# ---- design 1 ----
## config.mk

```make
export PLATFORM = sky130hd
export DESIGN_NAME = pe_mac_param
export DESIGN_NICKNAME = d
export VERILOG_FILES = /design/src/rtl/pe_mac_param.sv
export SDC_FILE = /design/constraint.sdc
export NUM_CORES = 2
export LEC_CHECK = 0
export ABC_AREA = 0
export CORE_ASPECT_RATIO = 0.5
export CORE_MARGIN = 3
export CORE_UTILIZATION = 34
export CTS_CLUSTER_DIAMETER = 40
export CTS_CLUSTER_SIZE = 10
export DETAILED_ROUTE_END_ITERATION = 10
export GPL_TIMING_DRIVEN = 1
export SLEW_MARGIN = 5
export SYNTH_ARGS = -nofsm -noshare
export SYNTH_HDL_FRONTEND = slang
export SYNTH_SLANG_ARGS = --single-unit
```

## constraint.sdc

```tcl
create_clock -name clk -period 13.55 [get_ports clk]
set_input_delay 3.3875 -clock clk [delete_from_list [all_inputs] [get_ports clk]]
set_output_delay 3.3875 -clock clk [all_outputs]
set_load 0.005 [all_outputs]
```

## src/rtl/pe_mac_param.sv

```systemverilog
`default_nettype none
// ============================================================================
// Module   : pe_mac_param
// Purpose  : Parametrised dot-product processing element. Computes the sum
//            of N_TERMS weight*activation products, LANES products per clock,
//            on top of an initial value (bias or previous result), then
//            saturates to ACC_W bits. Signed or unsigned arithmetic.
// Ports    : clk, rst          - clock / synchronous active-high reset
//            start             - request an operation (accepted in IDLE only)
//            signed_mode       - 1 = two's complement operands, 0 = unsigned
//            acc_en            - 1 = start from mac_out, 0 = start from bias
//            bias              - initial value when acc_en = 0
//            weights_flat      - N_TERMS packed weights, element i at i*DATA_W
//            inputs_flat       - N_TERMS packed activations, same packing
//            mac_out, ovf      - saturated result and clamp flag (held)
//            busy, done        - operation in flight / one-cycle completion
// Revision : 1.0 - initial release
// ============================================================================
module pe_mac_param #(
    parameter int N_TERMS = 27,
    parameter int DATA_W  = 8,
    parameter int LANES   = 9,
    parameter int ACC_W   = 24
) (
    input  logic                      clk,
    input  logic                      rst,
    input  logic                      start,
    input  logic                      signed_mode,
    input  logic                      acc_en,
    input  logic [ACC_W-1:0]          bias,
    input  logic [N_TERMS*DATA_W-1:0] weights_flat,
    input  logic [N_TERMS*DATA_W-1:0] inputs_flat,
    output logic [ACC_W-1:0]          mac_out,
    output logic                      ovf,
    output logic                      busy,
    output logic                      done
);

    localparam int c_k       = (N_TERMS + LANES - 1) / LANES;
    localparam int c_cw      = (c_k > 1) ? $clog2(c_k) : 1;
    localparam int c_aw      = ACC_W + 2*DATA_W + $clog2(N_TERMS) + 2;
    localparam int c_chunk_w = LANES * DATA_W;
    localparam int c_pad_w   = c_k * c_chunk_w;
    localparam int c_pw      = 2*DATA_W + 2;

    // Saturation bounds expressed at accumulator width.
    localparam logic signed [c_aw-1:0] c_smax = {{(c_aw-ACC_W+1){1'b0}}, {(ACC_W-1){1'b1}}};
    localparam logic signed [c_aw-1:0] c_smin = {{(c_aw-ACC_W+1){1'b1}}, {(ACC_W-1){1'b0}}};
    localparam logic signed [c_aw-1:0] c_umax = {{(c_aw-ACC_W){1'b0}}, {ACC_W{1'b1}}};

    typedef enum logic [1:0] {
        S_IDLE = 2'd0,
        S_MAC  = 2'd1,
        S_FIN  = 2'd2
    } state_t;

    state_t                   r_state;
    state_t                   w_state_next;
    logic [c_cw-1:0]          r_cnt;
    logic                     r_sm;
    logic [c_pad_w-1:0]       r_wts;
    logic [c_pad_w-1:0]       r_ins;
    logic signed [c_aw-1:0]   r_acc;
    logic [ACC_W-1:0]         r_mac_out;
    logic                     r_ovf;
    logic                     r_done;

    logic [ACC_W-1:0]         w_init_src;
    logic signed [c_aw-1:0]   w_init;
    logic signed [DATA_W:0]   w_a;
    logic signed [DATA_W:0]   w_b;
    logic signed [c_pw-1:0]   w_prod;
    logic signed [c_aw-1:0]   w_sum;
    logic signed [c_aw-1:0]   w_sat;
    logic                     w_clamped;

    // ------------------------------------------------------------------
    // State register
    // ------------------------------------------------------------------
    always_ff @(posedge clk) begin
        if (rst) begin
            r_state <= S_IDLE;
        end else begin
            r_state <= w_state_next;
        end
    end

    // ------------------------------------------------------------------
    // Next-state logic
    // ------------------------------------------------------------------
    always_comb begin
        w_state_next = r_state;
        case (r_state)
            S_IDLE:  if (start) w_state_next = S_MAC;
            S_MAC:   if (r_cnt == c_cw'(c_k - 1)) w_state_next = S_FIN;
            S_FIN:   w_state_next = S_IDLE;
            default: w_state_next = S_IDLE;
        endcase
    end

    // Initial accumulator value, extended according to the requested mode.
    always_comb begin
        w_init_src = acc_en ? r_mac_out : bias;
        w_init     = {{(c_aw-ACC_W){signed_mode & w_init_src[ACC_W-1]}}, w_init_src};
    end

    // Sum of the current chunk. Operand registers shift down one chunk per
    // MAC cycle, so the live chunk is always the low LANES elements. The
    // zero padding beyond N_TERMS makes unused lanes contribute nothing.
    // Each operand gets one extra bit: sign in signed mode, zero otherwise,
    // so a single signed multiplier covers both modes.
    always_comb begin
        w_sum  = '0;
        w_a    = '0;
        w_b    = '0;
        w_prod = '0;
        for (int l = 0; l < LANES; l++) begin
            w_a    = {r_sm & r_wts[l*DATA_W + DATA_W-1], r_wts[l*DATA_W +: DATA_W]};
            w_b    = {r_sm & r_ins[l*DATA_W + DATA_W-1], r_ins[l*DATA_W +: DATA_W]};
            w_prod = w_a * w_b;
            w_sum  = w_sum + {{(c_aw-c_pw){w_prod[c_pw-1]}}, w_prod};
        end
    end

    // Output saturation.
    always_comb begin
        w_sat     = r_acc;
        w_clamped = 1'b0;
        if (r_sm) begin
            if (r_acc > c_smax) begin
                w_sat     = c_smax;
                w_clamped = 1'b1;
            end else if (r_acc < c_smin) begin
                w_sat     = c_smin;
                w_clamped = 1'b1;
            end
        end else begin
            if (r_acc[c_aw-1]) begin
                w_sat     = '0;
                w_clamped = 1'b1;
            end else if (r_acc > c_umax) begin
                w_sat     = c_umax;
                w_clamped = 1'b1;
            end
        end
    end

    // ------------------------------------------------------------------
    // Datapath registers
    // ------------------------------------------------------------------
    always_ff @(posedge clk) begin
        if (rst) begin
            r_cnt     <= '0;
            r_sm      <= 1'b0;
            r_wts     <= '0;
            r_ins     <= '0;
            r_acc     <= '0;
            r_mac_out <= '0;
            r_ovf     <= 1'b0;
            r_done    <= 1'b0;
        end else begin
            r_done <= 1'b0;
            case (r_state)
                S_IDLE: begin
                    if (start) begin
                        r_wts <= c_pad_w'(weights_flat);
                        r_ins <= c_pad_w'(inputs_flat);
                        r_sm  <= signed_mode;
                        r_acc <= w_init;
                        r_cnt <= '0;
                    end
                end
                S_MAC: begin
                    r_acc <= r_acc + w_sum;
                    r_wts <= r_wts >> c_chunk_w;
                    r_ins <= r_ins >> c_chunk_w;
                    r_cnt <= r_cnt + 1'b1;
                end
                S_FIN: begin
                    r_mac_out <= w_sat[ACC_W-1:0];
                    r_ovf     <= w_clamped;
                    r_done    <= 1'b1;
                end
                default: ;
            endcase
        end
    end

    assign mac_out = r_mac_out;
    assign ovf     = r_ovf;
    assign done    = r_done;
    assign busy    = (r_state != S_IDLE);

endmodule
`default_nettype wire

```

# ---- design 2 ----
$ cat src/rtl/s_memory_phase_sequencer_pkg.sv
`default_nettype none
// +----------------------------------------------------------------------------+
// | s_memory_phase_sequencer_pkg                                               |
// | S-memory owner encodings and sequencer state type, shared with the mux.    |
// | Rev 1.0                                                                    |
// +----------------------------------------------------------------------------+
package s_memory_phase_sequencer_pkg;

    localparam logic [1:0] SEL_NONE    = 2'b00;
    localparam logic [1:0] SEL_INIT    = 2'b01;
    localparam logic [1:0] SEL_SHUFFLE = 2'b10;
    localparam logic [1:0] SEL_DECODE  = 2'b11;

    localparam int SECRET_KEY_WIDTH = 24;

    typedef enum logic [2:0] {
        IDLE        = 3'd0,
        INIT_RUN    = 3'd1,
        SHUFFLE_RUN = 3'd2,
        DECODE_RUN  = 3'd3,
        FOUND       = 3'd4,
        EXHAUSTED   = 3'd5,
        FAULT       = 3'd6
    } seq_state_t;

    function automatic logic [1:0] sel_for_state(input seq_state_t s);
        logic [1:0] sel;
        sel = SEL_NONE;
        case (s)
            INIT_RUN:    sel = SEL_INIT;
            SHUFFLE_RUN: sel = SEL_SHUFFLE;
            DECODE_RUN:  sel = SEL_DECODE;
            default:     sel = SEL_NONE;
        endcase
        return sel;
    endfunction

endpackage
`default_nettype wire

$ cat src/rtl/s_memory_phase_sequencer.sv
`default_nettype none
// +----------------------------------------------------------------------------+
// | s_memory_phase_sequencer                                                   |
// | Steps init/shuffle/decode per candidate key until a key decodes or the     |
// | key space runs out. Optional per-phase watchdog: S_SEQ_WATCHDOG_EN.        |
// | Rev 1.0                                                                    |
// +----------------------------------------------------------------------------+
module s_memory_phase_sequencer
    import s_memory_phase_sequencer_pkg::*;
#(
    parameter int KEY_WIDTH       = 22,
    parameter int WATCHDOG_CYCLES = 65535
) (
    input  logic        clk,
    input  logic        reset_n,
    input  logic        start,
    input  logic        init_done,
    input  logic        shuffle_done,
    input  logic        decode_done,
    input  logic        decode_key_valid,
    output logic        init_start,
    output logic        shuffle_start,
    output logic        decode_start,
    output logic [1:0]  select_share,
    output logic [23:0] secret_key,
    output logic        busy,
    output logic        key_found,
    output logic        key_exhausted,
    output logic        watchdog_error
);

    localparam logic [23:0] KEY_MAX = 24'((32'd1 << KEY_WIDTH) - 32'd1);

    if (KEY_WIDTH < 1 || KEY_WIDTH > SECRET_KEY_WIDTH || WATCHDOG_CYCLES < 1) begin : g_param_check
        $error("s_memory_phase_sequencer: KEY_WIDTH must be 1..24 and WATCHDOG_CYCLES >= 1");
    end

    seq_state_t  state;
    seq_state_t  next_state;
    logic        phase_entry;
    logic        next_entry;
    logic [23:0] next_key;

    // phase_entry marks the first cycle of a RUN state; done strobes seen then are stale.
    assign init_start    = phase_entry && (state == INIT_RUN);
    assign shuffle_start = phase_entry && (state == SHUFFLE_RUN);
    assign decode_start  = phase_entry && (state == DECODE_RUN);
    assign select_share  = sel_for_state(state);
    assign busy          = (state == INIT_RUN) || (state == SHUFFLE_RUN) || (state == DECODE_RUN);

`ifdef S_SEQ_WATCHDOG_EN
    localparam int            WD_W     = $clog2(WATCHDOG_CYCLES + 1);
    localparam logic [WD_W-1:0] WD_LIMIT = WD_W'(WATCHDOG_CYCLES - 1);

    logic [WD_W-1:0] wd_count;

    always_ff @(posedge clk or negedge reset_n) begin
        if (!reset_n) begin
            wd_count <= '0;
        end else if (next_entry) begin
            wd_count <= '0;
        end else if (busy) begin
            wd_count <= wd_count + 1'b1;
        end
    end

    assign watchdog_error = (state == FAULT);
`else
    assign watchdog_error = 1'b0;
`endif

    always_comb begin
        next_state = state;
        next_entry = 1'b0;
        next_key   = secret_key;
        case (state)
            IDLE: begin
                if (start) begin
                    next_state = INIT_RUN;
                    next_entry = 1'b1;
                end
            end
            INIT_RUN: begin
                if (!phase_entry && init_done) begin
                    next_state = SHUFFLE_RUN;
                    next_entry = 1'b1;
                end
            end
            SHUFFLE_RUN: begin
                if (!phase_entry && shuffle_done) begin
                    next_state = DECODE_RUN;
                    next_entry = 1'b1;
                end
            end
            DECODE_RUN: begin
                if (!phase_entry && decode_done) begin
                    if (decode_key_valid) begin
                        next_state = FOUND;
                    end else if (secret_key < KEY_MAX) begin
                        next_key   = secret_key + 24'd1;
                        next_state = INIT_RUN;
                        next_entry = 1'b1;
                    end else begin
                        next_state = EXHAUSTED;
                    end
                end
            end
            default: begin
                next_state = state;
            end
        endcase
`ifdef S_SEQ_WATCHDOG_EN
        // A legitimate done on the last allowed cycle still wins over the timeout.
        if (busy && (next_state == state) && !next_entry && (wd_count == WD_LIMIT)) begin
            next_state = FAULT;
        end
`endif
    end

    always_ff @(posedge clk or negedge reset_n) begin
        if (!reset_n) begin
            state         <= IDLE;
            phase_entry   <= 1'b0;
            secret_key    <= '0;
            key_found     <= 1'b0;
            key_exhausted <= 1'b0;
        end else begin
            state         <= next_state;
            phase_entry   <= next_entry;
            secret_key    <= next_key;
            key_found     <= (next_state == FOUND);
            key_exhausted <= (next_state == EXHAUSTED);
        end
    end

endmodule
`default_nettype wire

$ cat config.mk
export PLATFORM = sky130hd
export DESIGN_NAME = s_memory_phase_sequencer
export DESIGN_NICKNAME = d
export VERILOG_FILES = /design/src/rtl/s_memory_phase_sequencer_pkg.sv /design/src/rtl/s_memory_phase_sequencer.sv
export SDC_FILE = /design/constraint.sdc
export NUM_CORES = 1
export LEC_CHECK = 0
export ABC_CLOCK_PERIOD_IN_PS = 3000
export CORE_MARGIN = 2
export CORE_UTILIZATION = 51
export DETAILED_ROUTE_END_ITERATION = 12
export GPL_TIMING_DRIVEN = 0
export PLACE_DENSITY = 0.84
export SLEW_MARGIN = 20
export SYNTH_ARGS = -nofsm -noshare
export SYNTH_HDL_FRONTEND = slang
export SYNTH_SLANG_ARGS = --single-unit
$ cat constraint.sdc
create_clock -name clk -period 3 [get_ports clk]
set_input_delay 0.45 -clock clk [delete_from_list [all_inputs] [get_ports clk]]
set_output_delay 0.45 -clock clk [all_outputs]
set_load 0.005 [all_outputs]
### Metal 3, design 2

Bar = 20 um. Cells faint in the background.
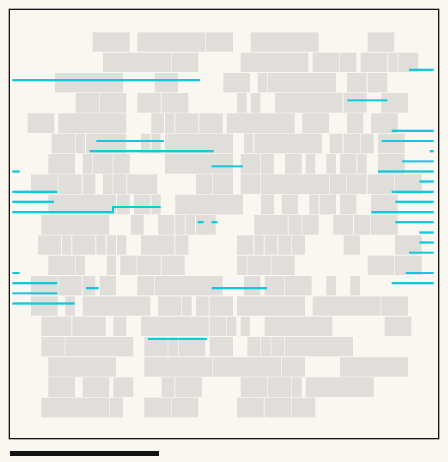
The wires run mostly horizontal. The longest straight run is 24.8 um. 29 nets have wire on it. The layer holds 6.1% of the routed length. The layer carries 193 um of wire.

### The metal 1 layer, design 2

Bar = 20 um. Cells faint in the background.
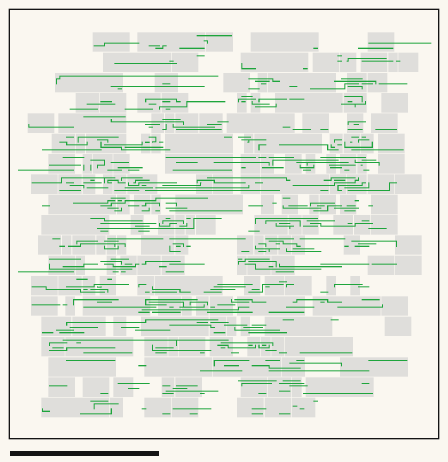
162 nets have wire on it. The layer carries 1340 um of wire. The longest straight run is 22.1 um. The layer holds 42% of the routed length.

==> flow_summary.yaml, design 2 <==
# flow metrics
finish:
  drive_gt1_frac: 0.09574
  flops: 30
  final_common_cell: "clkdlybuf4s50_1"
  largestRegisters: "secret_key x24, state x3"
  logic_area_um2: 639.4
  comb_area_share: 0.3322
worst_setup_path:
  cp.depth: 6
  reg2reg_to: "secret_key[1]"
  cp_slowest_cell: "or4_4"
  crit_start: "secret_key[0]"
run:
  warnings: 26
route:
  drtPass1Iterations: 4
  routedWlPerCell_um: 14.60
  vias: 1187
  wl_met1_um: 1339
cts:
  cts_tree: "done"
  clock-sinks: 30
synth:
  edf_count: 0
  synth.avg_cell_area_um2: 10.21
grt:
  met2_usage: 0.3530
  grt_max_degree: 31
timing:
  drv_slew: 0
  rsz0062_at_grt: "no"
run_status:
  outcome: "completed"
power:
  power_uw: 1008
### Metal 3, design 1

Bar = 200 um. Cells faint in the background.
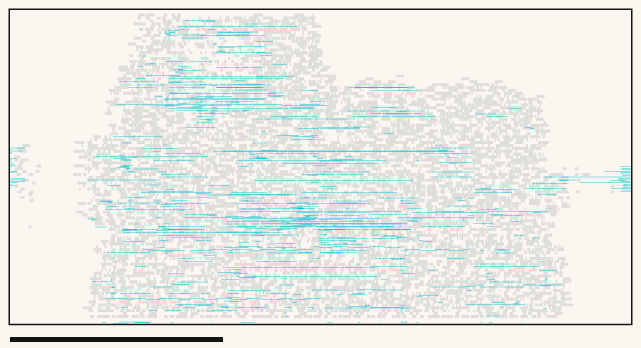
The longest straight run is 225 um. The layer carries 13100 um of wire. The layer holds 7.1% of the routed length.

### Signal wires on met4, design 1

Bar = 200 um.
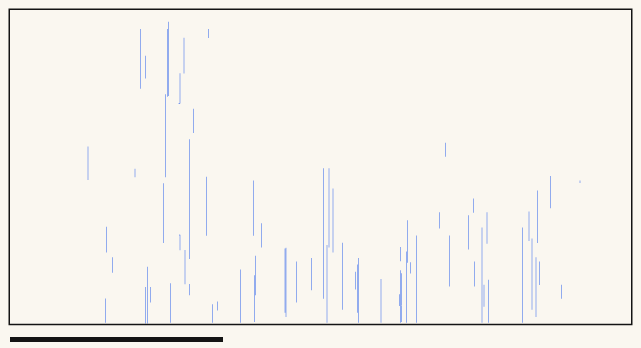
The layer carries 2870 um of wire. The longest straight run is 122 um. The wires run mostly vertical. The layer holds 1.6% of the routed length.
routed via count: 43772
drt total wl: 183300 um

==> flow_summary.yaml, design 1 <==
# flow metrics
finish:
  comb_cells: 4126
  final_common_cell: "inv_1"
  nClkBuffers: 92
  drive_gt1_frac: 0.02983
worst_setup_path:
  endpoint_kind: "flop"
  cp.depth: 28
  critPathTopFamily: "adder cells"
cts:
  clock_latency_ps: 650
  postCtsSetupBuffers: 0
timing:
  setup_violations: 0
  fin_hold_ws_ps: 467.3
synth:
  topCellsByArea: "fa_1, dfxtp_1, inv_1"
  syn-num-nets: 8195
run_status:
  outcome: "completed"
placement:
  dp_cells: 8680
power:
  powerSeq_uw: 1980
  p_clk_frac: 0.117

==> gallery <==
Routing congestion map.
shot_01.png
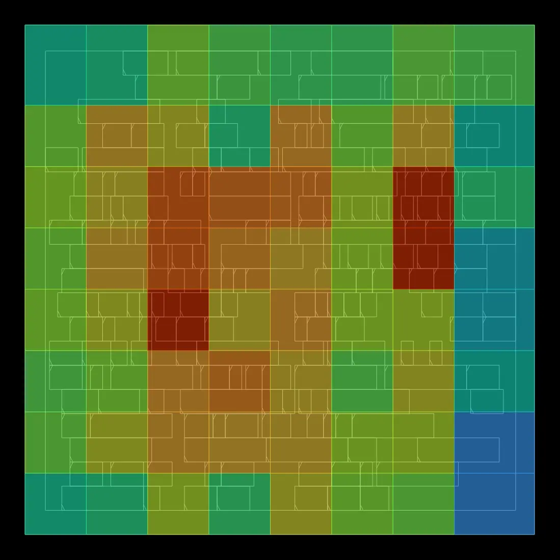
shot_02.png
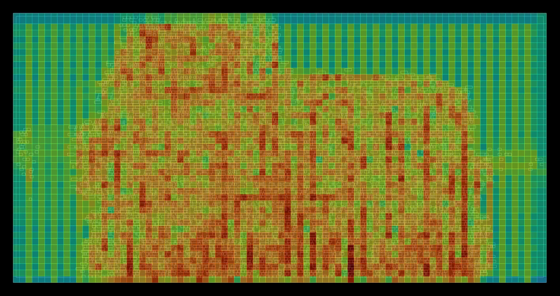
- most wire per cell: shot_02.png
shot_01.png: design 2
shot_02.png: design 1


# ---- design 3 ----
File: config.mk
export PLATFORM = sky130hd
export DESIGN_NAME = enoc_switch_allocator_flat
export DESIGN_NICKNAME = d
export VERILOG_FILES = /design/src/rtl/enoc_switch_allocator_pkg.sv /design/src/rtl/enoc_switch_allocator_if.sv /design/src/rtl/enoc_rr_arbiter.sv /design/src/rtl/enoc_switch_allocator.sv /design/src/flat_wrapper.sv
export SDC_FILE = /design/constraint.sdc
export NUM_CORES = 1
export LEC_CHECK = 0
export ABC_AREA = 1
export CAP_MARGIN = 20
export CORE_ASPECT_RATIO = 1.1
export CORE_MARGIN = 3
export CORE_UTILIZATION = 42
export CTS_CLUSTER_SIZE = 40
export DETAILED_ROUTE_END_ITERATION = 8
export PLACE_DENSITY = 0.58
export SLEW_MARGIN = 10
export SYNTH_ARGS = -nofsm -noshare
export SYNTH_HDL_FRONTEND = slang
export SYNTH_SLANG_ARGS = --single-unit
File: constraint.sdc
create_clock -name clk -period 6.65 [get_ports clk]
set_clock_uncertainty 0.05 [all_clocks]
set_input_delay 0.9975 -clock clk [delete_from_list [all_inputs] [get_ports clk]]
set_output_delay 0.9975 -clock clk [all_outputs]
set_load 0.005 [all_outputs]
File: src/rtl/enoc_switch_allocator_pkg.sv
`default_nettype none
// ============================================================================
// Module      : enoc_switch_allocator_pkg
// Description : Shared ENoC definitions: port indices, request vector type
//               and the log2 helper used to size pointers.
// Revision    : 1.0 - initial release
// ============================================================================
package enoc_switch_allocator_pkg;

  // Ceiling log2, used for pointer / owner index widths.
  function automatic int log2(input int value);
    int r;
    r = 0;
    while ((1 << r) < value) r++;
    return r;
  endfunction

  localparam int NUM_PORTS = 5;

  // Port order [c,n,e,s,w]; index 0 is the local port.
  localparam int C = 0;
  localparam int N = 1;
  localparam int E = 2;
  localparam int S = 3;
  localparam int W = 4;

  typedef logic [0:NUM_PORTS-1] port_req_t;

endpackage
`default_nettype wire

File: src/rtl/enoc_switch_allocator_if.sv
`default_nettype none
// ============================================================================
// Module      : enoc_switch_allocator_if
// Description : Request / grant bundle between the route calculators and
//               buffers (master) and the switch allocator (slave).
// Revision    : 1.0 - initial release
// ============================================================================
interface enoc_switch_allocator_if
  import enoc_switch_allocator_pkg::*;
#(
  parameter int PORTS = NUM_PORTS
);
  logic [0:PORTS-1][0:PORTS-1] i_output_req;    // [in][out]
  logic [0:PORTS-1]            i_tail;
  logic [0:PORTS-1]            i_en;
  logic [0:PORTS-1][0:PORTS-1] o_output_grant;  // [out][in]
  logic [0:PORTS-1]            o_output_val;
  logic [0:PORTS-1]            o_input_grant;

  modport master (
    output i_output_req, i_tail, i_en,
    input  o_output_grant, o_output_val, o_input_grant
  );

  modport slave (
    input  i_output_req, i_tail, i_en,
    output o_output_grant, o_output_val, o_input_grant
  );
endinterface
`default_nettype wire

File: src/rtl/enoc_rr_arbiter.sv
`default_nettype none
// ============================================================================
// Module      : enoc_rr_arbiter
// Description : Per-output round-robin arbiter with packet lock. Holds the
//               output for one input from its first granted flit to its tail.
// Revision    : 1.0 - initial release
// ============================================================================
module enoc_rr_arbiter
  import enoc_switch_allocator_pkg::*;
#(
  parameter int PORTS = NUM_PORTS
) (
  input  wire logic             clk,
  input  wire logic             reset_n,
  input  wire logic [0:PORTS-1] i_req,
  input  wire logic [0:PORTS-1] i_tail,
  input  wire logic             i_en,
  output logic      [0:PORTS-1] o_grant
);
  localparam int PTR_W = log2(PORTS);

  logic             lock;
  logic [PTR_W-1:0] owner;
  logic [PTR_W-1:0] ptr;
  logic             found;
  logic [PTR_W-1:0] winner;
  logic [PTR_W-1:0] next_ptr;

  // Pick the winner: locked owner, or first requester scanning from ptr.
  always_comb begin
    found   = 1'b0;
    winner  = owner;
    o_grant = '0;
    if (lock) begin
      found = i_req[owner];
    end else begin
      for (int k = 0; k < PORTS; k++) begin
        if (!found && i_req[(int'(ptr) + k) % PORTS]) begin
          found  = 1'b1;
          winner = PTR_W'((int'(ptr) + k) % PORTS);
        end
      end
    end
    // No downstream space or reset held: nothing moves, outputs stay zero.
    found = found & i_en & reset_n;
    for (int i = 0; i < PORTS; i++) begin
      o_grant[i] = found && (int'(winner) == i);
    end
    next_ptr = (int'(winner) == PORTS - 1) ? '0 : winner + 1'b1;
  end

  // Lock on a head/body grant; unlock and advance the pointer on a tail grant.
  always_ff @(posedge clk or negedge reset_n) begin
    if (!reset_n) begin
      lock  <= 1'b0;
      owner <= '0;
      ptr   <= '0;
    end else if (found) begin
      if (i_tail[winner]) begin
        lock <= 1'b0;
        ptr  <= next_ptr;
      end else begin
        lock  <= 1'b1;
        owner <= winner;
      end
    end
  end

endmodule
`default_nettype wire

File: src/rtl/enoc_switch_allocator.sv
`default_nettype none
// ============================================================================
// Module      : enoc_switch_allocator
// Description : Router switch allocator. Masks malformed requests, transposes
//               [in][out] requests to per-output arbiters and OR-reduces the
//               grants into output-valid and input-dequeue strobes.
// Revision    : 1.0 - initial release
// ============================================================================
module enoc_switch_allocator
  import enoc_switch_allocator_pkg::*;
#(
  parameter int PORTS = NUM_PORTS
) (
  input wire logic                 clk,
  input wire logic                 reset_n,
  enoc_switch_allocator_if.slave   bus
);
  logic [0:PORTS-1][0:PORTS-1] req_by_out;  // [out][in], masked
  logic [0:PORTS-1][0:PORTS-1] grant;       // [out][in]

  // Drop any input whose request is not exactly one-hot, then transpose.
  always_comb begin
    req_by_out = '0;
    for (int i = 0; i < PORTS; i++) begin
      logic [0:PORTS-1] r;
      logic             one_hot;
      r       = bus.i_output_req[i];
      one_hot = (r != '0) && ((r & (r - 1'b1)) == '0);
      for (int o = 0; o < PORTS; o++) begin
        req_by_out[o][i] = one_hot & r[o];
      end
    end
  end

  generate
    for (genvar o = 0; o < PORTS; o++) begin : g_out_arb
      enoc_rr_arbiter #(
        .PORTS (PORTS)
      ) u_arb (
        .clk     (clk),
        .reset_n (reset_n),
        .i_req   (req_by_out[o]),
        .i_tail  (bus.i_tail),
        .i_en    (bus.i_en[o]),
        .o_grant (grant[o])
      );
    end
  endgenerate

  // Crossbar selects plus per-output valid and per-input dequeue reductions.
  always_comb begin
    bus.o_output_grant = grant;
    bus.o_input_grant  = '0;
    for (int o = 0; o < PORTS; o++) begin
      bus.o_output_val[o] = |grant[o];
      for (int i = 0; i < PORTS; i++) begin
        bus.o_input_grant[i] = bus.o_input_grant[i] | grant[o][i];
      end
    end
  end

endmodule
`default_nettype wire
File: src/flat_wrapper.sv
// flat-port wrapper written by rule: the top's interface ports become plain ports
module enoc_switch_allocator_flat import enoc_switch_allocator_pkg::*;
#(
  parameter int PORTS = NUM_PORTS
)
  (clk, reset_n, bus_i_output_req, bus_i_tail, bus_i_en, bus_o_output_grant, bus_o_output_val, bus_o_input_grant);
  enoc_switch_allocator_if #(.PORTS(PORTS)) bus_i ();
  input wire logic clk;
  input wire logic reset_n;
  input wire logic [$bits(bus_i.i_output_req)-1:0] bus_i_output_req;
  input wire logic [$bits(bus_i.i_tail)-1:0] bus_i_tail;
  input wire logic [$bits(bus_i.i_en)-1:0] bus_i_en;
  output wire logic [$bits(bus_i.o_output_grant)-1:0] bus_o_output_grant;
  output wire logic [$bits(bus_i.o_output_val)-1:0] bus_o_output_val;
  output wire logic [$bits(bus_i.o_input_grant)-1:0] bus_o_input_grant;
  assign bus_i.i_output_req = bus_i_output_req;
  assign bus_i.i_tail = bus_i_tail;
  assign bus_i.i_en = bus_i_en;
  assign bus_o_output_grant = bus_i.o_output_grant;
  assign bus_o_output_val = bus_i.o_output_val;
  assign bus_o_input_grant = bus_i.o_input_grant;
  enoc_switch_allocator #(.PORTS(PORTS)) u_core (.clk(clk), .reset_n(reset_n), .bus(bus_i));
endmodule
# ---- design 4 ----
## config.mk

```make
export PLATFORM = sky130hd
export DESIGN_NAME = divider_8bits_seq
export DESIGN_NICKNAME = d
export VERILOG_FILES = /design/src/rtl/divider_8bits_seq.sv
export SDC_FILE = /design/constraint.sdc
export NUM_CORES = 1
export LEC_CHECK = 0
export CORE_ASPECT_RATIO = 1.2
export CORE_MARGIN = 2
export CORE_UTILIZATION = 35
export CTS_BUF_LIST = sky130_fd_sc_hd__clkbuf_8 sky130_fd_sc_hd__clkbuf_16
export CTS_CLUSTER_SIZE = 20
export DETAILED_ROUTE_END_ITERATION = 16
export SLEW_MARGIN = 10
export SYNTH_ARGS = -nofsm -noshare
export SYNTH_HDL_FRONTEND = slang
export SYNTH_SLANG_ARGS = --single-unit
```

## constraint.sdc

```tcl
create_clock -name clk -period 3.15 [get_ports clk]
set_input_delay 0.4725 -clock clk [delete_from_list [all_inputs] [get_ports clk]]
set_output_delay 0.4725 -clock clk [all_outputs]
set_load 0.01 [all_outputs]
```

## src/rtl/divider_8bits_seq.sv

```systemverilog
`default_nettype none
`timescale 1ns/1ps
// ============================================================================
// Module  : divider_8bits_seq
// Brief   : 16/8 unsigned restoring divider, one quotient bit per clock.
// Revision: 1.0 - initial release
// ============================================================================
module divider_8bits_seq (
  input  logic        clk,
  input  logic        rst,
  input  logic        in_valid,
  output logic        in_ready,
  input  logic [15:0] dividend,
  input  logic [7:0]  divisor,
  output logic        out_valid,
  input  logic        out_ready,
  output logic [7:0]  quotient,
  output logic [7:0]  remainder,
  output logic        div_zero,
  output logic        overflow
);

  typedef enum logic [1:0] {
    IDLE = 2'd0,
    CALC = 2'd1,
    DONE = 2'd2
  } state_t;

  localparam logic [7:0] C_ALL_ONES = 8'hFF;
  localparam logic [2:0] C_LAST_STEP = 3'd7;

  state_t     state_q, state_d;
  logic [7:0] rem_q, rem_d;
  logic [7:0] shift_q, shift_d;
  logic [7:0] divisor_q, divisor_d;
  logic [2:0] cnt_q, cnt_d;
  logic       div_zero_q, div_zero_d;
  logic       overflow_q, overflow_d;

  logic [8:0] shifted_rem;
  logic [8:0] trial;
  logic       trial_neg;

  // Since rem < divisor, {rem,bit} - divisor lies in [-255, 254], so the
  // 9-bit trial's MSB is an exact sign bit even when {rem,bit} >= 256.
  assign shifted_rem = {rem_q, shift_q[7]};
  assign trial       = shifted_rem - {1'b0, divisor_q};
  assign trial_neg   = trial[8];

  always_comb begin
    state_d    = state_q;
    rem_d      = rem_q;
    shift_d    = shift_q;
    divisor_d  = divisor_q;
    cnt_d      = cnt_q;
    div_zero_d = div_zero_q;
    overflow_d = overflow_q;

    case (state_q)
      IDLE: begin
        if (in_valid) begin
          divisor_d  = divisor;
          div_zero_d = 1'b0;
          overflow_d = 1'b0;
          cnt_d      = 3'd0;
          if (divisor == 8'd0) begin
            state_d    = DONE;
            shift_d    = C_ALL_ONES;
            rem_d      = dividend[7:0];
            div_zero_d = 1'b1;
          end else if (dividend[15:8] >= divisor) begin
            state_d    = DONE;
            shift_d    = C_ALL_ONES;
            rem_d      = C_ALL_ONES;
            overflow_d = 1'b1;
          end else begin
            state_d = CALC;
            rem_d   = dividend[15:8];
            shift_d = dividend[7:0];
          end
        end
      end

      CALC: begin
        // Dividend bits leave the top of shift_q while quotient bits enter
        // at the bottom, so after eight steps it holds the full quotient.
        shift_d = {shift_q[6:0], ~trial_neg};
        rem_d   = trial_neg ? shifted_rem[7:0] : trial[7:0];
        cnt_d   = cnt_q + 3'd1;
        if (cnt_q == C_LAST_STEP) begin
          state_d    = DONE;
          div_zero_d = 1'b0;
          overflow_d = 1'b0;
        end
      end

      DONE: begin
        if (out_ready) begin
          state_d = IDLE;
        end
      end

      default: begin
        state_d = IDLE;
      end
    endcase
  end

  always_ff @(posedge clk) begin
    if (rst) begin
      state_q    <= IDLE;
      rem_q      <= 8'd0;
      shift_q    <= 8'd0;
      divisor_q  <= 8'd0;
      cnt_q      <= 3'd0;
      div_zero_q <= 1'b0;
      overflow_q <= 1'b0;
    end else begin
      state_q    <= state_d;
      rem_q      <= rem_d;
      shift_q    <= shift_d;
      divisor_q  <= divisor_d;
      cnt_q      <= cnt_d;
      div_zero_q <= div_zero_d;
      overflow_q <= overflow_d;
    end
  end

  assign in_ready  = (state_q == IDLE);
  assign out_valid = (state_q == DONE);
  assign quotient  = shift_q;
  assign remainder = rem_q;
  assign div_zero  = div_zero_q;
  assign overflow  = overflow_q;

endmodule
`default_nettype wire

```

# ---- design 5 ----
**src/rtl/keypad_pkg.sv**
```systemverilog
// rtl/keypad_pkg.sv - shared types, constants and helpers for the keypad scanner
package keypad_pkg;

  typedef enum logic [1:0] {
    SCAN     = 2'd0,
    DEBOUNCE = 2'd1,
    HELD     = 2'd2
  } scan_state_t;

  localparam int NUM_ROWS = 4;
  localparam int NUM_COLS = 4;

  localparam logic [NUM_COLS-1:0] COLS_IDLE = 4'b1111;
  localparam logic [NUM_ROWS-1:0] ROWS_IDLE = 4'b1111;

  // Active-low one-hot column drive for a column index.
  function automatic logic [NUM_COLS-1:0] col_onehot_n(input logic [1:0] idx);
    logic [NUM_COLS-1:0] pat;
    pat      = COLS_IDLE;
    pat[idx] = 1'b0;
    return pat;
  endfunction

endpackage

```
**src/rtl/keypad_row_sync.sv**
```systemverilog
// rtl/keypad_row_sync.sv - two-flop synchronizer for the asynchronous keypad rows
module keypad_row_sync
  import keypad_pkg::*;
(
  input  logic                clk,
  input  logic                rst_n,
  input  logic [NUM_ROWS-1:0] i_rows,
  output logic [NUM_ROWS-1:0] o_rows_s
);

  logic [NUM_ROWS-1:0] r_meta;
  logic [NUM_ROWS-1:0] r_sync;

  // Two flops in series; reset to the released (pulled-up) level.
  always_ff @(posedge clk or negedge rst_n) begin
    if (!rst_n) begin
      r_meta <= ROWS_IDLE;
      r_sync <= ROWS_IDLE;
    end else begin
      r_meta <= i_rows;
      r_sync <= r_meta;
    end
  end

  assign o_rows_s = r_sync;

endmodule

```
**src/rtl/keypad_scan_ctrl.sv**
```systemverilog
// rtl/keypad_scan_ctrl.sv - 4x4 keypad column scanner with press/release debounce
module keypad_scan_ctrl
  import keypad_pkg::*;
#(
  parameter int SETTLE_CYCLES   = 1200,
  parameter int DEBOUNCE_CYCLES = 240000
) (
  input  logic                clk,
  input  logic                reset,
  input  logic [NUM_ROWS-1:0] rows,
  output logic [NUM_COLS-1:0] cols,
  output logic [3:0]          key_code,
  output logic                key_valid,
  output logic                key_held
);

  // Settling below 3 cycles would sample rows before the synchronizer has caught up.
  localparam int SETTLE_EFF = (SETTLE_CYCLES < 3) ? 3 : SETTLE_CYCLES;
  localparam int DEB_EFF    = (DEBOUNCE_CYCLES < 1) ? 1 : DEBOUNCE_CYCLES;
  localparam int CNT_MAX    = (SETTLE_EFF > DEB_EFF) ? SETTLE_EFF : DEB_EFF;
  localparam int CNT_W      = $clog2(CNT_MAX) + 1;

  localparam logic [CNT_W-1:0] SETTLE_LAST   = CNT_W'(SETTLE_EFF - 1);
  localparam logic [CNT_W-1:0] DEBOUNCE_LAST = CNT_W'(DEB_EFF - 1);

  scan_state_t         r_state;
  logic [1:0]          r_col_idx;
  logic [1:0]          r_row;
  logic [CNT_W-1:0]    r_cnt;
  logic [NUM_COLS-1:0] r_cols;
  logic [3:0]          r_key_code;
  logic                r_key_valid;
  logic                r_key_held;

  logic [NUM_ROWS-1:0] w_rows_s;
  logic [1:0]          w_row_first;
  logic [1:0]          w_col_next;
  logic                w_row_level;

  keypad_row_sync u_row_sync (
    .clk      (clk),
    .rst_n    (reset),
    .i_rows   (rows),
    .o_rows_s (w_rows_s)
  );

  // Lowest-numbered active row wins when several keys share a column.
  always_comb begin
    w_row_first = 2'd0;
    for (int i = NUM_ROWS - 1; i >= 0; i--) begin
      if (!w_rows_s[i]) w_row_first = 2'(i);
    end
  end

  assign w_col_next  = r_col_idx + 2'd1;
  assign w_row_level = w_rows_s[r_row];

  // Scan/debounce/hold sequencer; column drive and key outputs are registered here.
  always_ff @(posedge clk or negedge reset) begin
    if (!reset) begin
      r_state     <= SCAN;
      r_col_idx   <= 2'd0;
      r_row       <= 2'd0;
      r_cnt       <= '0;
      r_cols      <= col_onehot_n(2'd0);
      r_key_code  <= 4'd0;
      r_key_valid <= 1'b0;
      r_key_held  <= 1'b0;
    end else begin
      r_key_valid <= 1'b0;
      case (r_state)
        SCAN: begin
          if (r_cnt == SETTLE_LAST) begin
            r_cnt <= '0;
            if (w_rows_s == ROWS_IDLE) begin
              r_col_idx <= w_col_next;
              r_cols    <= col_onehot_n(w_col_next);
            end else begin
              r_row   <= w_row_first;
              r_state <= DEBOUNCE;
            end
          end else begin
            r_cnt <= r_cnt + 1'b1;
          end
        end

        DEBOUNCE: begin
          if (w_row_level) begin
            // Bounce: give up on this key and keep scanning from the next column.
            r_cnt     <= '0;
            r_col_idx <= w_col_next;
            r_cols    <= col_onehot_n(w_col_next);
            r_state   <= SCAN;
          end else if (r_cnt == DEBOUNCE_LAST) begin
            r_cnt       <= '0;
            r_key_valid <= 1'b1;
            r_key_code  <= {r_row, r_col_idx};
            r_key_held  <= 1'b1;
            r_state     <= HELD;
          end else begin
            r_cnt <= r_cnt + 1'b1;
          end
        end

        HELD: begin
          // Column stays frozen so only the accepted key is watched for release.
          if (!w_row_level) begin
            r_cnt <= '0;
          end else if (r_cnt == DEBOUNCE_LAST) begin
            r_cnt      <= '0;
            r_key_held <= 1'b0;
            r_col_idx  <= w_col_next;
            r_cols     <= col_onehot_n(w_col_next);
            r_state    <= SCAN;
          end else begin
            r_cnt <= r_cnt + 1'b1;
          end
        end

        default: begin
          r_state    <= SCAN;
          r_col_idx  <= 2'd0;
          r_cols     <= col_onehot_n(2'd0);
          r_cnt      <= '0;
          r_key_held <= 1'b0;
        end
      endcase
    end
  end

  assign cols      = r_cols;
  assign key_code  = r_key_code;
  assign key_valid = r_key_valid;
  assign key_held  = r_key_held;

endmodule

```
**config.mk**
```make
export PLATFORM = sky130hd
export DESIGN_NAME = keypad_scan_ctrl
export DESIGN_NICKNAME = d
export VERILOG_FILES = /design/src/rtl/keypad_pkg.sv /design/src/rtl/keypad_row_sync.sv /design/src/rtl/keypad_scan_ctrl.sv
export SDC_FILE = /design/constraint.sdc
export NUM_CORES = 1
export LEC_CHECK = 0
export CAP_MARGIN = 20
export CORE_MARGIN = 1.5
export CORE_UTILIZATION = 57
export DETAILED_ROUTE_END_ITERATION = 12
export PLACE_DENSITY = 0.81
export SLEW_MARGIN = 15
export SYNTH_ARGS = -nofsm -noshare
export SYNTH_HDL_FRONTEND = slang
export SYNTH_HIERARCHICAL = 1
export SYNTH_SLANG_ARGS = --single-unit
```
**constraint.sdc**
```tcl
create_clock -name clk -period 2.69 [get_ports clk]
set_clock_uncertainty 0.15 [all_clocks]
set_input_delay 0.6725 -clock clk [delete_from_list [all_inputs] [get_ports clk]]
set_output_delay 0.6725 -clock clk [all_outputs]
set_load 0.01 [all_outputs]
```
# ---- design 6 ----
`src/rtl/rf_2p_lane.sv`:
```
// Two-port lane-addressable register file with SIZE parallel channels, write-first
// bypass, optional output register and a zeroing init sequencer after reset/clear.
module rf_2p_lane #(
  parameter int WORDWD = 32,
  parameter int DWD    = 32,
  parameter int LANEWD = 16,
  parameter int SIZE   = 1,
  parameter int OREG   = 0,
  parameter int AWD    = $clog2(WORDWD * (DWD / LANEWD))
) (
  input  logic                i_clk,
  input  logic                i_rst_n,
  input  logic                i_narrow,
  input  logic                i_clear,
  input  logic                i_read,
  input  logic                i_write,
  input  logic [AWD-1:0]      i_raddr,
  input  logic [AWD-1:0]      i_waddr,
  input  logic [DWD*SIZE-1:0] i_wdata,
  output logic [DWD*SIZE-1:0] o_rdata,
  output logic                o_rvalid,
  output logic                o_ready,
  output logic                o_state
);
  localparam int NLANE = DWD / LANEWD;
  localparam int LW    = $clog2(NLANE);
  localparam int CW    = (WORDWD > 1) ? $clog2(WORDWD) : 1;

  // Handshake: a read/write is taken on a clock edge where it is high while
  // o_ready is high and i_clear is low; otherwise it is silently dropped.
  typedef enum logic {INIT = 1'b0, RUN = 1'b1} state_t;

  state_t                state;
  logic [CW-1:0]         cnt;
  logic [DWD*SIZE-1:0]   mem [WORDWD];

  logic [AWD-1:0]        wword, rword, wlane, rlane;
  logic [CW-1:0]         wi, ri;
  logic                  w_ok, r_ok, wr_acc, rd_acc;
  logic [DWD*SIZE-1:0]   wr_word, rd_word, rd_sel;

  assign o_state = state;

  assign wword  = i_narrow ? (i_waddr >> LW) : i_waddr;
  assign rword  = i_narrow ? (i_raddr >> LW) : i_raddr;
  assign wlane  = i_waddr & AWD'(NLANE - 1);
  assign rlane  = i_raddr & AWD'(NLANE - 1);
  assign w_ok   = 32'(wword) < 32'(WORDWD);
  assign r_ok   = 32'(rword) < 32'(WORDWD);
  assign wi     = wword[CW-1:0];
  assign ri     = rword[CW-1:0];
  assign wr_acc = (state == RUN) && i_write && !i_clear && w_ok;
  assign rd_acc = (state == RUN) && i_read && !i_clear;

  // Post-write image of the addressed word: selected lanes replaced, rest kept.
  always_comb begin
    wr_word = mem[wi];
    for (int j = 0; j < SIZE; j++) begin
      for (int l = 0; l < NLANE; l++) begin
        if (!i_narrow)
          wr_word[j*DWD+l*LANEWD +: LANEWD] = i_wdata[j*DWD+l*LANEWD +: LANEWD];
        else if (wlane == AWD'(l))
          wr_word[j*DWD+l*LANEWD +: LANEWD] = i_wdata[j*DWD +: LANEWD];
      end
    end
  end

  always_comb begin
    rd_word = (wr_acc && r_ok && (rword == wword)) ? wr_word : mem[ri];
    rd_sel  = '0;
    if (r_ok) begin
      for (int j = 0; j < SIZE; j++) begin
        if (!i_narrow) begin
          rd_sel[j*DWD +: DWD] = rd_word[j*DWD +: DWD];
        end else begin
          for (int l = 0; l < NLANE; l++) begin
            if (rlane == AWD'(l))
              rd_sel[j*DWD +: LANEWD] = rd_word[j*DWD+l*LANEWD +: LANEWD];
          end
        end
      end
    end
  end

  // Storage is deliberately not reset; INIT zeroes it one word per cycle.
  always_ff @(posedge i_clk) begin
    if (state == INIT)
      mem[cnt] <= '0;
    else if (wr_acc)
      mem[wi] <= wr_word;
  end

  always_ff @(posedge i_clk or negedge i_rst_n) begin
    if (!i_rst_n) begin
      state   <= INIT;
      cnt     <= '0;
      o_ready <= 1'b0;
    end else begin
      case (state)
        INIT: begin
          if (i_clear) begin
            cnt <= '0;
          end else if (cnt == CW'(WORDWD - 1)) begin
            state   <= RUN;
            cnt     <= '0;
            o_ready <= 1'b1;
          end else begin
            cnt <= cnt + 1'b1;
          end
        end
        RUN: begin
          if (i_clear) begin
            state   <= INIT;
            cnt     <= '0;
            o_ready <= 1'b0;
          end
        end
        default: begin
          state   <= INIT;
          cnt     <= '0;
          o_ready <= 1'b0;
        end
      endcase
    end
  end

  logic                s1_v;
  logic [DWD*SIZE-1:0] s1_d;

  always_ff @(posedge i_clk or negedge i_rst_n) begin
    if (!i_rst_n) begin
      s1_v <= 1'b0;
      s1_d <= '0;
    end else begin
      s1_v <= rd_acc;
      if (rd_acc) s1_d <= rd_sel;
    end
  end

  generate
    if (OREG != 0) begin : g_oreg
      logic                s2_v;
      logic [DWD*SIZE-1:0] s2_d;
      always_ff @(posedge i_clk or negedge i_rst_n) begin
        if (!i_rst_n) begin
          s2_v <= 1'b0;
          s2_d <= '0;
        end else begin
          s2_v <= s1_v;
          if (s1_v) s2_d <= s1_d;
        end
      end
      assign o_rvalid = s2_v;
      assign o_rdata  = s2_d;
    end else begin : g_direct
      assign o_rvalid = s1_v;
      assign o_rdata  = s1_d;
    end
  endgenerate

endmodule
```
`config.mk`:
```
export PLATFORM = sky130hd
export DESIGN_NAME = rf_2p_lane
export DESIGN_NICKNAME = d
export VERILOG_FILES = /design/src/rtl/rf_2p_lane.sv
export SDC_FILE = /design/constraint.sdc
export NUM_CORES = 2
export LEC_CHECK = 0
export CORE_MARGIN = 10
export CORE_UTILIZATION = 23
export DETAILED_ROUTE_END_ITERATION = 10
export PLACE_DENSITY = 0.37
export SYNTH_ARGS = -nofsm -noshare
export SYNTH_HDL_FRONTEND = slang
export SYNTH_SLANG_ARGS = --single-unit
```
`constraint.sdc`:
```
create_clock -name i_clk -period 3.19 [get_ports i_clk]
set_input_delay 0.638 -clock i_clk [delete_from_list [all_inputs] [get_ports i_clk]]
set_output_delay 0.638 -clock i_clk [all_outputs]
set_load 0.03 [all_outputs]
```
### The metal 1 layer, design 4

Bar = 20 um. Cells faint in the background.
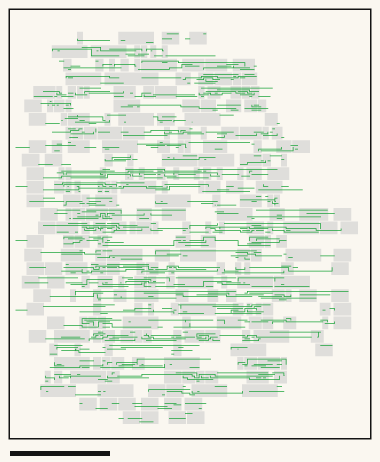
The layer carries 2440 um of wire. The longest straight run is 32.2 um. The layer holds 47% of the routed length. The wires run mostly horizontal.

==> flow_summary.yaml, design 4 <==
# flow metrics
run_status:
  outcome: "completed"
worst_hold_path:
  hold_path_end: "divisor_q[5]"
  min_path_cells: 2
synth:
  ys_sh_simple: 0.1472
  ys_chip_area_um2: 1956
  yosys_warnings: 0
  common_cells: "dfxtp_1, nand2_1, a21oi_1"
  synthMuxAreaShare: 0.04415
placement:
  place_congestion: 0.8012
  dpl_cell_area_um2: 2496
cts:
  cts_max_level: 2
finish:
  nonClkBufAreaFrac: 0.1947
  seqCellArea_um2: 620.6
  fillers: 558
  area_growth_pct: 33.40
timing:
  worstMarginPinSlew_ps: 721.8
  slew_headroom: 0.5164
  drv_slew: 0
route:
  met3_length_um: 258
  wirelength_um: 5196
grt:
  met2_usage: 0.2927
worst_setup_path:
  rr_startpoint: "quotient[7]"
  crit_top_cell: "a221oi_1"
floorplanning:
  die_width_um: 72.24
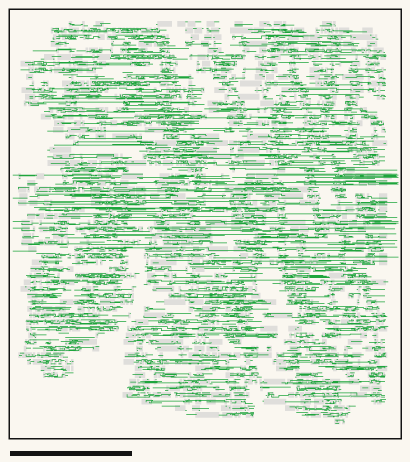
*The metal 1 layer, design 3*
Bar = 50 um. Cells faint in the background.
The wires run mostly horizontal. The layer holds 47% of the routed length. 1925 nets have wire on it. The longest straight run is 62.6 um. The layer carries 15100 um of wire.
routed via count: 11835
met1 Use GR: 0.3015
drt total wl: 32270 um

### Metal 2, design 3

Bar = 50 um. Cells faint in the background.
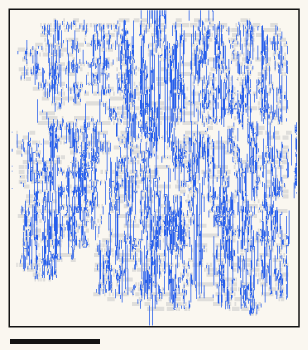
The layer holds 45% of the routed length. The layer carries 14600 um of wire. The wires run mostly vertical.
met2 Usage GRT: 0.3843

==> flow_summary.yaml, design 3 <==
# flow metrics
finish:
  clkCellAreaFrac: 0.01345
  comb_area_share: 0.7064
  stdcell_count: 2294
route:
  remaining_drc_errors: 0
  drt_iter0_markers: 852
  met3_length_um: 1956
  drt.antenna.violating_nets: 0
synth:
  edf_count: 0
  aoi_share: 0.1156
timing:
  post-route-period-util: 0.9351
  setup_violations: 0
worst_setup_path:
  arrival_ps: 5170
  crit_start: "u_core.g_out_arb[4].u_arb.ptr[1]"
cts:
  postCtsSetupBuffers: 0
  cts.clk_slew.worst_paths_ps: 60
placement:
  hpwl_um: 26950
grt:
  grt_max_degree: 16
  met3_usage: 0.03443
run_status:
  outcome: "completed"
floorplanning:
  core_um2: 25490
worst_hold_path:
  hp-start: "u_core.g_out_arb[0].u_arb.owner[2]"
### The metal 1 layer, design 6

Bar = 200 um. Cells faint in the background.
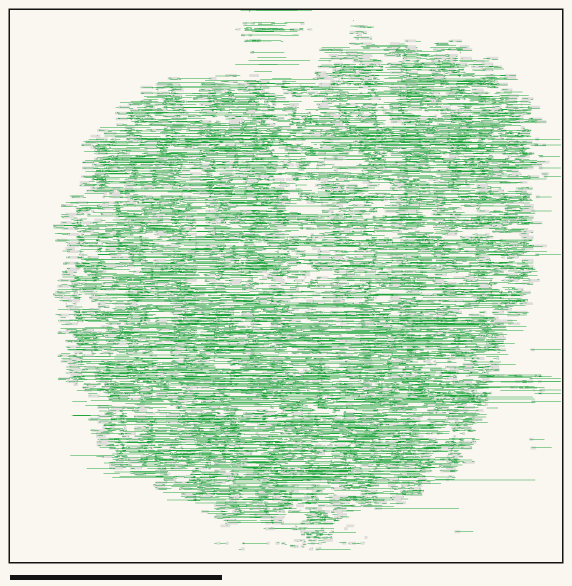
The wires run mostly horizontal. The layer holds 43% of the routed length. 5259 nets have wire on it. The layer carries 126 mm of wire. The longest straight run is 208 um.
met1 Use GR: 0.2802
drt total wl: 291500 um

==> flow_summary.yaml, design 6 <==
# flow metrics
run_status:
  outcome: "completed"
grt:
  track_usage: 0.2067
  grt.overflow.total: 0
floorplanning:
  die_width_um: 520.1
placement:
  portBuffers: 84
  hpwl_um: 207100
synth:
  ys_chip_area_um2: 57520
  ys_seq_frac: 0.5520
  yosys_warnings: 0
  common_cells: "edfxtp_1, nand2_1, mux2i_1"
finish:
  design_area_um2: 75490
  area_growth_pct: 31.25
cts:
  cts_buffer_depth: 3
worst_setup_path:
  slowest_delay_ps: 750
  arrival_ps: 3770
timing:
  final.min_clock_period_ps: 3057
### Pin map, design 5

Bar = 20 um. Pins as bars across the die edge, other pins in grey.
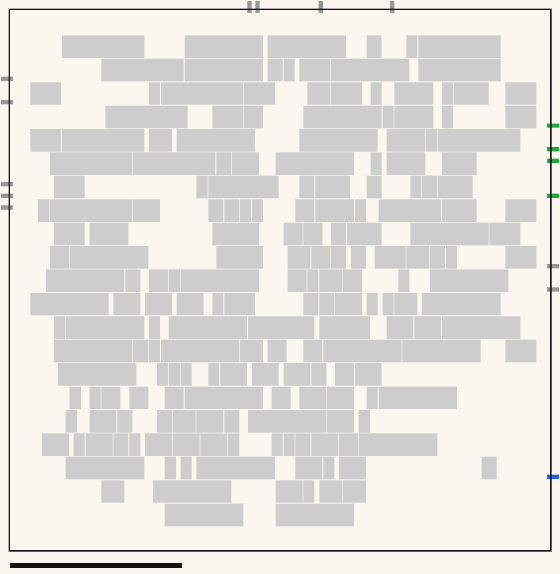
Key: green = cols [pins 4, direction output, edge right]; blue = reset [pins 1, direction input, edge right]

==> flow_summary.yaml, design 5 <==
# flow metrics
floorplanning:
  core_um2: 3390
  fp-row-count: 21
worst_setup_path:
  cp.depth: 6
  rr_startpoint: "r_cnt[0]"
  cp_slowest_cell: "or4_4"
  reg2regPathDepth: 6
finish:
  comb_area_share: 0.3959
  comb_cells: 127
  flops: 43
  nonClkBufAreaFrac: 0.06441
placement:
  portBuffers: 15
  dp_slack_ps: 269.2
cts:
  numCtsBuffers: 5
worst_hold_path:
  hp-start: "u_row_sync/r_meta[2]"
run_status:
  outcome: "completed"
grt:
  grt_pass1_wl_um: 6265
synth:
  ys_sh_xor: 0.07319

# ---- design 7 ----
### Signal wires on met4, design 7

Bar = 100 um.
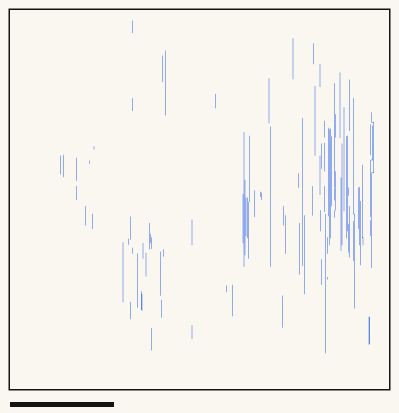

==> src/rtl/hilo_muldiv_if.sv <==
// Request/response bundle between the pipeline and the HI/LO multiply/divide sequencer.
// DIVZERO_FLAG_EN adds the div_by_zero result flag.
interface hilo_muldiv_if;
  logic        start;
  logic [3:0]  alu_control;
  logic [31:0] op1;
  logic [31:0] op2;
  logic        mthi;
  logic        mtlo;
  logic [31:0] mt_data;
  logic        rd_req;
  logic        busy;
  logic        stall;
  logic        done;
  logic [31:0] hi;
  logic [31:0] lo;
`ifdef DIVZERO_FLAG_EN
  logic        div_by_zero;
`endif

  modport master (
    output start, alu_control, op1, op2, mthi, mtlo, mt_data, rd_req,
`ifdef DIVZERO_FLAG_EN
    input  div_by_zero,
`endif
    input  busy, stall, done, hi, lo
  );

  modport slave (
    input  start, alu_control, op1, op2, mthi, mtlo, mt_data, rd_req,
`ifdef DIVZERO_FLAG_EN
    output div_by_zero,
`endif
    output busy, stall, done, hi, lo
  );
endinterface

==> src/rtl/hilo_muldiv_ctrl.sv <==
// HI/LO owner: fixed-latency multiply, 32-step restoring divide, MTHI/MTLO and stall generation.
// Optional macro DIVZERO_FLAG_EN adds a div_by_zero pulse aligned with done.
module hilo_muldiv_ctrl #(
  parameter int unsigned MULT_LATENCY = 4
) (
  input  logic              clk,
  input  logic              reset,
  hilo_muldiv_if.slave      bus
);

  localparam logic [3:0] OP_MULT  = 4'b0000;
  localparam logic [3:0] OP_MULTU = 4'b1001;
  localparam logic [3:0] OP_DIV   = 4'b1101;
  localparam logic [3:0] OP_DIVU  = 4'b1100;

  typedef enum logic [1:0] {IDLE, MUL_WAIT, DIV_ITER, DIV_FIX} state_e;

  state_e      state_q, state_d;
  logic [4:0]  cnt_q, cnt_d;
  logic [31:0] rem_q, rem_d;
  logic [31:0] quo_q, quo_d;
  logic [31:0] dvsr_q, dvsr_d;
  logic [31:0] op1_q, op1_d;
  logic        neg_quo_q, neg_quo_d;
  logic        neg_rem_q, neg_rem_d;
  logic        dz_q, dz_d;
  logic [31:0] hi_q, hi_d;
  logic [31:0] lo_q, lo_d;
  logic        busy_q, busy_d;
  logic        done_q, done_d;
  logic        dbz_q, dbz_d;

  logic        mul_signed;
  logic        div_signed;
  logic [63:0] mul_a;
  logic [63:0] mul_b;
  logic [63:0] product;
  logic [31:0] op1_abs;
  logic [31:0] op2_abs;
  logic [32:0] shifted;
  logic [32:0] trial;

  always_comb begin
    mul_signed = (bus.alu_control == OP_MULT);
    div_signed = (bus.alu_control == OP_DIV);
    mul_a      = {{32{mul_signed & bus.op1[31]}}, bus.op1};
    mul_b      = {{32{mul_signed & bus.op2[31]}}, bus.op2};
    product    = mul_a * mul_b;
    op1_abs    = (div_signed && bus.op1[31]) ? -bus.op1 : bus.op1;
    op2_abs    = (div_signed && bus.op2[31]) ? -bus.op2 : bus.op2;

    // Restoring step: borrow in bit 32 means the trial subtract is discarded.
    shifted    = {rem_q, quo_q[31]};
    trial      = shifted - {1'b0, dvsr_q};

    state_d   = state_q;
    cnt_d     = cnt_q;
    rem_d     = rem_q;
    quo_d     = quo_q;
    dvsr_d    = dvsr_q;
    op1_d     = op1_q;
    neg_quo_d = neg_quo_q;
    neg_rem_d = neg_rem_q;
    dz_d      = dz_q;
    hi_d      = hi_q;
    lo_d      = lo_q;
    busy_d    = busy_q;
    done_d    = 1'b0;
    dbz_d     = 1'b0;

    case (state_q)
      IDLE: begin
        if (bus.mthi) hi_d = bus.mt_data;
        if (bus.mtlo) lo_d = bus.mt_data;
        if (bus.start) begin
          case (bus.alu_control)
            OP_MULT, OP_MULTU: begin
              // Product is formed at issue and parked in rem/quo while the latency elapses.
              {rem_d, quo_d} = product;
              cnt_d          = 5'(MULT_LATENCY - 1);
              state_d        = MUL_WAIT;
              busy_d         = 1'b1;
            end
            OP_DIV, OP_DIVU: begin
              rem_d     = '0;
              quo_d     = op1_abs;
              dvsr_d    = op2_abs;
              op1_d     = bus.op1;
              neg_quo_d = div_signed && (bus.op1[31] ^ bus.op2[31]);
              neg_rem_d = div_signed && bus.op1[31];
              dz_d      = (bus.op2 == '0);
              cnt_d     = 5'd31;
              state_d   = DIV_ITER;
              busy_d    = 1'b1;
            end
            default: ;
          endcase
        end
      end
      MUL_WAIT: begin
        if (cnt_q == '0) begin
          hi_d    = rem_q;
          lo_d    = quo_q;
          done_d  = 1'b1;
          busy_d  = 1'b0;
          state_d = IDLE;
        end else begin
          cnt_d = cnt_q - 5'd1;
        end
      end
      DIV_ITER: begin
        rem_d = trial[32] ? shifted[31:0] : trial[31:0];
        quo_d = {quo_q[30:0], ~trial[32]};
        if (cnt_q == '0) begin
          state_d = DIV_FIX;
        end else begin
          cnt_d = cnt_q - 5'd1;
        end
      end
      DIV_FIX: begin
        if (dz_q) begin
          lo_d = '1;
          hi_d = op1_q;
        end else begin
          lo_d = neg_quo_q ? -quo_q : quo_q;
          hi_d = neg_rem_q ? -rem_q : rem_q;
        end
        dbz_d   = dz_q;
        done_d  = 1'b1;
        busy_d  = 1'b0;
        state_d = IDLE;
      end
      default: state_d = IDLE;
    endcase
  end

  always_ff @(posedge clk) begin
    if (reset) begin
      state_q   <= IDLE;
      cnt_q     <= '0;
      rem_q     <= '0;
      quo_q     <= '0;
      dvsr_q    <= '0;
      op1_q     <= '0;
      neg_quo_q <= 1'b0;
      neg_rem_q <= 1'b0;
      dz_q      <= 1'b0;
      hi_q      <= '0;
      lo_q      <= '0;
      busy_q    <= 1'b0;
      done_q    <= 1'b0;
      dbz_q     <= 1'b0;
    end else begin
      state_q   <= state_d;
      cnt_q     <= cnt_d;
      rem_q     <= rem_d;
      quo_q     <= quo_d;
      dvsr_q    <= dvsr_d;
      op1_q     <= op1_d;
      neg_quo_q <= neg_quo_d;
      neg_rem_q <= neg_rem_d;
      dz_q      <= dz_d;
      hi_q      <= hi_d;
      lo_q      <= lo_d;
      busy_q    <= busy_d;
      done_q    <= done_d;
      dbz_q     <= dbz_d;
    end
  end

  assign bus.busy  = busy_q;
  assign bus.stall = busy_q && (bus.start || bus.mthi || bus.mtlo || bus.rd_req);
  assign bus.done  = done_q;
  assign bus.hi    = hi_q;
  assign bus.lo    = lo_q;

`ifdef DIVZERO_FLAG_EN
  assign bus.div_by_zero = dbz_q;
`else
  logic unused_dbz;
  assign unused_dbz = dbz_q;
`endif

endmodule

==> src/flat_wrapper.sv <==
// flat-port wrapper written by rule: the top's interface ports become plain ports
module hilo_muldiv_ctrl_flat 
#(
  parameter int unsigned MULT_LATENCY = 4
)
  (clk, reset, bus_start, bus_alu_control, bus_op1, bus_op2, bus_mthi, bus_mtlo, bus_mt_data, bus_rd_req, bus_busy, bus_stall, bus_done, bus_hi, bus_lo);
  hilo_muldiv_if bus_i ();
  input  logic clk;
  input  logic reset;
  input wire logic [$bits(bus_i.start)-1:0] bus_start;
  input wire logic [$bits(bus_i.alu_control)-1:0] bus_alu_control;
  input wire logic [$bits(bus_i.op1)-1:0] bus_op1;
  input wire logic [$bits(bus_i.op2)-1:0] bus_op2;
  input wire logic [$bits(bus_i.mthi)-1:0] bus_mthi;
  input wire logic [$bits(bus_i.mtlo)-1:0] bus_mtlo;
  input wire logic [$bits(bus_i.mt_data)-1:0] bus_mt_data;
  input wire logic [$bits(bus_i.rd_req)-1:0] bus_rd_req;
  output wire logic [$bits(bus_i.busy)-1:0] bus_busy;
  output wire logic [$bits(bus_i.stall)-1:0] bus_stall;
  output wire logic [$bits(bus_i.done)-1:0] bus_done;
  output wire logic [$bits(bus_i.hi)-1:0] bus_hi;
  output wire logic [$bits(bus_i.lo)-1:0] bus_lo;
  assign bus_i.start = bus_start;
  assign bus_i.alu_control = bus_alu_control;
  assign bus_i.op1 = bus_op1;
  assign bus_i.op2 = bus_op2;
  assign bus_i.mthi = bus_mthi;
  assign bus_i.mtlo = bus_mtlo;
  assign bus_i.mt_data = bus_mt_data;
  assign bus_i.rd_req = bus_rd_req;
  assign bus_busy = bus_i.busy;
  assign bus_stall = bus_i.stall;
  assign bus_done = bus_i.done;
  assign bus_hi = bus_i.hi;
  assign bus_lo = bus_i.lo;
  hilo_muldiv_ctrl #(.MULT_LATENCY(MULT_LATENCY)) u_core (.clk(clk), .reset(reset), .bus(bus_i));
endmodule
==> config.mk <==
export PLATFORM = sky130hd
export DESIGN_NAME = hilo_muldiv_ctrl_flat
export DESIGN_NICKNAME = d
export VERILOG_FILES = /design/src/rtl/hilo_muldiv_if.sv /design/src/rtl/hilo_muldiv_ctrl.sv /design/src/flat_wrapper.sv
export SDC_FILE = /design/constraint.sdc
export NUM_CORES = 2
export LEC_CHECK = 0
export CORE_UTILIZATION = 40
export CTS_CLUSTER_DIAMETER = 50
export DETAILED_ROUTE_END_ITERATION = 8
export SETUP_SLACK_MARGIN = 0.2
export SLEW_MARGIN = 20
export SYNTH_ARGS = -nofsm -noshare
export SYNTH_HDL_FRONTEND = slang
export SYNTH_SLANG_ARGS = --single-unit
==> constraint.sdc <==
create_clock -name clk -period 19.22 [get_ports clk]
set_input_delay 3.844 -clock clk [delete_from_list [all_inputs] [get_ports clk]]
set_output_delay 3.844 -clock clk [all_outputs]
set_load 0.02 [all_outputs]
# ---- design 8 ----
===== src/rtl/uart_tx_arbiter.sv =====
// Round-robin arbiter sharing one UART transmitter among NUM_REQ byte producers.
// Grants one byte, pulses tx_start, then waits for tx_done or watchdog expiry.
module uart_tx_arbiter #(
  parameter int unsigned NUM_REQ = 4,
  parameter int unsigned DATA_W  = 8,
  parameter int unsigned TIMEOUT = 4096
) (
  input  logic                       clk,
  input  logic                       reset,
  input  logic [NUM_REQ-1:0]         req_valid,
  input  logic [NUM_REQ*DATA_W-1:0]  req_data,
  output logic [NUM_REQ-1:0]         req_ready,
  output logic [DATA_W-1:0]          tx_data,
  output logic                       tx_start,
  input  logic                       tx_active,
  input  logic                       tx_done,
  output logic                       busy,
  output logic [$clog2(NUM_REQ)-1:0] grant_id,
  output logic                       timeout_err
);

  localparam int unsigned ID_W  = $clog2(NUM_REQ);
  localparam int unsigned CNT_W = (TIMEOUT == 0) ? 1 : $clog2(TIMEOUT + 1);

  typedef enum logic [1:0] {IDLE, START, WAIT} state_t;

  state_t            state;
  logic [ID_W-1:0]   ptr;
  logic [CNT_W-1:0]  wd_cnt;
  logic [DATA_W-1:0] req_byte [NUM_REQ];
  logic [ID_W-1:0]   winner;
  logic [ID_W-1:0]   cand_id;
  logic [ID_W-1:0]   next_ptr;
  logic              found;
  int unsigned       cand;

  // tx_active is status only and never steers the state machine.
  logic unused_tx_active;
  assign unused_tx_active = tx_active;

  always_comb begin
    for (int unsigned i = 0; i < NUM_REQ; i++) begin
      req_byte[i] = req_data[i*DATA_W +: DATA_W];
    end
  end

  always_comb begin
    found   = 1'b0;
    winner  = '0;
    cand    = 0;
    cand_id = '0;
    for (int unsigned i = 0; i < NUM_REQ; i++) begin
      cand = 32'(ptr) + i;
      if (cand >= NUM_REQ) cand = cand - NUM_REQ;
      cand_id = ID_W'(cand);
      if (!found && req_valid[cand_id]) begin
        found  = 1'b1;
        winner = cand_id;
      end
    end
    next_ptr = (winner == ID_W'(NUM_REQ - 1)) ? '0 : winner + 1'b1;
  end

  // Status outputs are registered from the current state, so they trail the
  // state register by one cycle (tx_start/busy rise one edge after the grant).
  always_ff @(posedge clk or posedge reset) begin
    if (reset) begin
      state       <= IDLE;
      ptr         <= '0;
      tx_data     <= '0;
      grant_id    <= '0;
      req_ready   <= '0;
      tx_start    <= 1'b0;
      busy        <= 1'b0;
      timeout_err <= 1'b0;
      wd_cnt      <= '0;
    end else begin
      tx_start    <= (state == START);
      busy        <= (state != IDLE);
      timeout_err <= 1'b0;
      for (int unsigned i = 0; i < NUM_REQ; i++) begin
        req_ready[i] <= (state == START) && (grant_id == ID_W'(i));
      end
      case (state)
        IDLE: begin
          if (found) begin
            tx_data  <= req_byte[winner];
            grant_id <= winner;
            ptr      <= next_ptr;
            state    <= START;
          end
        end
        START: begin
          wd_cnt <= '0;
          state  <= WAIT;
        end
        WAIT: begin
          if (tx_done) begin
            state <= IDLE;
          end else if (TIMEOUT != 0) begin
            if (wd_cnt == CNT_W'(TIMEOUT - 1)) begin
              wd_cnt      <= CNT_W'(TIMEOUT);
              timeout_err <= 1'b1;
              state       <= IDLE;
            end else begin
              wd_cnt <= wd_cnt + 1'b1;
            end
          end
        end
        default: state <= IDLE;
      endcase
    end
  end

endmodule


===== config.mk =====
export PLATFORM = sky130hd
export DESIGN_NAME = uart_tx_arbiter
export DESIGN_NICKNAME = d
export VERILOG_FILES = /design/src/rtl/uart_tx_arbiter.sv
export SDC_FILE = /design/constraint.sdc
export NUM_CORES = 1
export LEC_CHECK = 0
export ABC_CLOCK_PERIOD_IN_PS = 1700
export CAP_MARGIN = 20
export CORE_MARGIN = 4
export CORE_UTILIZATION = 42
export CTS_CLUSTER_SIZE = 10
export DETAILED_ROUTE_END_ITERATION = 8
export PLACE_DENSITY = 0.76
export SKIP_CTS_REPAIR_TIMING = 1
export SYNTH_ARGS = -nofsm -noshare
export SYNTH_HDL_FRONTEND = slang
export SYNTH_SLANG_ARGS = --single-unit

===== constraint.sdc =====
create_clock -name clk -period 1.7 [get_ports clk]
set_clock_uncertainty 0.2 [all_clocks]
set_input_delay 0.34 -clock clk [delete_from_list [all_inputs] [get_ports clk]]
set_output_delay 0.34 -clock clk [all_outputs]
set_load 0.05 [all_outputs]

# ---- design 9 ----
==> config.mk <==
export PLATFORM = sky130hd
export DESIGN_NAME = control_multiciclo_flat
export DESIGN_NICKNAME = d
export VERILOG_FILES = /design/src/rtl/control_pkg.sv /design/src/rtl/control_multiciclo_if.sv /design/src/rtl/control_multiciclo_contador_espera.sv /design/src/rtl/control_multiciclo.sv /design/src/flat_wrapper.sv
export SDC_FILE = /design/constraint.sdc
export NUM_CORES = 1
export LEC_CHECK = 0
export CORE_MARGIN = 5
export CORE_UTILIZATION = 52
export CTS_BUF_LIST = sky130_fd_sc_hd__clkbuf_2
export DETAILED_ROUTE_END_ITERATION = 6
export MAX_ROUTING_LAYER = met4
export PLACE_DENSITY = 0.83
export SYNTH_ARGS = -nofsm -noshare
export SYNTH_HDL_FRONTEND = slang
export SYNTH_HIERARCHICAL = 1
export SYNTH_SLANG_ARGS = --single-unit
export TNS_END_PERCENT = 5
==> constraint.sdc <==
create_clock -name clk -period 2.1 [get_ports clk]
set_input_delay 0.21 -clock clk [delete_from_list [all_inputs] [get_ports clk]]
set_output_delay 0.21 -clock clk [all_outputs]
set_load 0.005 [all_outputs]
==> src/rtl/control_pkg.sv <==
// Shared types and constants for the multicycle sequencer.
// States, opcodes and ALU operation-class encodings.
package control_pkg;

  typedef enum logic [2:0] {
    S_IDLE,
    S_FETCH,
    S_DECODE,
    S_EXEC,
    S_MEM,
    S_WB,
    S_ERROR
  } estado_t;

  localparam logic [5:0] OP_R    = 6'b000000;
  localparam logic [5:0] OP_LW   = 6'b100011;
  localparam logic [5:0] OP_SW   = 6'b101011;
  localparam logic [5:0] OP_ADDI = 6'b001000;
  localparam logic [5:0] OP_ANDI = 6'b001100;
  localparam logic [5:0] OP_ORI  = 6'b001101;

  localparam logic [1:0] HAB_R = 2'b00;
  localparam logic [1:0] HAB_I = 2'b01;

  function automatic logic es_legal(input logic [5:0] op);
    case (op)
      OP_R, OP_LW, OP_SW,
      OP_ADDI, OP_ANDI, OP_ORI: es_legal = 1'b1;
      default:                  es_legal = 1'b0;
    endcase
  endfunction

endpackage

==> src/rtl/control_multiciclo_if.sv <==
// Control bundle between sequencer, instruction register and datapath.
// slave = sequencer side, master = environment side.
interface control_multiciclo_if;

  logic        inicio;
  logic        detener;
  logic [5:0]  oper_in;
  logic        mem_listo;
  logic        w_e_pc;
  logic        w_e_ir;
  logic        w_e_banco;
  logic        w_e_memo;
  logic        r_e_memo;
  logic [1:0]  habilitador;
  logic        signal_MUX_F;
  logic        MUX_INS;
  logic        MUX_D_A;
  logic        ocupado;
  logic        error;
  logic [31:0] cont_instr;

  modport slave (
    input  inicio, detener, oper_in, mem_listo,
    output w_e_pc, w_e_ir, w_e_banco, w_e_memo,
    output r_e_memo, habilitador, signal_MUX_F,
    output MUX_INS, MUX_D_A, ocupado, error,
    output cont_instr
  );

  modport master (
    output inicio, detener, oper_in, mem_listo,
    input  w_e_pc, w_e_ir, w_e_banco, w_e_memo,
    input  r_e_memo, habilitador, signal_MUX_F,
    input  MUX_INS, MUX_D_A, ocupado, error,
    input  cont_instr
  );

endinterface

==> src/rtl/control_multiciclo_contador_espera.sv <==
// MEM wait counter: counts MEM cycles without mem_listo.
// expirado flags the last allowed cycle.
module contador_espera #(
  parameter int unsigned TO_CICLOS = 16
) (
  input  logic clk,
  input  logic rst,
  input  logic clr,
  input  logic en,
  output logic expirado
);

  localparam int unsigned W = $clog2(TO_CICLOS + 1);
  localparam logic [W-1:0] LIM = W'(TO_CICLOS - 1);

  logic [W-1:0] cnt;

  // Count while enabled, restart whenever cleared
  always_ff @(posedge clk or posedge rst) begin
    if (rst)      cnt <= '0;
    else if (clr) cnt <= '0;
    else if (en)  cnt <= cnt + 1'b1;
  end

  assign expirado = (cnt == LIM);

endmodule

==> src/rtl/control_multiciclo.sv <==
// Multicycle sequencer: FETCH/DECODE/EXEC/MEM/WB with memory
// timeout, sticky error and retired-instruction counter.
import control_pkg::*;

module control_multiciclo #(
  parameter int unsigned TO_CICLOS = 16
) (
  input logic                 clk,
  input logic                 rst,
  control_multiciclo_if.slave bus
);

  estado_t     est;
  logic [5:0]  op_q;
  logic [31:0] cont_q;
  logic        expirado;
  logic        en_mem;

  assign en_mem = (est == S_MEM);

  contador_espera #(.TO_CICLOS(TO_CICLOS)) u_espera (
    .clk      (clk),
    .rst      (rst),
    .clr      (!en_mem),
    .en       (en_mem),
    .expirado (expirado)
  );

  // Sequencer state, latched opcode and retire counter
  always_ff @(posedge clk or posedge rst) begin
    if (rst) begin
      est    <= S_IDLE;
      op_q   <= '0;
      cont_q <= '0;
    end else begin
      unique case (est)
        S_IDLE:   if (bus.inicio) est <= S_FETCH;
        S_FETCH:  est <= S_DECODE;
        S_DECODE: begin
          op_q <= bus.oper_in;
          est  <= es_legal(bus.oper_in) ? S_EXEC : S_ERROR;
        end
        S_EXEC: begin
          if (op_q == OP_LW || op_q == OP_SW) est <= S_MEM;
          else                                est <= S_WB;
        end
        S_MEM: begin
          if (bus.mem_listo) begin
            if (op_q == OP_SW) begin
              cont_q <= cont_q + 32'd1;
              est    <= bus.detener ? S_IDLE : S_FETCH;
            end else begin
              est <= S_WB;
            end
          end else if (expirado) begin
            est <= S_ERROR;
          end
        end
        S_WB: begin
          cont_q <= cont_q + 32'd1;
          est    <= bus.detener ? S_IDLE : S_FETCH;
        end
        S_ERROR:  est <= S_ERROR;
        default:  est <= S_IDLE;
      endcase
    end
  end

  // Moore decode of state and latched opcode; sw retire gated by mem_listo
  always_comb begin
    bus.w_e_pc       = 1'b0;
    bus.w_e_ir       = 1'b0;
    bus.w_e_banco    = 1'b0;
    bus.w_e_memo     = 1'b0;
    bus.r_e_memo     = 1'b0;
    bus.habilitador  = HAB_R;
    bus.signal_MUX_F = 1'b0;
    bus.MUX_INS      = 1'b0;
    bus.MUX_D_A      = 1'b0;
    if (est == S_EXEC || est == S_MEM || est == S_WB) begin
      bus.habilitador = (op_q == OP_R) ? HAB_R : HAB_I;
      bus.MUX_INS     = (op_q != OP_R);
      bus.MUX_D_A     = (op_q == OP_SW);
    end
    unique case (1'b1)
      (est == S_FETCH): bus.w_e_ir = 1'b1;
      (est == S_MEM): begin
        bus.r_e_memo = (op_q == OP_LW);
        bus.w_e_memo = (op_q == OP_SW);
        bus.w_e_pc   = (op_q == OP_SW) && bus.mem_listo;
      end
      (est == S_WB): begin
        bus.w_e_banco    = 1'b1;
        bus.w_e_pc       = 1'b1;
        bus.signal_MUX_F = (op_q == OP_LW);
      end
      default: ;
    endcase
  end

  assign bus.ocupado    = (est != S_IDLE) && (est != S_ERROR);
  assign bus.error      = (est == S_ERROR);
  assign bus.cont_instr = cont_q;

endmodule

==> src/flat_wrapper.sv <==
// flat-port wrapper written by rule: the top's interface ports become plain ports
module control_multiciclo_flat 
#(
  parameter int unsigned TO_CICLOS = 16
)
  (clk, rst, bus_inicio, bus_detener, bus_oper_in, bus_mem_listo, bus_w_e_pc, bus_w_e_ir, bus_w_e_banco, bus_w_e_memo, bus_r_e_memo, bus_habilitador, bus_signal_MUX_F, bus_MUX_INS, bus_MUX_D_A, bus_ocupado, bus_error, bus_cont_instr);
  control_multiciclo_if bus_i ();
  input logic clk;
  input logic rst;
  input wire logic [$bits(bus_i.inicio)-1:0] bus_inicio;
  input wire logic [$bits(bus_i.detener)-1:0] bus_detener;
  input wire logic [$bits(bus_i.oper_in)-1:0] bus_oper_in;
  input wire logic [$bits(bus_i.mem_listo)-1:0] bus_mem_listo;
  output wire logic [$bits(bus_i.w_e_pc)-1:0] bus_w_e_pc;
  output wire logic [$bits(bus_i.w_e_ir)-1:0] bus_w_e_ir;
  output wire logic [$bits(bus_i.w_e_banco)-1:0] bus_w_e_banco;
  output wire logic [$bits(bus_i.w_e_memo)-1:0] bus_w_e_memo;
  output wire logic [$bits(bus_i.r_e_memo)-1:0] bus_r_e_memo;
  output wire logic [$bits(bus_i.habilitador)-1:0] bus_habilitador;
  output wire logic [$bits(bus_i.signal_MUX_F)-1:0] bus_signal_MUX_F;
  output wire logic [$bits(bus_i.MUX_INS)-1:0] bus_MUX_INS;
  output wire logic [$bits(bus_i.MUX_D_A)-1:0] bus_MUX_D_A;
  output wire logic [$bits(bus_i.ocupado)-1:0] bus_ocupado;
  output wire logic [$bits(bus_i.error)-1:0] bus_error;
  output wire logic [$bits(bus_i.cont_instr)-1:0] bus_cont_instr;
  assign bus_i.inicio = bus_inicio;
  assign bus_i.detener = bus_detener;
  assign bus_i.oper_in = bus_oper_in;
  assign bus_i.mem_listo = bus_mem_listo;
  assign bus_w_e_pc = bus_i.w_e_pc;
  assign bus_w_e_ir = bus_i.w_e_ir;
  assign bus_w_e_banco = bus_i.w_e_banco;
  assign bus_w_e_memo = bus_i.w_e_memo;
  assign bus_r_e_memo = bus_i.r_e_memo;
  assign bus_habilitador = bus_i.habilitador;
  assign bus_signal_MUX_F = bus_i.signal_MUX_F;
  assign bus_MUX_INS = bus_i.MUX_INS;
  assign bus_MUX_D_A = bus_i.MUX_D_A;
  assign bus_ocupado = bus_i.ocupado;
  assign bus_error = bus_i.error;
  assign bus_cont_instr = bus_i.cont_instr;
  control_multiciclo #(.TO_CICLOS(TO_CICLOS)) u_core (.clk(clk), .rst(rst), .bus(bus_i));
endmodule
# ---- design 10 ----
[src/rtl/muldiv_pkg.sv]
// Shared encodings and constants for the iterative multiply/divide unit.
package muldiv_pkg;

    typedef enum logic [1:0] {
        OP_MULT  = 2'b00,
        OP_MULTU = 2'b01,
        OP_DIV   = 2'b10,
        OP_DIVU  = 2'b11
    } op_e;

    typedef enum logic [1:0] {
        S_IDLE = 2'b00,
        S_CALC = 2'b01,
        S_FIX  = 2'b10
    } state_e;

    // Edges from the start sample to the result being visible in hi/lo.
    localparam int MD_LAT = 34;

    function automatic logic op_is_signed(input op_e o);
        return (o == OP_MULT) || (o == OP_DIV);
    endfunction

    function automatic logic op_is_div(input op_e o);
        return (o == OP_DIV) || (o == OP_DIVU);
    endfunction

endpackage

[src/rtl/muldiv_ctrl.sv]
// Sequencer for the multiply/divide unit: IDLE -> CALC (WIDTH iterations) -> FIX.
module muldiv_ctrl
    import muldiv_pkg::*;
#(
    parameter int WIDTH = 32
) (
    input  logic clk,
    input  logic clr,
    input  logic start,
    output logic load,
    output logic iter,
    output logic fix,
    output logic busy,
    output logic done
);

    localparam int CW = $clog2(WIDTH);
    localparam logic [CW-1:0] CNT_LAST = CW'(WIDTH - 1);

    state_e        state_q, state_d;
    logic [CW-1:0] cnt_q, cnt_d;
    logic          busy_q, busy_d;
    logic          done_q, done_d;

    // Next-state and strobe decode.
    // NOTE: every signal driven here gets a default first, so no path leaves it unassigned and no latch is inferred.
    always_comb begin
        state_d = state_q;
        cnt_d   = cnt_q;
        load    = 1'b0;
        iter    = 1'b0;
        fix     = 1'b0;
        done_d  = 1'b0;
        case (state_q)
            S_IDLE: begin
                if (start) begin
                    load    = 1'b1;
                    cnt_d   = '0;
                    state_d = S_CALC;
                end
            end
            S_CALC: begin
                iter  = 1'b1;
                cnt_d = cnt_q + CW'(1);
                if (cnt_q == CNT_LAST) begin
                    state_d = S_FIX;
                end
            end
            S_FIX: begin
                fix     = 1'b1;
                done_d  = 1'b1;
                state_d = S_IDLE;
            end
            default: state_d = S_IDLE;
        endcase
        busy_d = (state_d != S_IDLE);
    end

    // State, counter and registered status flags.
    // NOTE: sequential state uses non-blocking assignments so every register samples pre-edge values.
    always_ff @(posedge clk or posedge clr) begin
        if (clr) begin
            state_q <= S_IDLE;
            cnt_q   <= '0;
            busy_q  <= 1'b0;
            done_q  <= 1'b0;
        end else begin
            state_q <= state_d;
            cnt_q   <= cnt_d;
            busy_q  <= busy_d;
            done_q  <= done_d;
        end
    end

    assign busy = busy_q;
    assign done = done_q;

endmodule

[src/rtl/muldiv.sv]
// Iterative MULT/MULTU/DIV/DIVU unit with HI/LO registers and MTHI/MTLO writes.
module muldiv
    import muldiv_pkg::*;
#(
    parameter int WIDTH = 32
) (
    input  logic             clk,
    input  logic             clr,
    input  logic             start,
    input  logic [1:0]       op,
    input  logic [WIDTH-1:0] a,
    input  logic [WIDTH-1:0] b,
    input  logic             hi_we,
    input  logic             lo_we,
    input  logic [WIDTH-1:0] wdata,
    output logic             busy,
    output logic             done,
    output logic [WIDTH-1:0] hi,
    output logic [WIDTH-1:0] lo
);

    logic load, iter, fix;

    muldiv_ctrl #(.WIDTH(WIDTH)) u_ctrl (
        .clk   (clk),
        .clr   (clr),
        .start (start),
        .load  (load),
        .iter  (iter),
        .fix   (fix),
        .busy  (busy),
        .done  (done)
    );

    op_e                op_q, op_d;
    logic [WIDTH-1:0]   a_q, a_d;        // multiplicand, or dividend shifted out MSB first
    logic [WIDTH-1:0]   b_q, b_d;        // multiplier shifted out LSB first, or divisor
    logic [WIDTH-1:0]   araw_q, araw_d;  // a as sampled, returned in hi on divide by zero
    logic [2*WIDTH-1:0] acc_q, acc_d;    // product, or quotient in the low half
    logic [WIDTH-1:0]   rem_q, rem_d;    // always below the divisor, so WIDTH bits hold it
    logic               pneg_q, pneg_d;  // negate product/quotient at FIX
    logic               rneg_q, rneg_d;  // negate remainder at FIX
    logic               dbz_q, dbz_d;
    logic [WIDTH-1:0]   hi_q, hi_d;
    logic [WIDTH-1:0]   lo_q, lo_d;

    logic               sgn;
    logic [WIDTH:0]     sum;
    logic [WIDTH:0]     part;   // shifted partial remainder
    logic [WIDTH+1:0]   diff;   // trial subtract with borrow in the MSB
    logic [2*WIDTH-1:0] prod;
    logic [WIDTH-1:0]   quo;
    logic [WIDTH-1:0]   rem;

    // Operand latch, one shift-add / restoring-divide step, sign fix and HI/LO update.
    always_comb begin
        op_d   = op_q;
        a_d    = a_q;
        b_d    = b_q;
        araw_d = araw_q;
        acc_d  = acc_q;
        rem_d  = rem_q;
        pneg_d = pneg_q;
        rneg_d = rneg_q;
        dbz_d  = dbz_q;
        hi_d   = hi_q;
        lo_d   = lo_q;
        sgn    = op_is_signed(op_e'(op));
        sum    = {1'b0, acc_q[2*WIDTH-1:WIDTH]} + (b_q[0] ? {1'b0, a_q} : '0);
        part   = {rem_q, a_q[WIDTH-1]};
        diff   = {1'b0, part} - {2'b00, b_q};
        prod   = pneg_q ? -acc_q : acc_q;
        quo    = pneg_q ? -acc_q[WIDTH-1:0] : acc_q[WIDTH-1:0];
        rem    = rneg_q ? -rem_q : rem_q;

        if (load) begin
            op_d   = op_e'(op);
            a_d    = (sgn && a[WIDTH-1]) ? -a : a;
            b_d    = (sgn && b[WIDTH-1]) ? -b : b;
            araw_d = a;
            acc_d  = '0;
            rem_d  = '0;
            pneg_d = sgn && (a[WIDTH-1] ^ b[WIDTH-1]);
            rneg_d = sgn && a[WIDTH-1];
            dbz_d  = (b == '0);
        end else if (!busy) begin
            if (hi_we) hi_d = wdata;
            if (lo_we) lo_d = wdata;
        end

        if (iter) begin
            if (op_is_div(op_q)) begin
                a_d = {a_q[WIDTH-2:0], 1'b0};
                if (!diff[WIDTH+1]) begin
                    rem_d = diff[WIDTH-1:0];
                    acc_d[WIDTH-1:0] = {acc_q[WIDTH-2:0], 1'b1};
                end else begin
                    rem_d = part[WIDTH-1:0];
                    acc_d[WIDTH-1:0] = {acc_q[WIDTH-2:0], 1'b0};
                end
            end else begin
                acc_d = {sum, acc_q[WIDTH-1:1]};
                b_d   = {1'b0, b_q[WIDTH-1:1]};
            end
        end

        if (fix) begin
            if (!op_is_div(op_q)) begin
                hi_d = prod[2*WIDTH-1:WIDTH];
                lo_d = prod[WIDTH-1:0];
            end else if (dbz_q) begin
                hi_d = araw_q;
                lo_d = '1;
            end else begin
                hi_d = rem;
                lo_d = quo;
            end
        end
    end

    // Datapath and architectural HI/LO registers.
    always_ff @(posedge clk or posedge clr) begin
        if (clr) begin
            op_q   <= OP_MULT;
            a_q    <= '0;
            b_q    <= '0;
            araw_q <= '0;
            acc_q  <= '0;
            rem_q  <= '0;
            pneg_q <= 1'b0;
            rneg_q <= 1'b0;
            dbz_q  <= 1'b0;
            hi_q   <= '0;
            lo_q   <= '0;
        end else begin
            op_q   <= op_d;
            a_q    <= a_d;
            b_q    <= b_d;
            araw_q <= araw_d;
            acc_q  <= acc_d;
            rem_q  <= rem_d;
            pneg_q <= pneg_d;
            rneg_q <= rneg_d;
            dbz_q  <= dbz_d;
            hi_q   <= hi_d;
            lo_q   <= lo_d;
        end
    end

    assign hi = hi_q;
    assign lo = lo_q;

endmodule
[config.mk]
export PLATFORM = sky130hd
export DESIGN_NAME = muldiv
export DESIGN_NICKNAME = d
export VERILOG_FILES = /design/src/rtl/muldiv_pkg.sv /design/src/rtl/muldiv_ctrl.sv /design/src/rtl/muldiv.sv
export SDC_FILE = /design/constraint.sdc
export NUM_CORES = 1
export LEC_CHECK = 0
export ABC_AREA = 1
export CAP_MARGIN = 10
export CORE_MARGIN = 5
export CORE_UTILIZATION = 35
export CTS_CLUSTER_SIZE = 10
export DETAILED_ROUTE_END_ITERATION = 6
export PLACE_DENSITY = 0.59
export SLEW_MARGIN = 20
export SYNTH_ARGS = -nofsm -noshare
export SYNTH_HDL_FRONTEND = slang
export SYNTH_SLANG_ARGS = --single-unit
[constraint.sdc]
create_clock -name clk -period 11.4 [get_ports clk]
set_input_delay 1.14 -clock clk [delete_from_list [all_inputs] [get_ports clk]]
set_output_delay 1.14 -clock clk [all_outputs]
set_load 0.02 [all_outputs]
### Metal 3, design 10

Bar = 100 um. Cells faint in the background.
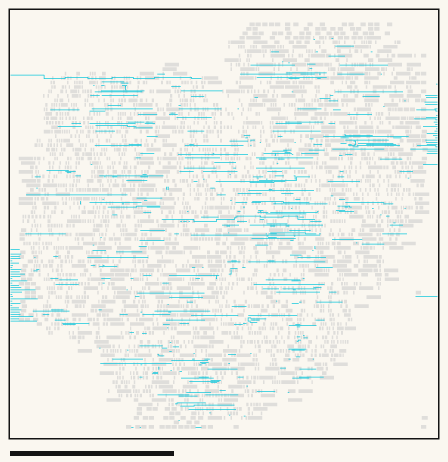
311 nets have wire on it. The longest straight run is 78.2 um.

==> flow_summary.yaml, design 10 <==
# flow metrics
floorplanning:
  fp-row-count: 91
  dieArea_um2: 67770
  die_width_um: 260.3
  fp_util: 0.3541
timing:
  layout_setup_ws_ps: 7679
  timing_hold_violations_final: 0
  final.min_clock_period_ps: 3721
  worstMarginPinSlew_ps: 1054
  drv_slew: 0
synth:
  async_flop_share: 1.000
  ys_sh_xor: 0.01398
  synth_flops: 269
  ys_sh_simple: 0.3702
cts:
  cts_tree: "done"
  cts_buffer_depth: 3
  cts_resized: 0
grt:
  grt_max_degree: 100
  track_usage: 0.2471
  antenna_found_initial: 0
  met3_usage: 0.02341
worst_setup_path:
  cp.depth: 9
  crit_start: "u_ctrl.state_q[0]"
finish:
  design_area_um2: 25380
  drive_gt1_frac: 0.03440
  final_nets: 3794
run_status:
  outcome: "completed"
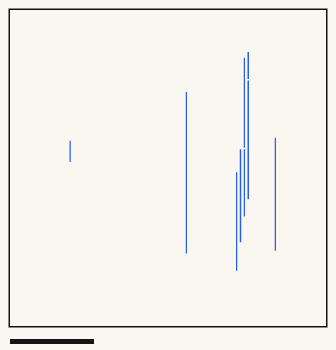
*Signal wires on met4, design 8*
Bar = 20 um.
The layer holds 3.2% of the routed length. The layer carries 185 um of wire.
routed via count: 1891
drt total wl: 5747 um

==> flow_summary.yaml, design 8 <==
# flow metrics
placement:
  dpl_cell_area_um2: 2975
finish:
  nClkBuffers: 7
  clkCellAreaFrac: 0.02737
  drive_gt1_frac: 0.4034
timing:
  layout_setup_ws_ps: -273.7
  setup_violations: 21
route:
  met2_length_um: 2916
worst_hold_path:
  hp-class: "primary input to async pin"
worst_setup_path:
  rr_startpoint: "ptr[1]"
  reg2reg_to: "tx_data[4]"
  critPathBufInv: 0
synth:
  top_area_cell: "dfrtp_1"
  syn_inst: 196
  synth.distinct_cells: 41
run_status:
  violations: "negative setup slack"
  outcome: "complete, but fails checks"
cts:
  cts.clk_slew.worst_paths_ps: 70
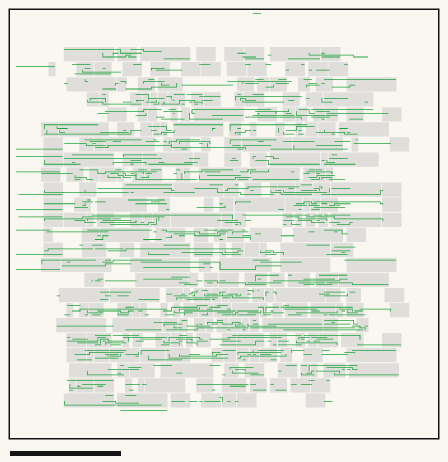
*The metal 1 layer, design 9*
Bar = 20 um. Cells faint in the background.
The longest straight run is 25.3 um. The layer carries 2350 um of wire. The layer holds 45% of the routed length. The wires run mostly horizontal. 280 nets have wire on it.

==> flow_summary.yaml, design 9 <==
# flow metrics
worst_setup_path:
  cp.depth: 4
  cp_slowest_cell: "clkdlybuf4s50_1"
synth:
  synth.avg_cell_area_um2: 10.39
  synthMuxAreaShare: 0.04403
  synth.distinct_cells: 46
  yosys_cells: 227
finish:
  num_antenna_cells: 0
  largest_register_ffs: 32
  comb_area_share: 0.3669
  logic_area_um2: 1159
  drive_gt1_frac: 0.1667
  final_common_cell: "clkdlybuf4s50_1"
  final_cell_mix: "clkdlybuf4s50_1, dfrtp_1, xnor2_1"
route:
  routedWlPerCell_um: 15.00
timing:
  drv_slew: 0
  layout_setup_ws_ps: 40.73
  fmax_mhz: 485.6
  rsz0062_at_grt: "yes"
floorplanning:
  die_width_um: 77.35
  die_h_um: 77.35
cts:
  cts.clk_slew.worst_paths_ps: 220
  cts_resized: 9
  clock-root-buffer: "clkbuf_2"
  numCtsBuffers: 5
worst_hold_path:
  hp-class: "primary input to flop"
  hp-start: "bus_oper_in[4]"
run_status:
  outcome: "completed"
### Metal 2, design 7

Bar = 100 um. Cells faint in the background.
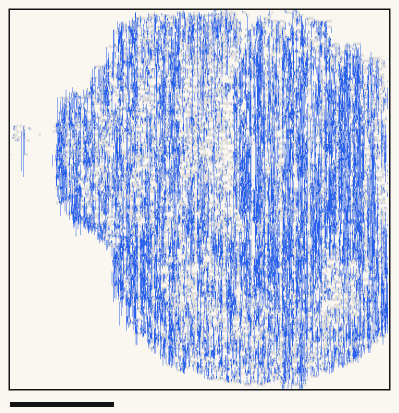
The wires run mostly vertical. The longest straight run is 115 um.
drt total wl: 166900 um
routed via count: 42051
met2 Usage GRT: 0.4068

About 'Signal wires on met4' of design 7:
The layer carries 4190 um of wire. The wires run mostly vertical.

==> flow_summary.yaml, design 7 <==
# flow metrics
run_status:
  outcome: "completed"
placement:
  dp_slack_ps: 5527
  hpwl_um: 123700
  dpl_cell_area_um2: 54890
timing:
  final.min_clock_period_ps: 13160
finish:
  area_dominant_class: "logic gates"
  area_growth_pct: 6.924
  final_common_cell: "inv_1"
synth:
  aoi_share: 0.1052
  yosys_cells: 6173
  top_area_cell: "fa_1"
  ys_seq_frac: 0.07839
cts:
  cts_tree: "done"

==> layout pictures side by side <==
Routing congestion map.
panel A
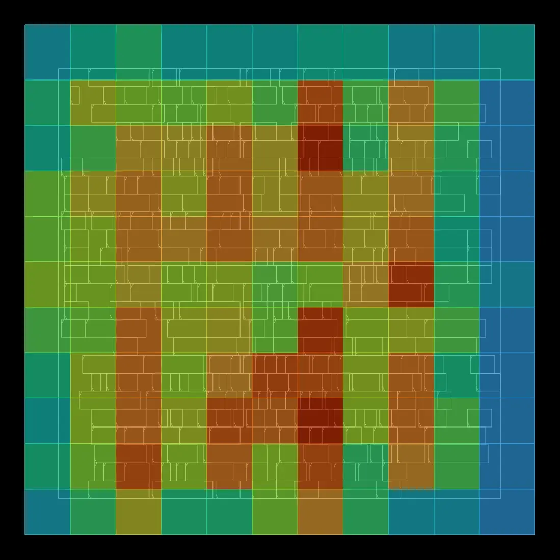
panel B
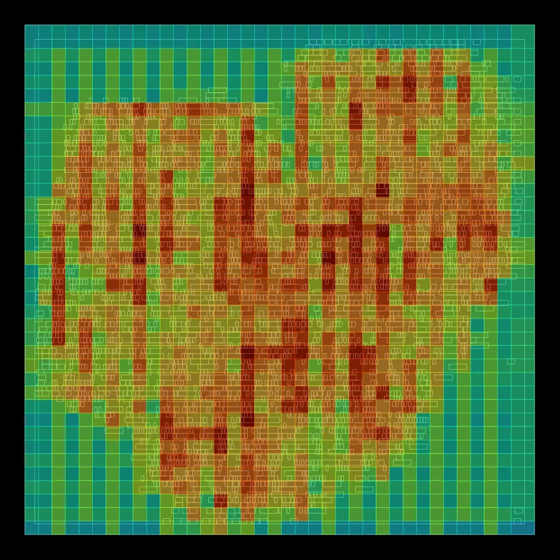
panel C
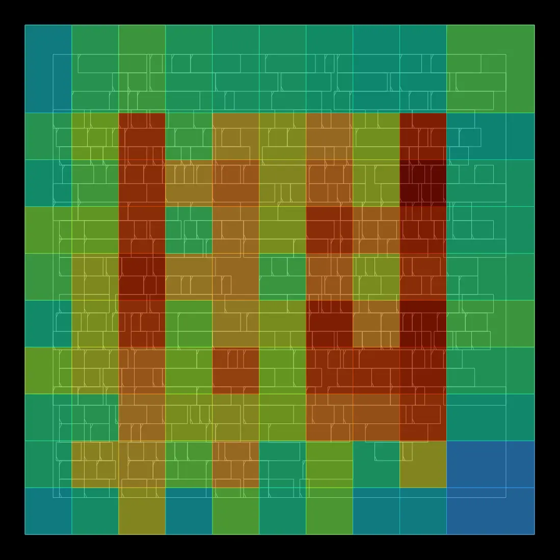
panel D
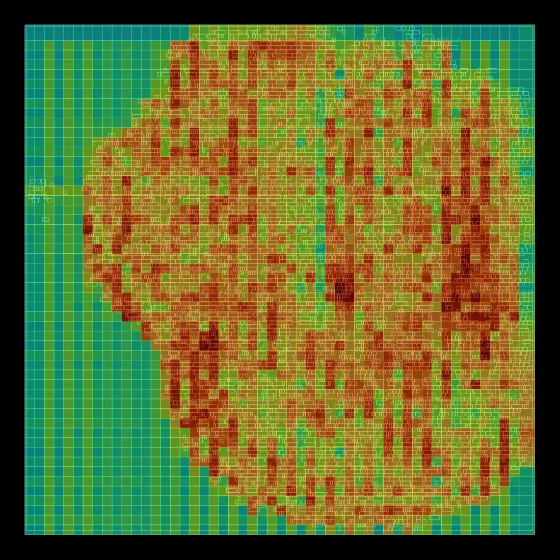
- panel D = design 7
- panel A = design 9
- panel B = design 10
- panel C = design 8


# ---- design 11 ----
### The metal 1 layer, design 11

Bar = 50 um. Cells faint in the background.
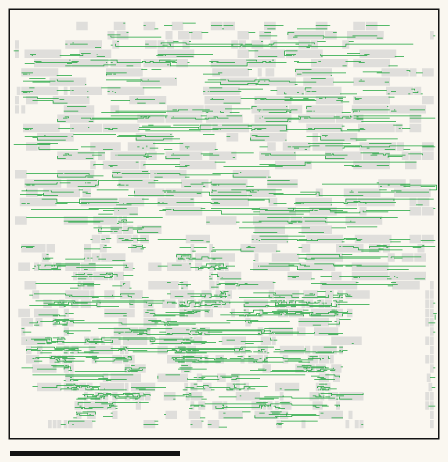

--- src/rtl/conv2d_pixel_tx.sv ---
// Frame sender: buffers upstream pixels and streams one frame of IMG_W x IMG_H words with row/frame markers.
// Latency: a pixel accepted on one edge is presented on in_data from the next cycle; one beat per cycle when unstalled.
// Backpressure: in_ready=0 holds the head word; px_in_ready drops while the FIFO is full or the frame quota is accepted.

module conv2d_pixel_tx_fifo #(
  parameter int W     = 24,
  parameter int DEPTH = 4
) (
  input  logic         clk,
  input  logic         rst,
  input  logic         i_flush,
  input  logic         i_push,
  input  logic [W-1:0] i_push_dat,
  input  logic         i_pop,
  output logic [W-1:0] o_head_dat,
  output logic         o_full,
  output logic         o_empty
);
  localparam int AW = $clog2(DEPTH);

  logic [W-1:0] r_mem [DEPTH];
  logic [AW:0]  r_wr_ptr;
  logic [AW:0]  r_rd_ptr;

  // Pointers carry an extra wrap bit so full and empty are distinguishable.
  always_ff @(posedge clk) begin
    if (rst || i_flush) begin
      r_wr_ptr <= '0;
      r_rd_ptr <= '0;
    end else begin
      if (i_push) r_wr_ptr <= r_wr_ptr + 1'b1;
      if (i_pop)  r_rd_ptr <= r_rd_ptr + 1'b1;
    end
  end

  // Storage needs no reset: contents are only observed when the FIFO is non-empty.
  always_ff @(posedge clk) begin
    if (i_push) r_mem[r_wr_ptr[AW-1:0]] <= i_push_dat;
  end

  assign o_head_dat = r_mem[r_rd_ptr[AW-1:0]];
  assign o_empty    = (r_wr_ptr == r_rd_ptr);
  assign o_full     = (r_wr_ptr[AW] != r_rd_ptr[AW]) && (r_wr_ptr[AW-1:0] == r_rd_ptr[AW-1:0]);
endmodule

module conv2d_pixel_tx #(
  parameter int DATA_WIDTH = 64,
  parameter int PIXEL_W    = 24,
  parameter int IMG_W      = 32,
  parameter int IMG_H      = 32,
  parameter int FIFO_DEPTH = 4
) (
  input  logic                  clk,
  input  logic                  rst,
  input  logic                  start,
  input  logic                  abort,
  input  logic [PIXEL_W-1:0]    px_in,
  input  logic                  px_in_valid,
  output logic                  px_in_ready,
  output logic [DATA_WIDTH-1:0] in_data,
  output logic                  in_valid,
  input  logic                  in_ready,
  output logic                  in_last_col,
  output logic                  in_last_frame,
  output logic                  busy,
  output logic                  done
);
  localparam int TOTAL = IMG_W * IMG_H;
  localparam int CW    = (IMG_W > 1) ? $clog2(IMG_W) : 1;
  localparam int RW    = (IMG_H > 1) ? $clog2(IMG_H) : 1;
  localparam int NW    = $clog2(TOTAL + 1);

  typedef enum logic [1:0] {
    S_IDLE,
    S_SEND,
    S_DONE
  } state_t;

  state_t            r_state;
  logic [CW-1:0]     r_col;
  logic [RW-1:0]     r_row;
  logic [NW-1:0]     r_accepted;
  logic [NW-1:0]     r_sent;

  logic              w_send;
  logic              w_full;
  logic              w_empty;
  logic              w_push;
  logic              w_pop;
  logic              w_col_last;
  logic              w_row_last;
  logic [PIXEL_W-1:0] w_head;

  assign w_send      = (r_state == S_SEND);
  assign px_in_ready = w_send && !w_full && (r_accepted < NW'(TOTAL));
  assign in_valid    = w_send && !w_empty;

  // Abort cancels any handshake in its cycle; the FIFO is flushed instead.
  assign w_push = px_in_valid && px_in_ready && !abort;
  assign w_pop  = in_valid && in_ready && !abort;

  conv2d_pixel_tx_fifo #(
    .W     (PIXEL_W),
    .DEPTH (FIFO_DEPTH)
  ) u_fifo (
    .clk        (clk),
    .rst        (rst),
    .i_flush    (abort),
    .i_push     (w_push),
    .i_push_dat (px_in),
    .i_pop      (w_pop),
    .o_head_dat (w_head),
    .o_full     (w_full),
    .o_empty    (w_empty)
  );

  // Data is masked when not valid so stale FIFO storage never leaks after reset or abort.
  assign in_data       = in_valid ? DATA_WIDTH'(w_head) : '0;
  assign w_col_last    = (r_col == CW'(IMG_W - 1));
  assign w_row_last    = (r_row == RW'(IMG_H - 1));
  assign in_last_col   = w_col_last && in_valid;
  assign in_last_frame = in_last_col && w_row_last;
  assign busy          = (r_state != S_IDLE);
  assign done          = (r_state == S_DONE);

  // Frame FSM and position/accept/send counters; reset beats abort, abort beats start and transfers.
  always_ff @(posedge clk) begin
    if (rst || abort) begin
      r_state    <= S_IDLE;
      r_col      <= '0;
      r_row      <= '0;
      r_accepted <= '0;
      r_sent     <= '0;
    end else begin
      case (r_state)
        S_IDLE: begin
          if (start) begin
            r_state    <= S_SEND;
            r_col      <= '0;
            r_row      <= '0;
            r_accepted <= '0;
            r_sent     <= '0;
          end
        end
        S_SEND: begin
          if (w_push) r_accepted <= r_accepted + 1'b1;
          if (w_pop) begin
            r_sent <= r_sent + 1'b1;
            if (w_col_last) begin
              r_col <= '0;
              r_row <= w_row_last ? '0 : r_row + 1'b1;
            end else begin
              r_col <= r_col + 1'b1;
            end
            // The sent count agrees with the row/col position on the final beat.
            if (in_last_frame && (r_sent == NW'(TOTAL - 1))) r_state <= S_DONE;
          end
        end
        S_DONE:  r_state <= S_IDLE;
        default: r_state <= S_IDLE;
      endcase
    end
  end
endmodule

--- config.mk ---
export PLATFORM = sky130hd
export DESIGN_NAME = conv2d_pixel_tx
export DESIGN_NICKNAME = d
export VERILOG_FILES = /design/src/rtl/conv2d_pixel_tx.sv
export SDC_FILE = /design/constraint.sdc
export NUM_CORES = 1
export LEC_CHECK = 0
export CAP_MARGIN = 0
export CORE_UTILIZATION = 40
export DETAILED_ROUTE_END_ITERATION = 12
export HOLD_SLACK_MARGIN = 0.02
export PLACE_DENSITY_LB_ADDON = 0.05
export SLEW_MARGIN = 10
export SYNTH_ARGS = -nofsm -noshare
export SYNTH_HDL_FRONTEND = slang
export SYNTH_HIERARCHICAL = 1
export SYNTH_SLANG_ARGS = --single-unit
--- constraint.sdc ---
create_clock -name clk -period 3.32 [get_ports clk]
set_clock_uncertainty 0.05 [all_clocks]
set_input_delay 0.498 -clock clk [delete_from_list [all_inputs] [get_ports clk]]
set_output_delay 0.498 -clock clk [all_outputs]
set_load 0.03 [all_outputs]
# ---- design 12 ----
$ cat src/rtl/stack_game_pkg.sv
// Shared types and constants for the stacking-game scoring path.
package stack_game_pkg;

  localparam int unsigned DEF_PERFECT_BONUS = 8;
  localparam int unsigned DEF_STREAK_MAX    = 4;

  // Placement fields are carried at a fixed width; narrower inputs are zero-extended.
  localparam int unsigned PLC_BLK_W = 8;
  localparam int unsigned PLC_HGT_W = 8;

  typedef struct packed {
    logic                 stacked;
    logic [PLC_BLK_W-1:0] blocks_placed;
    logic [PLC_HGT_W-1:0] height;
  } placement_t;

  // Number of bits needed to hold values 0..v-1.
  function automatic int unsigned clog2(input longint unsigned v);
    int unsigned r;
    r = 0;
    for (int i = 0; i < 63; i++) begin
      if ((64'd1 << i) < v) r = 32'(i + 1);
    end
    return r;
  endfunction

endpackage

$ cat src/rtl/stack_point_calc.sv
// Combinational point award for one placement given the streak in force before it.
module stack_point_calc
  import stack_game_pkg::*;
#(
  parameter int unsigned BLK_W         = 2,
  parameter int unsigned STREAK_W      = 3,
  parameter int unsigned PTS_W         = 7,
  parameter int unsigned PERFECT_BONUS = DEF_PERFECT_BONUS
) (
  input  placement_t          plc,
  input  logic [STREAK_W-1:0] streak_old,
  output logic [PTS_W-1:0]    pts_c,
  output logic                perfect_c
);

  localparam logic [PLC_BLK_W-1:0] MAX_BLK = PLC_BLK_W'((1 << BLK_W) - 1);

  logic [PTS_W-1:0] base;

  // PTS_W is sized for the largest product, so no term can overflow here.
  always_comb begin
    perfect_c = plc.stacked & (plc.blocks_placed == MAX_BLK);
    base      = PTS_W'(plc.blocks_placed)
              * (PTS_W'(plc.height) + PTS_W'(1))
              * PTS_W'(streak_old);
    pts_c     = '0;
    if (plc.stacked) begin
      pts_c = base + (perfect_c ? PTS_W'(PERFECT_BONUS) : PTS_W'(0));
    end
  end

endmodule

$ cat src/rtl/stack_score_engine.sv
// Two-stage scoring pipeline: point award + streak/game-over, then saturating accumulate
// with high-score tracking.
module stack_score_engine
  import stack_game_pkg::*;
#(
  parameter int unsigned BLK_W         = 2,
  parameter int unsigned HGT_W         = 3,
  parameter int unsigned STREAK_MAX    = DEF_STREAK_MAX,
  parameter int unsigned PERFECT_BONUS = DEF_PERFECT_BONUS,
  parameter int unsigned SCORE_W       = 16,
  localparam int unsigned MAX_BLK      = (1 << BLK_W) - 1,
  localparam int unsigned PTS_W        =
    clog2(MAX_BLK * (1 << HGT_W) * STREAK_MAX + PERFECT_BONUS + 1),
  localparam int unsigned STREAK_W     = clog2(STREAK_MAX + 1)
) (
  input  logic                clk,
  input  logic                rst_n,
  input  logic                game_clear,
  input  logic                place_valid,
  input  logic                stacked,
  input  logic [BLK_W-1:0]    blocks_placed,
  input  logic [HGT_W-1:0]    height,
  output logic                pnt_valid,
  output logic [PTS_W-1:0]    pnt_output,
  output logic [STREAK_W-1:0] streak,
  output logic [SCORE_W-1:0]  score,
  output logic                score_sat,
  output logic [SCORE_W-1:0]  hi_score,
  output logic                game_over
);

  localparam int unsigned SUM_W = ((PTS_W > SCORE_W) ? PTS_W : SCORE_W) + 1;

  placement_t          plc;
  logic [PTS_W-1:0]    pts;
  logic                perfect;
  logic                accept;
  logic                miss;
  logic [STREAK_W-1:0] streak_nxt;
  logic [SUM_W-1:0]    sum;
  logic                sat_hit;
  logic [SCORE_W-1:0]  score_nxt;

  assign plc.stacked       = stacked;
  assign plc.blocks_placed = PLC_BLK_W'(blocks_placed);
  assign plc.height        = PLC_HGT_W'(height);

  stack_point_calc #(
    .BLK_W         (BLK_W),
    .STREAK_W      (STREAK_W),
    .PTS_W         (PTS_W),
    .PERFECT_BONUS (PERFECT_BONUS)
  ) u_point_calc (
    .plc        (plc),
    .streak_old (streak),
    .pts_c      (pts),
    .perfect_c  (perfect)
  );

  always_comb begin
    accept     = place_valid & ~game_over & ~game_clear;
    miss       = ~stacked | (blocks_placed == '0);
    streak_nxt = STREAK_W'(1);
    if (perfect) begin
      streak_nxt = (streak == STREAK_W'(STREAK_MAX)) ? streak : streak + STREAK_W'(1);
    end
    sum       = SUM_W'(score) + SUM_W'(pnt_output);
    sat_hit   = sum >= SUM_W'({SCORE_W{1'b1}});
    score_nxt = sat_hit ? {SCORE_W{1'b1}} : SCORE_W'(sum);
  end

  // Stage 1: award points, advance streak, latch game over.
  always_ff @(posedge clk or negedge rst_n) begin
    if (!rst_n) begin
      pnt_valid  <= 1'b0;
      pnt_output <= '0;
      streak     <= STREAK_W'(1);
      game_over  <= 1'b0;
    end else if (game_clear) begin
      pnt_valid <= 1'b0;
      streak    <= STREAK_W'(1);
      game_over <= 1'b0;
    end else begin
      pnt_valid <= accept;
      if (accept) begin
        pnt_output <= pts;
        streak     <= streak_nxt;
        if (miss) game_over <= 1'b1;
      end
    end
  end

  // Stage 2: saturating accumulate; a clear drops whatever stage 1 holds.
  always_ff @(posedge clk or negedge rst_n) begin
    if (!rst_n) begin
      score     <= '0;
      score_sat <= 1'b0;
      hi_score  <= '0;
    end else if (game_clear) begin
      score     <= '0;
      score_sat <= 1'b0;
    end else if (pnt_valid) begin
      score     <= score_nxt;
      score_sat <= score_sat | sat_hit;
      if (score_nxt > hi_score) hi_score <= score_nxt;
    end
  end

endmodule

$ cat config.mk
export PLATFORM = sky130hd
export DESIGN_NAME = stack_score_engine
export DESIGN_NICKNAME = d
export VERILOG_FILES = /design/src/rtl/stack_game_pkg.sv /design/src/rtl/stack_point_calc.sv /design/src/rtl/stack_score_engine.sv
export SDC_FILE = /design/constraint.sdc
export NUM_CORES = 1
export LEC_CHECK = 0
export CORE_MARGIN = 2
export CORE_UTILIZATION = 51
export CTS_BUF_LIST = sky130_fd_sc_hd__clkbuf_2 sky130_fd_sc_hd__clkbuf_4 sky130_fd_sc_hd__clkbuf_8
export CTS_CLUSTER_DIAMETER = 40
export DETAILED_ROUTE_END_ITERATION = 8
export PLACE_DENSITY = 0.8
export SETUP_SLACK_MARGIN = 0.02
export SLEW_MARGIN = 10
export SYNTH_ARGS = -nofsm -noshare
export SYNTH_HDL_FRONTEND = slang
export SYNTH_SLANG_ARGS = --single-unit
$ cat constraint.sdc
create_clock -name clk -period 10.3 [get_ports clk]
set_clock_uncertainty 0.05 [all_clocks]
set_input_delay 2.575 -clock clk [delete_from_list [all_inputs] [get_ports clk]]
set_output_delay 2.575 -clock clk [all_outputs]
set_load 0.05 [all_outputs]

==> gallery <==
Metal 3.
(a)
Bar = 50 um. Cells faint in the background.
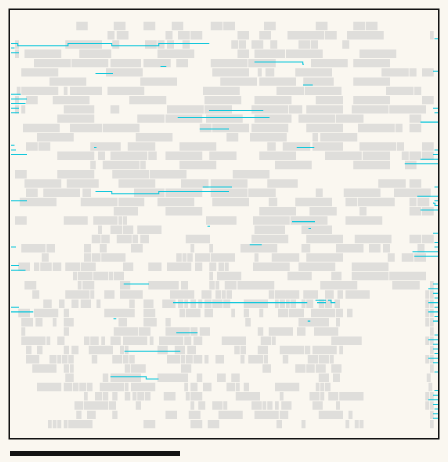
(b)
Bar = 20 um. Cells faint in the background.
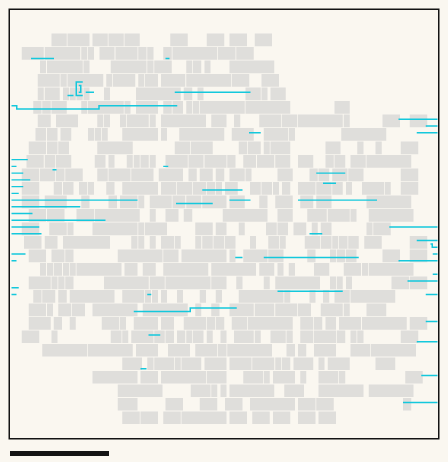
- (b) = design 12
- (a) = design 11
The one with the largest die is (a).

Key to (b):
48 nets have wire on it. The layer holds 4.1% of the routed length. The wires run mostly horizontal. The longest straight run is 25.1 um. The layer carries 319 um of wire.

### Metal 2, design 12

Bar = 20 um. Cells faint in the background.
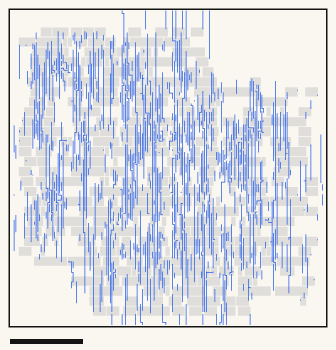
The layer carries 3900 um of wire. 407 nets have wire on it.
met2 Usage GRT: 0.3904
drt total wl: 7779 um
routed via count: 2922

### Signal wires on met4, design 12

Bar = 20 um.
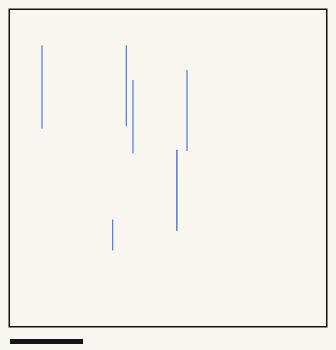
5 nets have wire on it. The layer carries 116 um of wire. The longest straight run is 22.4 um. The wires run mostly vertical.

==> flow_summary.yaml, design 12 <==
# flow metrics
worst_hold_path:
  hold_path_end: "pnt_output[3]"
worst_setup_path:
  critPathBufInv: 2
  endpoint_kind: "flop"
synth:
  ys_top_logic_family: "simple AND/OR/NAND/NOR gates"
  ys_chip_area_um2: 3451
placement:
  dp_slack_ps: 3425
power:
  p_comb_frac: 0.508
  powerDensity_nw_per_um2: 182.8
  power_leader: "combinational cells"
floorplanning:
  fp_util: 0.5343
cts:
  postCtsSetupBuffers: 0
grt:
  busiest_layer: "met2"
finish:
  final_common_cell: "clkdlybuf4s50_1"
  finish.utilization: 0.6362
  flops: 45
timing:
  drv_slew: 0
  post-route-period-util: 0.6379
route:
  remaining_drc_errors: 0
run_status:
  outcome: "completed"
### Metal 2, design 11

Bar = 50 um. Cells faint in the background.
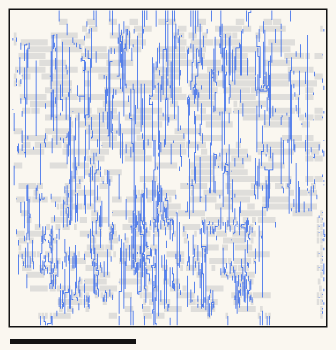
The layer carries 5680 um of wire. The longest straight run is 67.0 um. The wires run mostly vertical. 490 nets have wire on it. The layer holds 47% of the routed length.

Notes on 'The metal 1 layer' of design 11 above:
494 nets have wire on it. The layer carries 5680 um of wire. The layer holds 48% of the routed length.

==> flow_summary.yaml, design 11 <==
# flow metrics
worst_hold_path:
  hold_path_end: "r_row[4]"
cts:
  postCtsSetupBuffers: 0
timing:
  setup_violations: 0
  timing_hold_violations_final: 0
  worstMarginPinSlew_ps: 835.6
power:
  p_comb_frac: 0.047
  p_clk_frac: 0.454
  power.switching_uw: 847.1
  powerSeq_uw: 1850
finish:
  final_nets: 563
  comb_area_share: 0.2863
route:
  routedWlPerCell_um: 16.64
  highest_layer: "met4"
run_status:
  outcome: "completed"
synth:
  edf_count: 96
  topCellsByArea: "edfxtp_1, dfxtp_1, mux4_2"

# ---- design 13 ----
File: src/rtl/toggle_gen_pkg.sv
`default_nettype none
// ============================================================================
//  Module      : toggle_gen_pkg
//  Description : Shared state encoding and default parameters for the
//                multi-channel square-wave generator.
//  Revision    : 1.0 - initial release
// ============================================================================
package toggle_gen_pkg;

    localparam int c_WIDTH_DEFAULT = 4;
    localparam int c_CNT_W_DEFAULT = 8;

    // Controller states, explicitly 2 bits wide
    typedef logic [1:0] state_t;

    localparam state_t c_IDLE   = 2'd0;
    localparam state_t c_RUN    = 2'd1;
    localparam state_t c_FINISH = 2'd2;

endpackage : toggle_gen_pkg
`default_nettype wire

File: src/rtl/toggle_gen_if.sv
`default_nettype none
// ============================================================================
//  Module      : toggle_gen_if
//  Description : Control/status bundle between a stimulus owner (master) and
//                the square-wave generator (slave).
//  Revision    : 1.0 - initial release
// ============================================================================
interface toggle_gen_if
    import toggle_gen_pkg::*;
#(
    parameter int WIDTH = c_WIDTH_DEFAULT,
    parameter int CNT_W = c_CNT_W_DEFAULT
);
    logic             start;
    logic             stop;
    logic [CNT_W-1:0] half_period;
    logic [CNT_W-1:0] num_toggles;
    logic [WIDTH-1:0] init;
    logic [WIDTH-1:0] en_mask;
    logic [WIDTH-1:0] pol;
    logic [WIDTH-1:0] y;
    logic             busy;
    logic             done;
    logic [CNT_W-1:0] toggle_cnt;

    modport master (
        output start, stop, half_period, num_toggles, init, en_mask, pol,
        input  y, busy, done, toggle_cnt
    );

    modport slave (
        input  start, stop, half_period, num_toggles, init, en_mask, pol,
        output y, busy, done, toggle_cnt
    );

endinterface : toggle_gen_if
`default_nettype wire

File: src/rtl/toggle_gen_tick_timer.sv
`default_nettype none
// ============================================================================
//  Module      : tick_timer
//  Description : Half-period phase counter. Holds the latched half period
//                (a zero request is promoted to one) and flags the last
//                phase of each period with a combinational tick.
//  Revision    : 1.0 - initial release
// ============================================================================
module tick_timer #(
    parameter int CNT_W = 8
) (
    input  wire logic             clk,
    input  wire logic             rst,
    input  wire logic             load,
    input  wire logic [CNT_W-1:0] hp_in,
    input  wire logic             clear,
    input  wire logic             en,
    output logic                  tick
);

    localparam logic [CNT_W-1:0] c_ONE = CNT_W'(1);

    logic [CNT_W-1:0] r_hp;
    logic [CNT_W-1:0] r_phase;
    logic [CNT_W-1:0] w_hp_eff;

    assign w_hp_eff = (hp_in == '0) ? c_ONE : hp_in;
    assign tick     = (r_phase == (r_hp - c_ONE));

    // Latch the period on load; advance or wrap the phase while enabled
    always_ff @(posedge clk or posedge rst) begin
        if (rst) begin
            r_hp    <= c_ONE;
            r_phase <= '0;
        end else begin
            if (load) begin
                r_hp <= w_hp_eff;
            end
            if (clear) begin
                r_phase <= '0;
            end else if (en) begin
                r_phase <= tick ? '0 : (r_phase + c_ONE);
            end
        end
    end

endmodule : tick_timer
`default_nettype wire

File: src/rtl/toggle_gen.sv
`default_nettype none
// ============================================================================
//  Module      : toggle_gen
//  Description : Multi-channel square-wave generator. Each channel inverts a
//                registered level every half period for a counted number of
//                toggles or until stopped; outputs are polarity adjusted.
//  Revision    : 1.0 - initial release
// ============================================================================
module toggle_gen
    import toggle_gen_pkg::*;
#(
    parameter int WIDTH = c_WIDTH_DEFAULT,
    parameter int CNT_W = c_CNT_W_DEFAULT
) (
    input  wire logic   clk,
    input  wire logic   rst,
    toggle_gen_if.slave bus
);

    localparam logic [CNT_W-1:0] c_ONE = CNT_W'(1);

    state_t           r_state;
    state_t           w_state_next;
    logic             w_accept;
    logic             w_advance;
    logic             w_tick;
    logic             w_timer_en;
    logic [CNT_W-1:0] w_cnt_next;

    logic [WIDTH-1:0] r_q;
    logic [WIDTH-1:0] r_pol;
    logic [WIDTH-1:0] r_en;
    logic [CNT_W-1:0] r_nt;
    logic [CNT_W-1:0] r_cnt;

    assign w_cnt_next = r_cnt + c_ONE;
    // A stop in RUN freezes the phase along with everything else
    assign w_timer_en = (r_state == c_RUN) && !bus.stop;

    tick_timer #(
        .CNT_W (CNT_W)
    ) u_tick_timer (
        .clk   (clk),
        .rst   (rst),
        .load  (w_accept),
        .hp_in (bus.half_period),
        .clear (w_accept),
        .en    (w_timer_en),
        .tick  (w_tick)
    );

    // Controller state register
    always_ff @(posedge clk or posedge rst) begin
        if (rst) begin
            r_state <= c_IDLE;
        end else begin
            r_state <= w_state_next;
        end
    end

    // Next-state decode; stop takes priority over start and over a terminal tick
    always_comb begin
        w_state_next = r_state;
        w_accept     = 1'b0;
        w_advance    = 1'b0;
        case (r_state)
            c_IDLE: begin
                if (bus.start && !bus.stop) begin
                    w_accept     = 1'b1;
                    w_state_next = c_RUN;
                end
            end
            c_RUN: begin
                if (bus.stop) begin
                    w_state_next = c_IDLE;
                end else if (w_tick) begin
                    w_advance = 1'b1;
                    if ((r_nt != '0) && (w_cnt_next == r_nt)) begin
                        w_state_next = c_FINISH;
                    end
                end
            end
            c_FINISH: begin
                w_state_next = c_IDLE;
            end
            default: begin
                w_state_next = c_IDLE;
            end
        endcase
    end

    // Channel levels, run configuration and toggle counter
    always_ff @(posedge clk or posedge rst) begin
        if (rst) begin
            r_q   <= '0;
            r_pol <= '0;
            r_en  <= '0;
            r_nt  <= '0;
            r_cnt <= '0;
        end else if (w_accept) begin
            r_q   <= bus.init;
            r_pol <= bus.pol;
            r_en  <= bus.en_mask;
            r_nt  <= bus.num_toggles;
            r_cnt <= '0;
        end else if (w_advance) begin
            r_q   <= r_q ^ r_en;
            r_cnt <= w_cnt_next;
        end
    end

    assign bus.y          = r_q ^ r_pol;
    assign bus.busy       = (r_state == c_RUN);
    assign bus.done       = (r_state == c_FINISH);
    assign bus.toggle_cnt = r_cnt;

endmodule : toggle_gen
`default_nettype wire

File: src/flat_wrapper.sv
// flat-port wrapper written by rule: the top's interface ports become plain ports
module toggle_gen_flat import toggle_gen_pkg::*;
#(
    parameter int WIDTH = c_WIDTH_DEFAULT,
    parameter int CNT_W = c_CNT_W_DEFAULT
)
  (clk, rst, bus_start, bus_stop, bus_half_period, bus_num_toggles, bus_init, bus_en_mask, bus_pol, bus_y, bus_busy, bus_done, bus_toggle_cnt);
  toggle_gen_if #(.WIDTH(WIDTH), .CNT_W(CNT_W)) bus_i ();
  input  wire logic clk;
  input  wire logic rst;
  input wire logic [$bits(bus_i.start)-1:0] bus_start;
  input wire logic [$bits(bus_i.stop)-1:0] bus_stop;
  input wire logic [$bits(bus_i.half_period)-1:0] bus_half_period;
  input wire logic [$bits(bus_i.num_toggles)-1:0] bus_num_toggles;
  input wire logic [$bits(bus_i.init)-1:0] bus_init;
  input wire logic [$bits(bus_i.en_mask)-1:0] bus_en_mask;
  input wire logic [$bits(bus_i.pol)-1:0] bus_pol;
  output wire logic [$bits(bus_i.y)-1:0] bus_y;
  output wire logic [$bits(bus_i.busy)-1:0] bus_busy;
  output wire logic [$bits(bus_i.done)-1:0] bus_done;
  output wire logic [$bits(bus_i.toggle_cnt)-1:0] bus_toggle_cnt;
  assign bus_i.start = bus_start;
  assign bus_i.stop = bus_stop;
  assign bus_i.half_period = bus_half_period;
  assign bus_i.num_toggles = bus_num_toggles;
  assign bus_i.init = bus_init;
  assign bus_i.en_mask = bus_en_mask;
  assign bus_i.pol = bus_pol;
  assign bus_y = bus_i.y;
  assign bus_busy = bus_i.busy;
  assign bus_done = bus_i.done;
  assign bus_toggle_cnt = bus_i.toggle_cnt;
  toggle_gen #(.WIDTH(WIDTH), .CNT_W(CNT_W)) u_core (.clk(clk), .rst(rst), .bus(bus_i));
endmodule
File: config.mk
export PLATFORM = sky130hd
export DESIGN_NAME = toggle_gen_flat
export DESIGN_NICKNAME = d
export VERILOG_FILES = /design/src/rtl/toggle_gen_pkg.sv /design/src/rtl/toggle_gen_if.sv /design/src/rtl/toggle_gen_tick_timer.sv /design/src/rtl/toggle_gen.sv /design/src/flat_wrapper.sv
export SDC_FILE = /design/constraint.sdc
export NUM_CORES = 1
export LEC_CHECK = 0
export ABC_AREA = 1
export CORE_ASPECT_RATIO = 1.4
export CORE_MARGIN = 5
export CORE_UTILIZATION = 53
export CTS_CLUSTER_SIZE = 12
export DETAILED_ROUTE_END_ITERATION = 12
export PLACE_DENSITY_LB_ADDON = 0.15
export SETUP_SLACK_MARGIN = 0.1
export SLEW_MARGIN = 20
export SYNTH_ARGS = -nofsm -noshare
export SYNTH_HDL_FRONTEND = slang
export SYNTH_SLANG_ARGS = --single-unit
export TNS_END_PERCENT = 100
File: constraint.sdc
create_clock -name clk -period 2.7 [get_ports clk]
set_input_delay 0.54 -clock clk [delete_from_list [all_inputs] [get_ports clk]]
set_output_delay 0.54 -clock clk [all_outputs]
set_load 0.02 [all_outputs]
### The metal 1 layer, design 13

Bar = 20 um. Cells faint in the background.
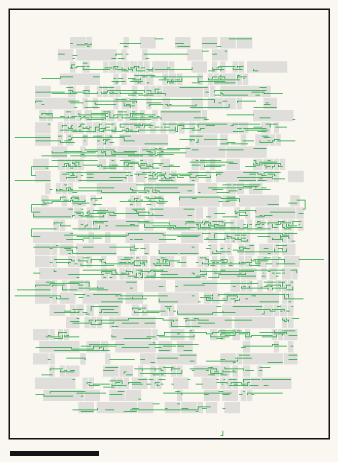
The layer holds 40% of the routed length. The layer carries 2640 um of wire. 433 nets have wire on it. The wires run mostly horizontal. The longest straight run is 18.9 um.

### Metal 2, design 13

Bar = 20 um. Cells faint in the background.
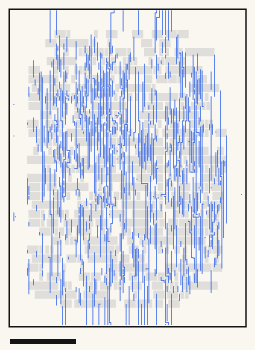
The layer holds 54% of the routed length. 378 nets have wire on it. The layer carries 3530 um of wire.

### Metal 3, design 13

Bar = 20 um. Cells faint in the background.
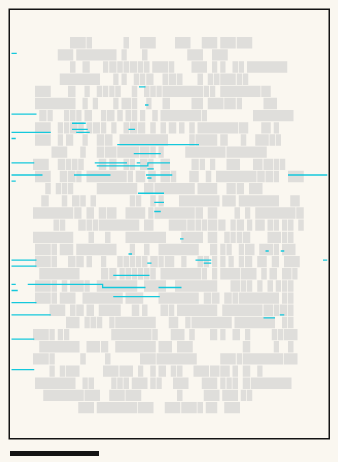
The layer carries 213 um of wire. The longest straight run is 17.9 um. 37 nets have wire on it. The layer holds 3.2% of the routed length.
drt total wl: 6589 um
met3 Usage GRT: 0.03448
routed via count: 2647

==> flow_summary.yaml <==
# flow metrics
finish:
  logic_area_um2: 1384
power:
  pg_comb_uw: 729
  power_clock_uw: 511
synth:
  yosysMostFrequentCell: "nand2_1"
  synth.avg_cell_area_um2: 7.042
  common_cells: "nand2_1, inv_1, dfrtp_1"
  yosys_warnings: 0
grt:
  grt_pass1_wl_um: 11680
  antenna_found_initial: 0
run:
  drv_cap: 0
timing:
  worstMarginPinSlew_ps: 579.7
  final.min_clock_period_ps: 2124
floorplanning:
  die_width_um: 71.23
worst_setup_path:
  reg2regPathDepth: 13
  cp_slowest_cell: "dfstp_2"
route:
  drt_iter0_markers: 169
run_status:
  outcome: "completed"
cts:
  clock_latency_ps: 300


==> screenshots <==
Metal 3.
picture 1
Bar = 20 um. Cells faint in the background.
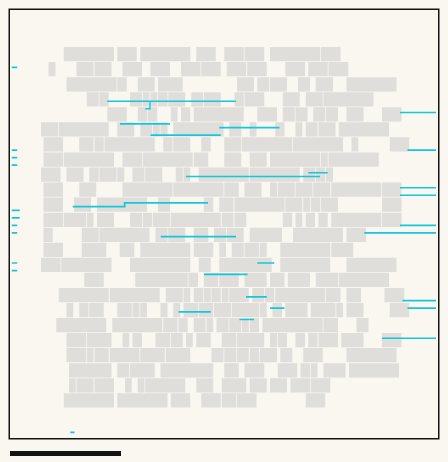
picture 2
Bar = 50 um. Cells faint in the background.
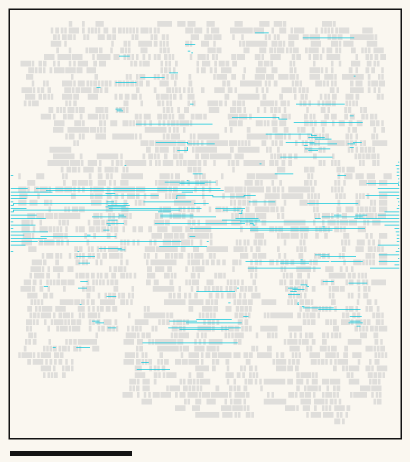
picture 3
Bar = 20 um. Cells faint in the background.
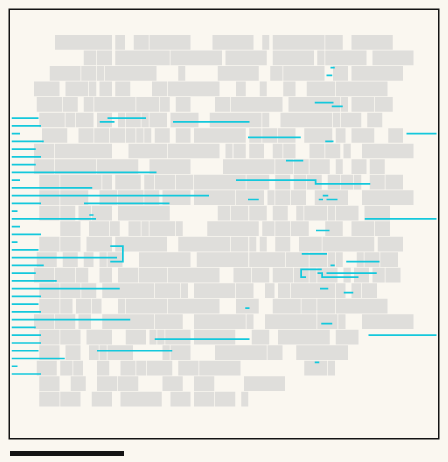
picture 4
Bar = 20 um. Cells faint in the background.
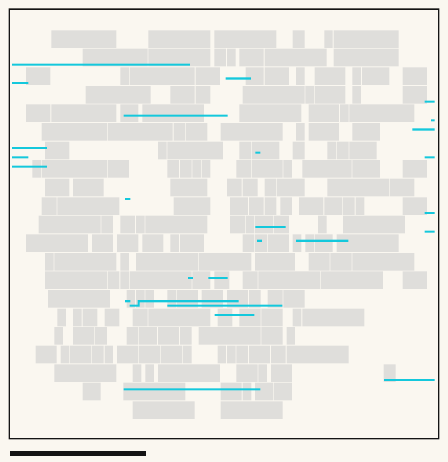
picture 5
Bar = 200 um. Cells faint in the background.
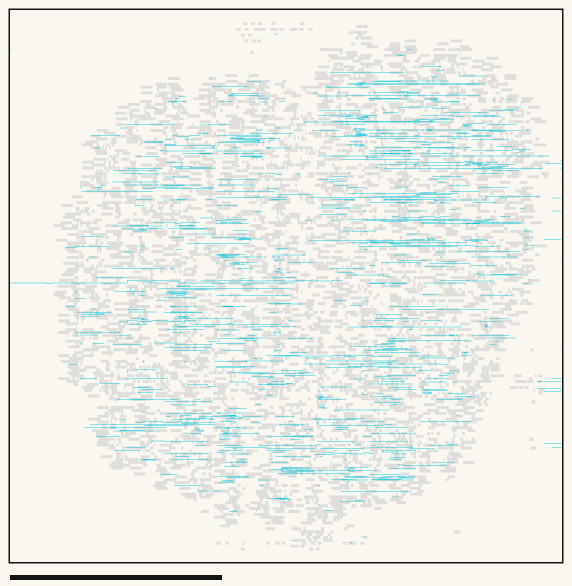
picture 6
Bar = 20 um. Cells faint in the background.
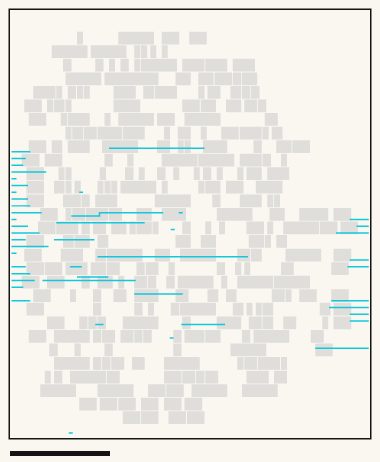
| from | picture |
|---|---|
| design 8 | picture 3 |
| design 5 | picture 4 |
| design 6 | picture 5 |
| design 3 | picture 2 |
| design 9 | picture 1 |
| design 4 | picture 6 |
- largest die: picture 5
- smallest die: picture 4

Key to picture 6:
41 nets have wire on it. The longest straight run is 29.9 um. The layer carries 258 um of wire. The wires run mostly horizontal. The layer holds 5.0% of the routed length.


==> notes/layouts.md <==
Pictures saved along the way, in no particular order.

Signal wires on met4.
Plate I
Bar = 20 um.
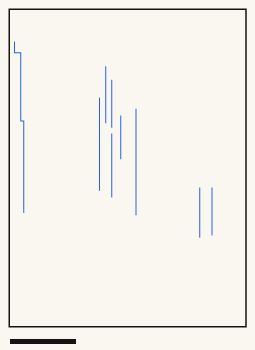
Plate II
Bar = 100 um.
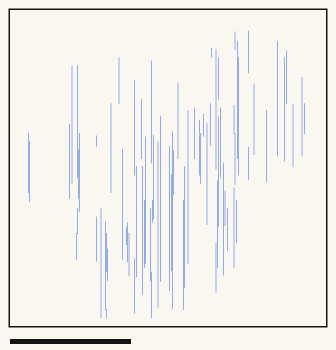
Plate III
Bar = 200 um.
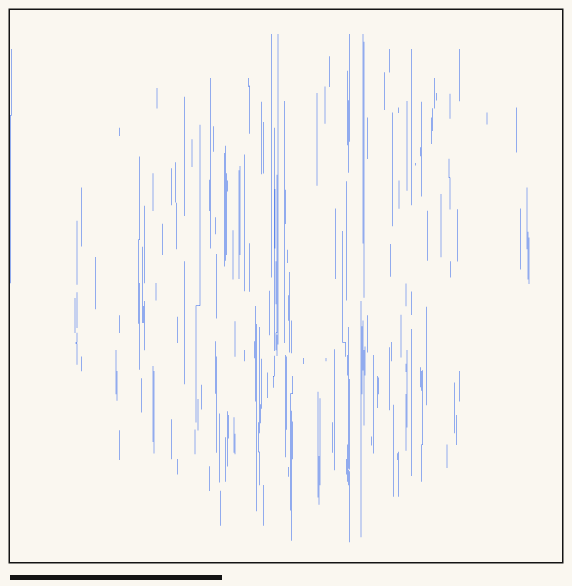
Plate IV
Bar = 50 um.
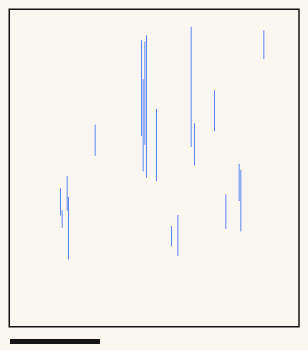
- Plate I = design 13
- Plate II = design 10
- Plate IV = design 3
- Plate III = design 6
- smallest die: Plate I

Power is estimated from default activity; no workload was simulated.
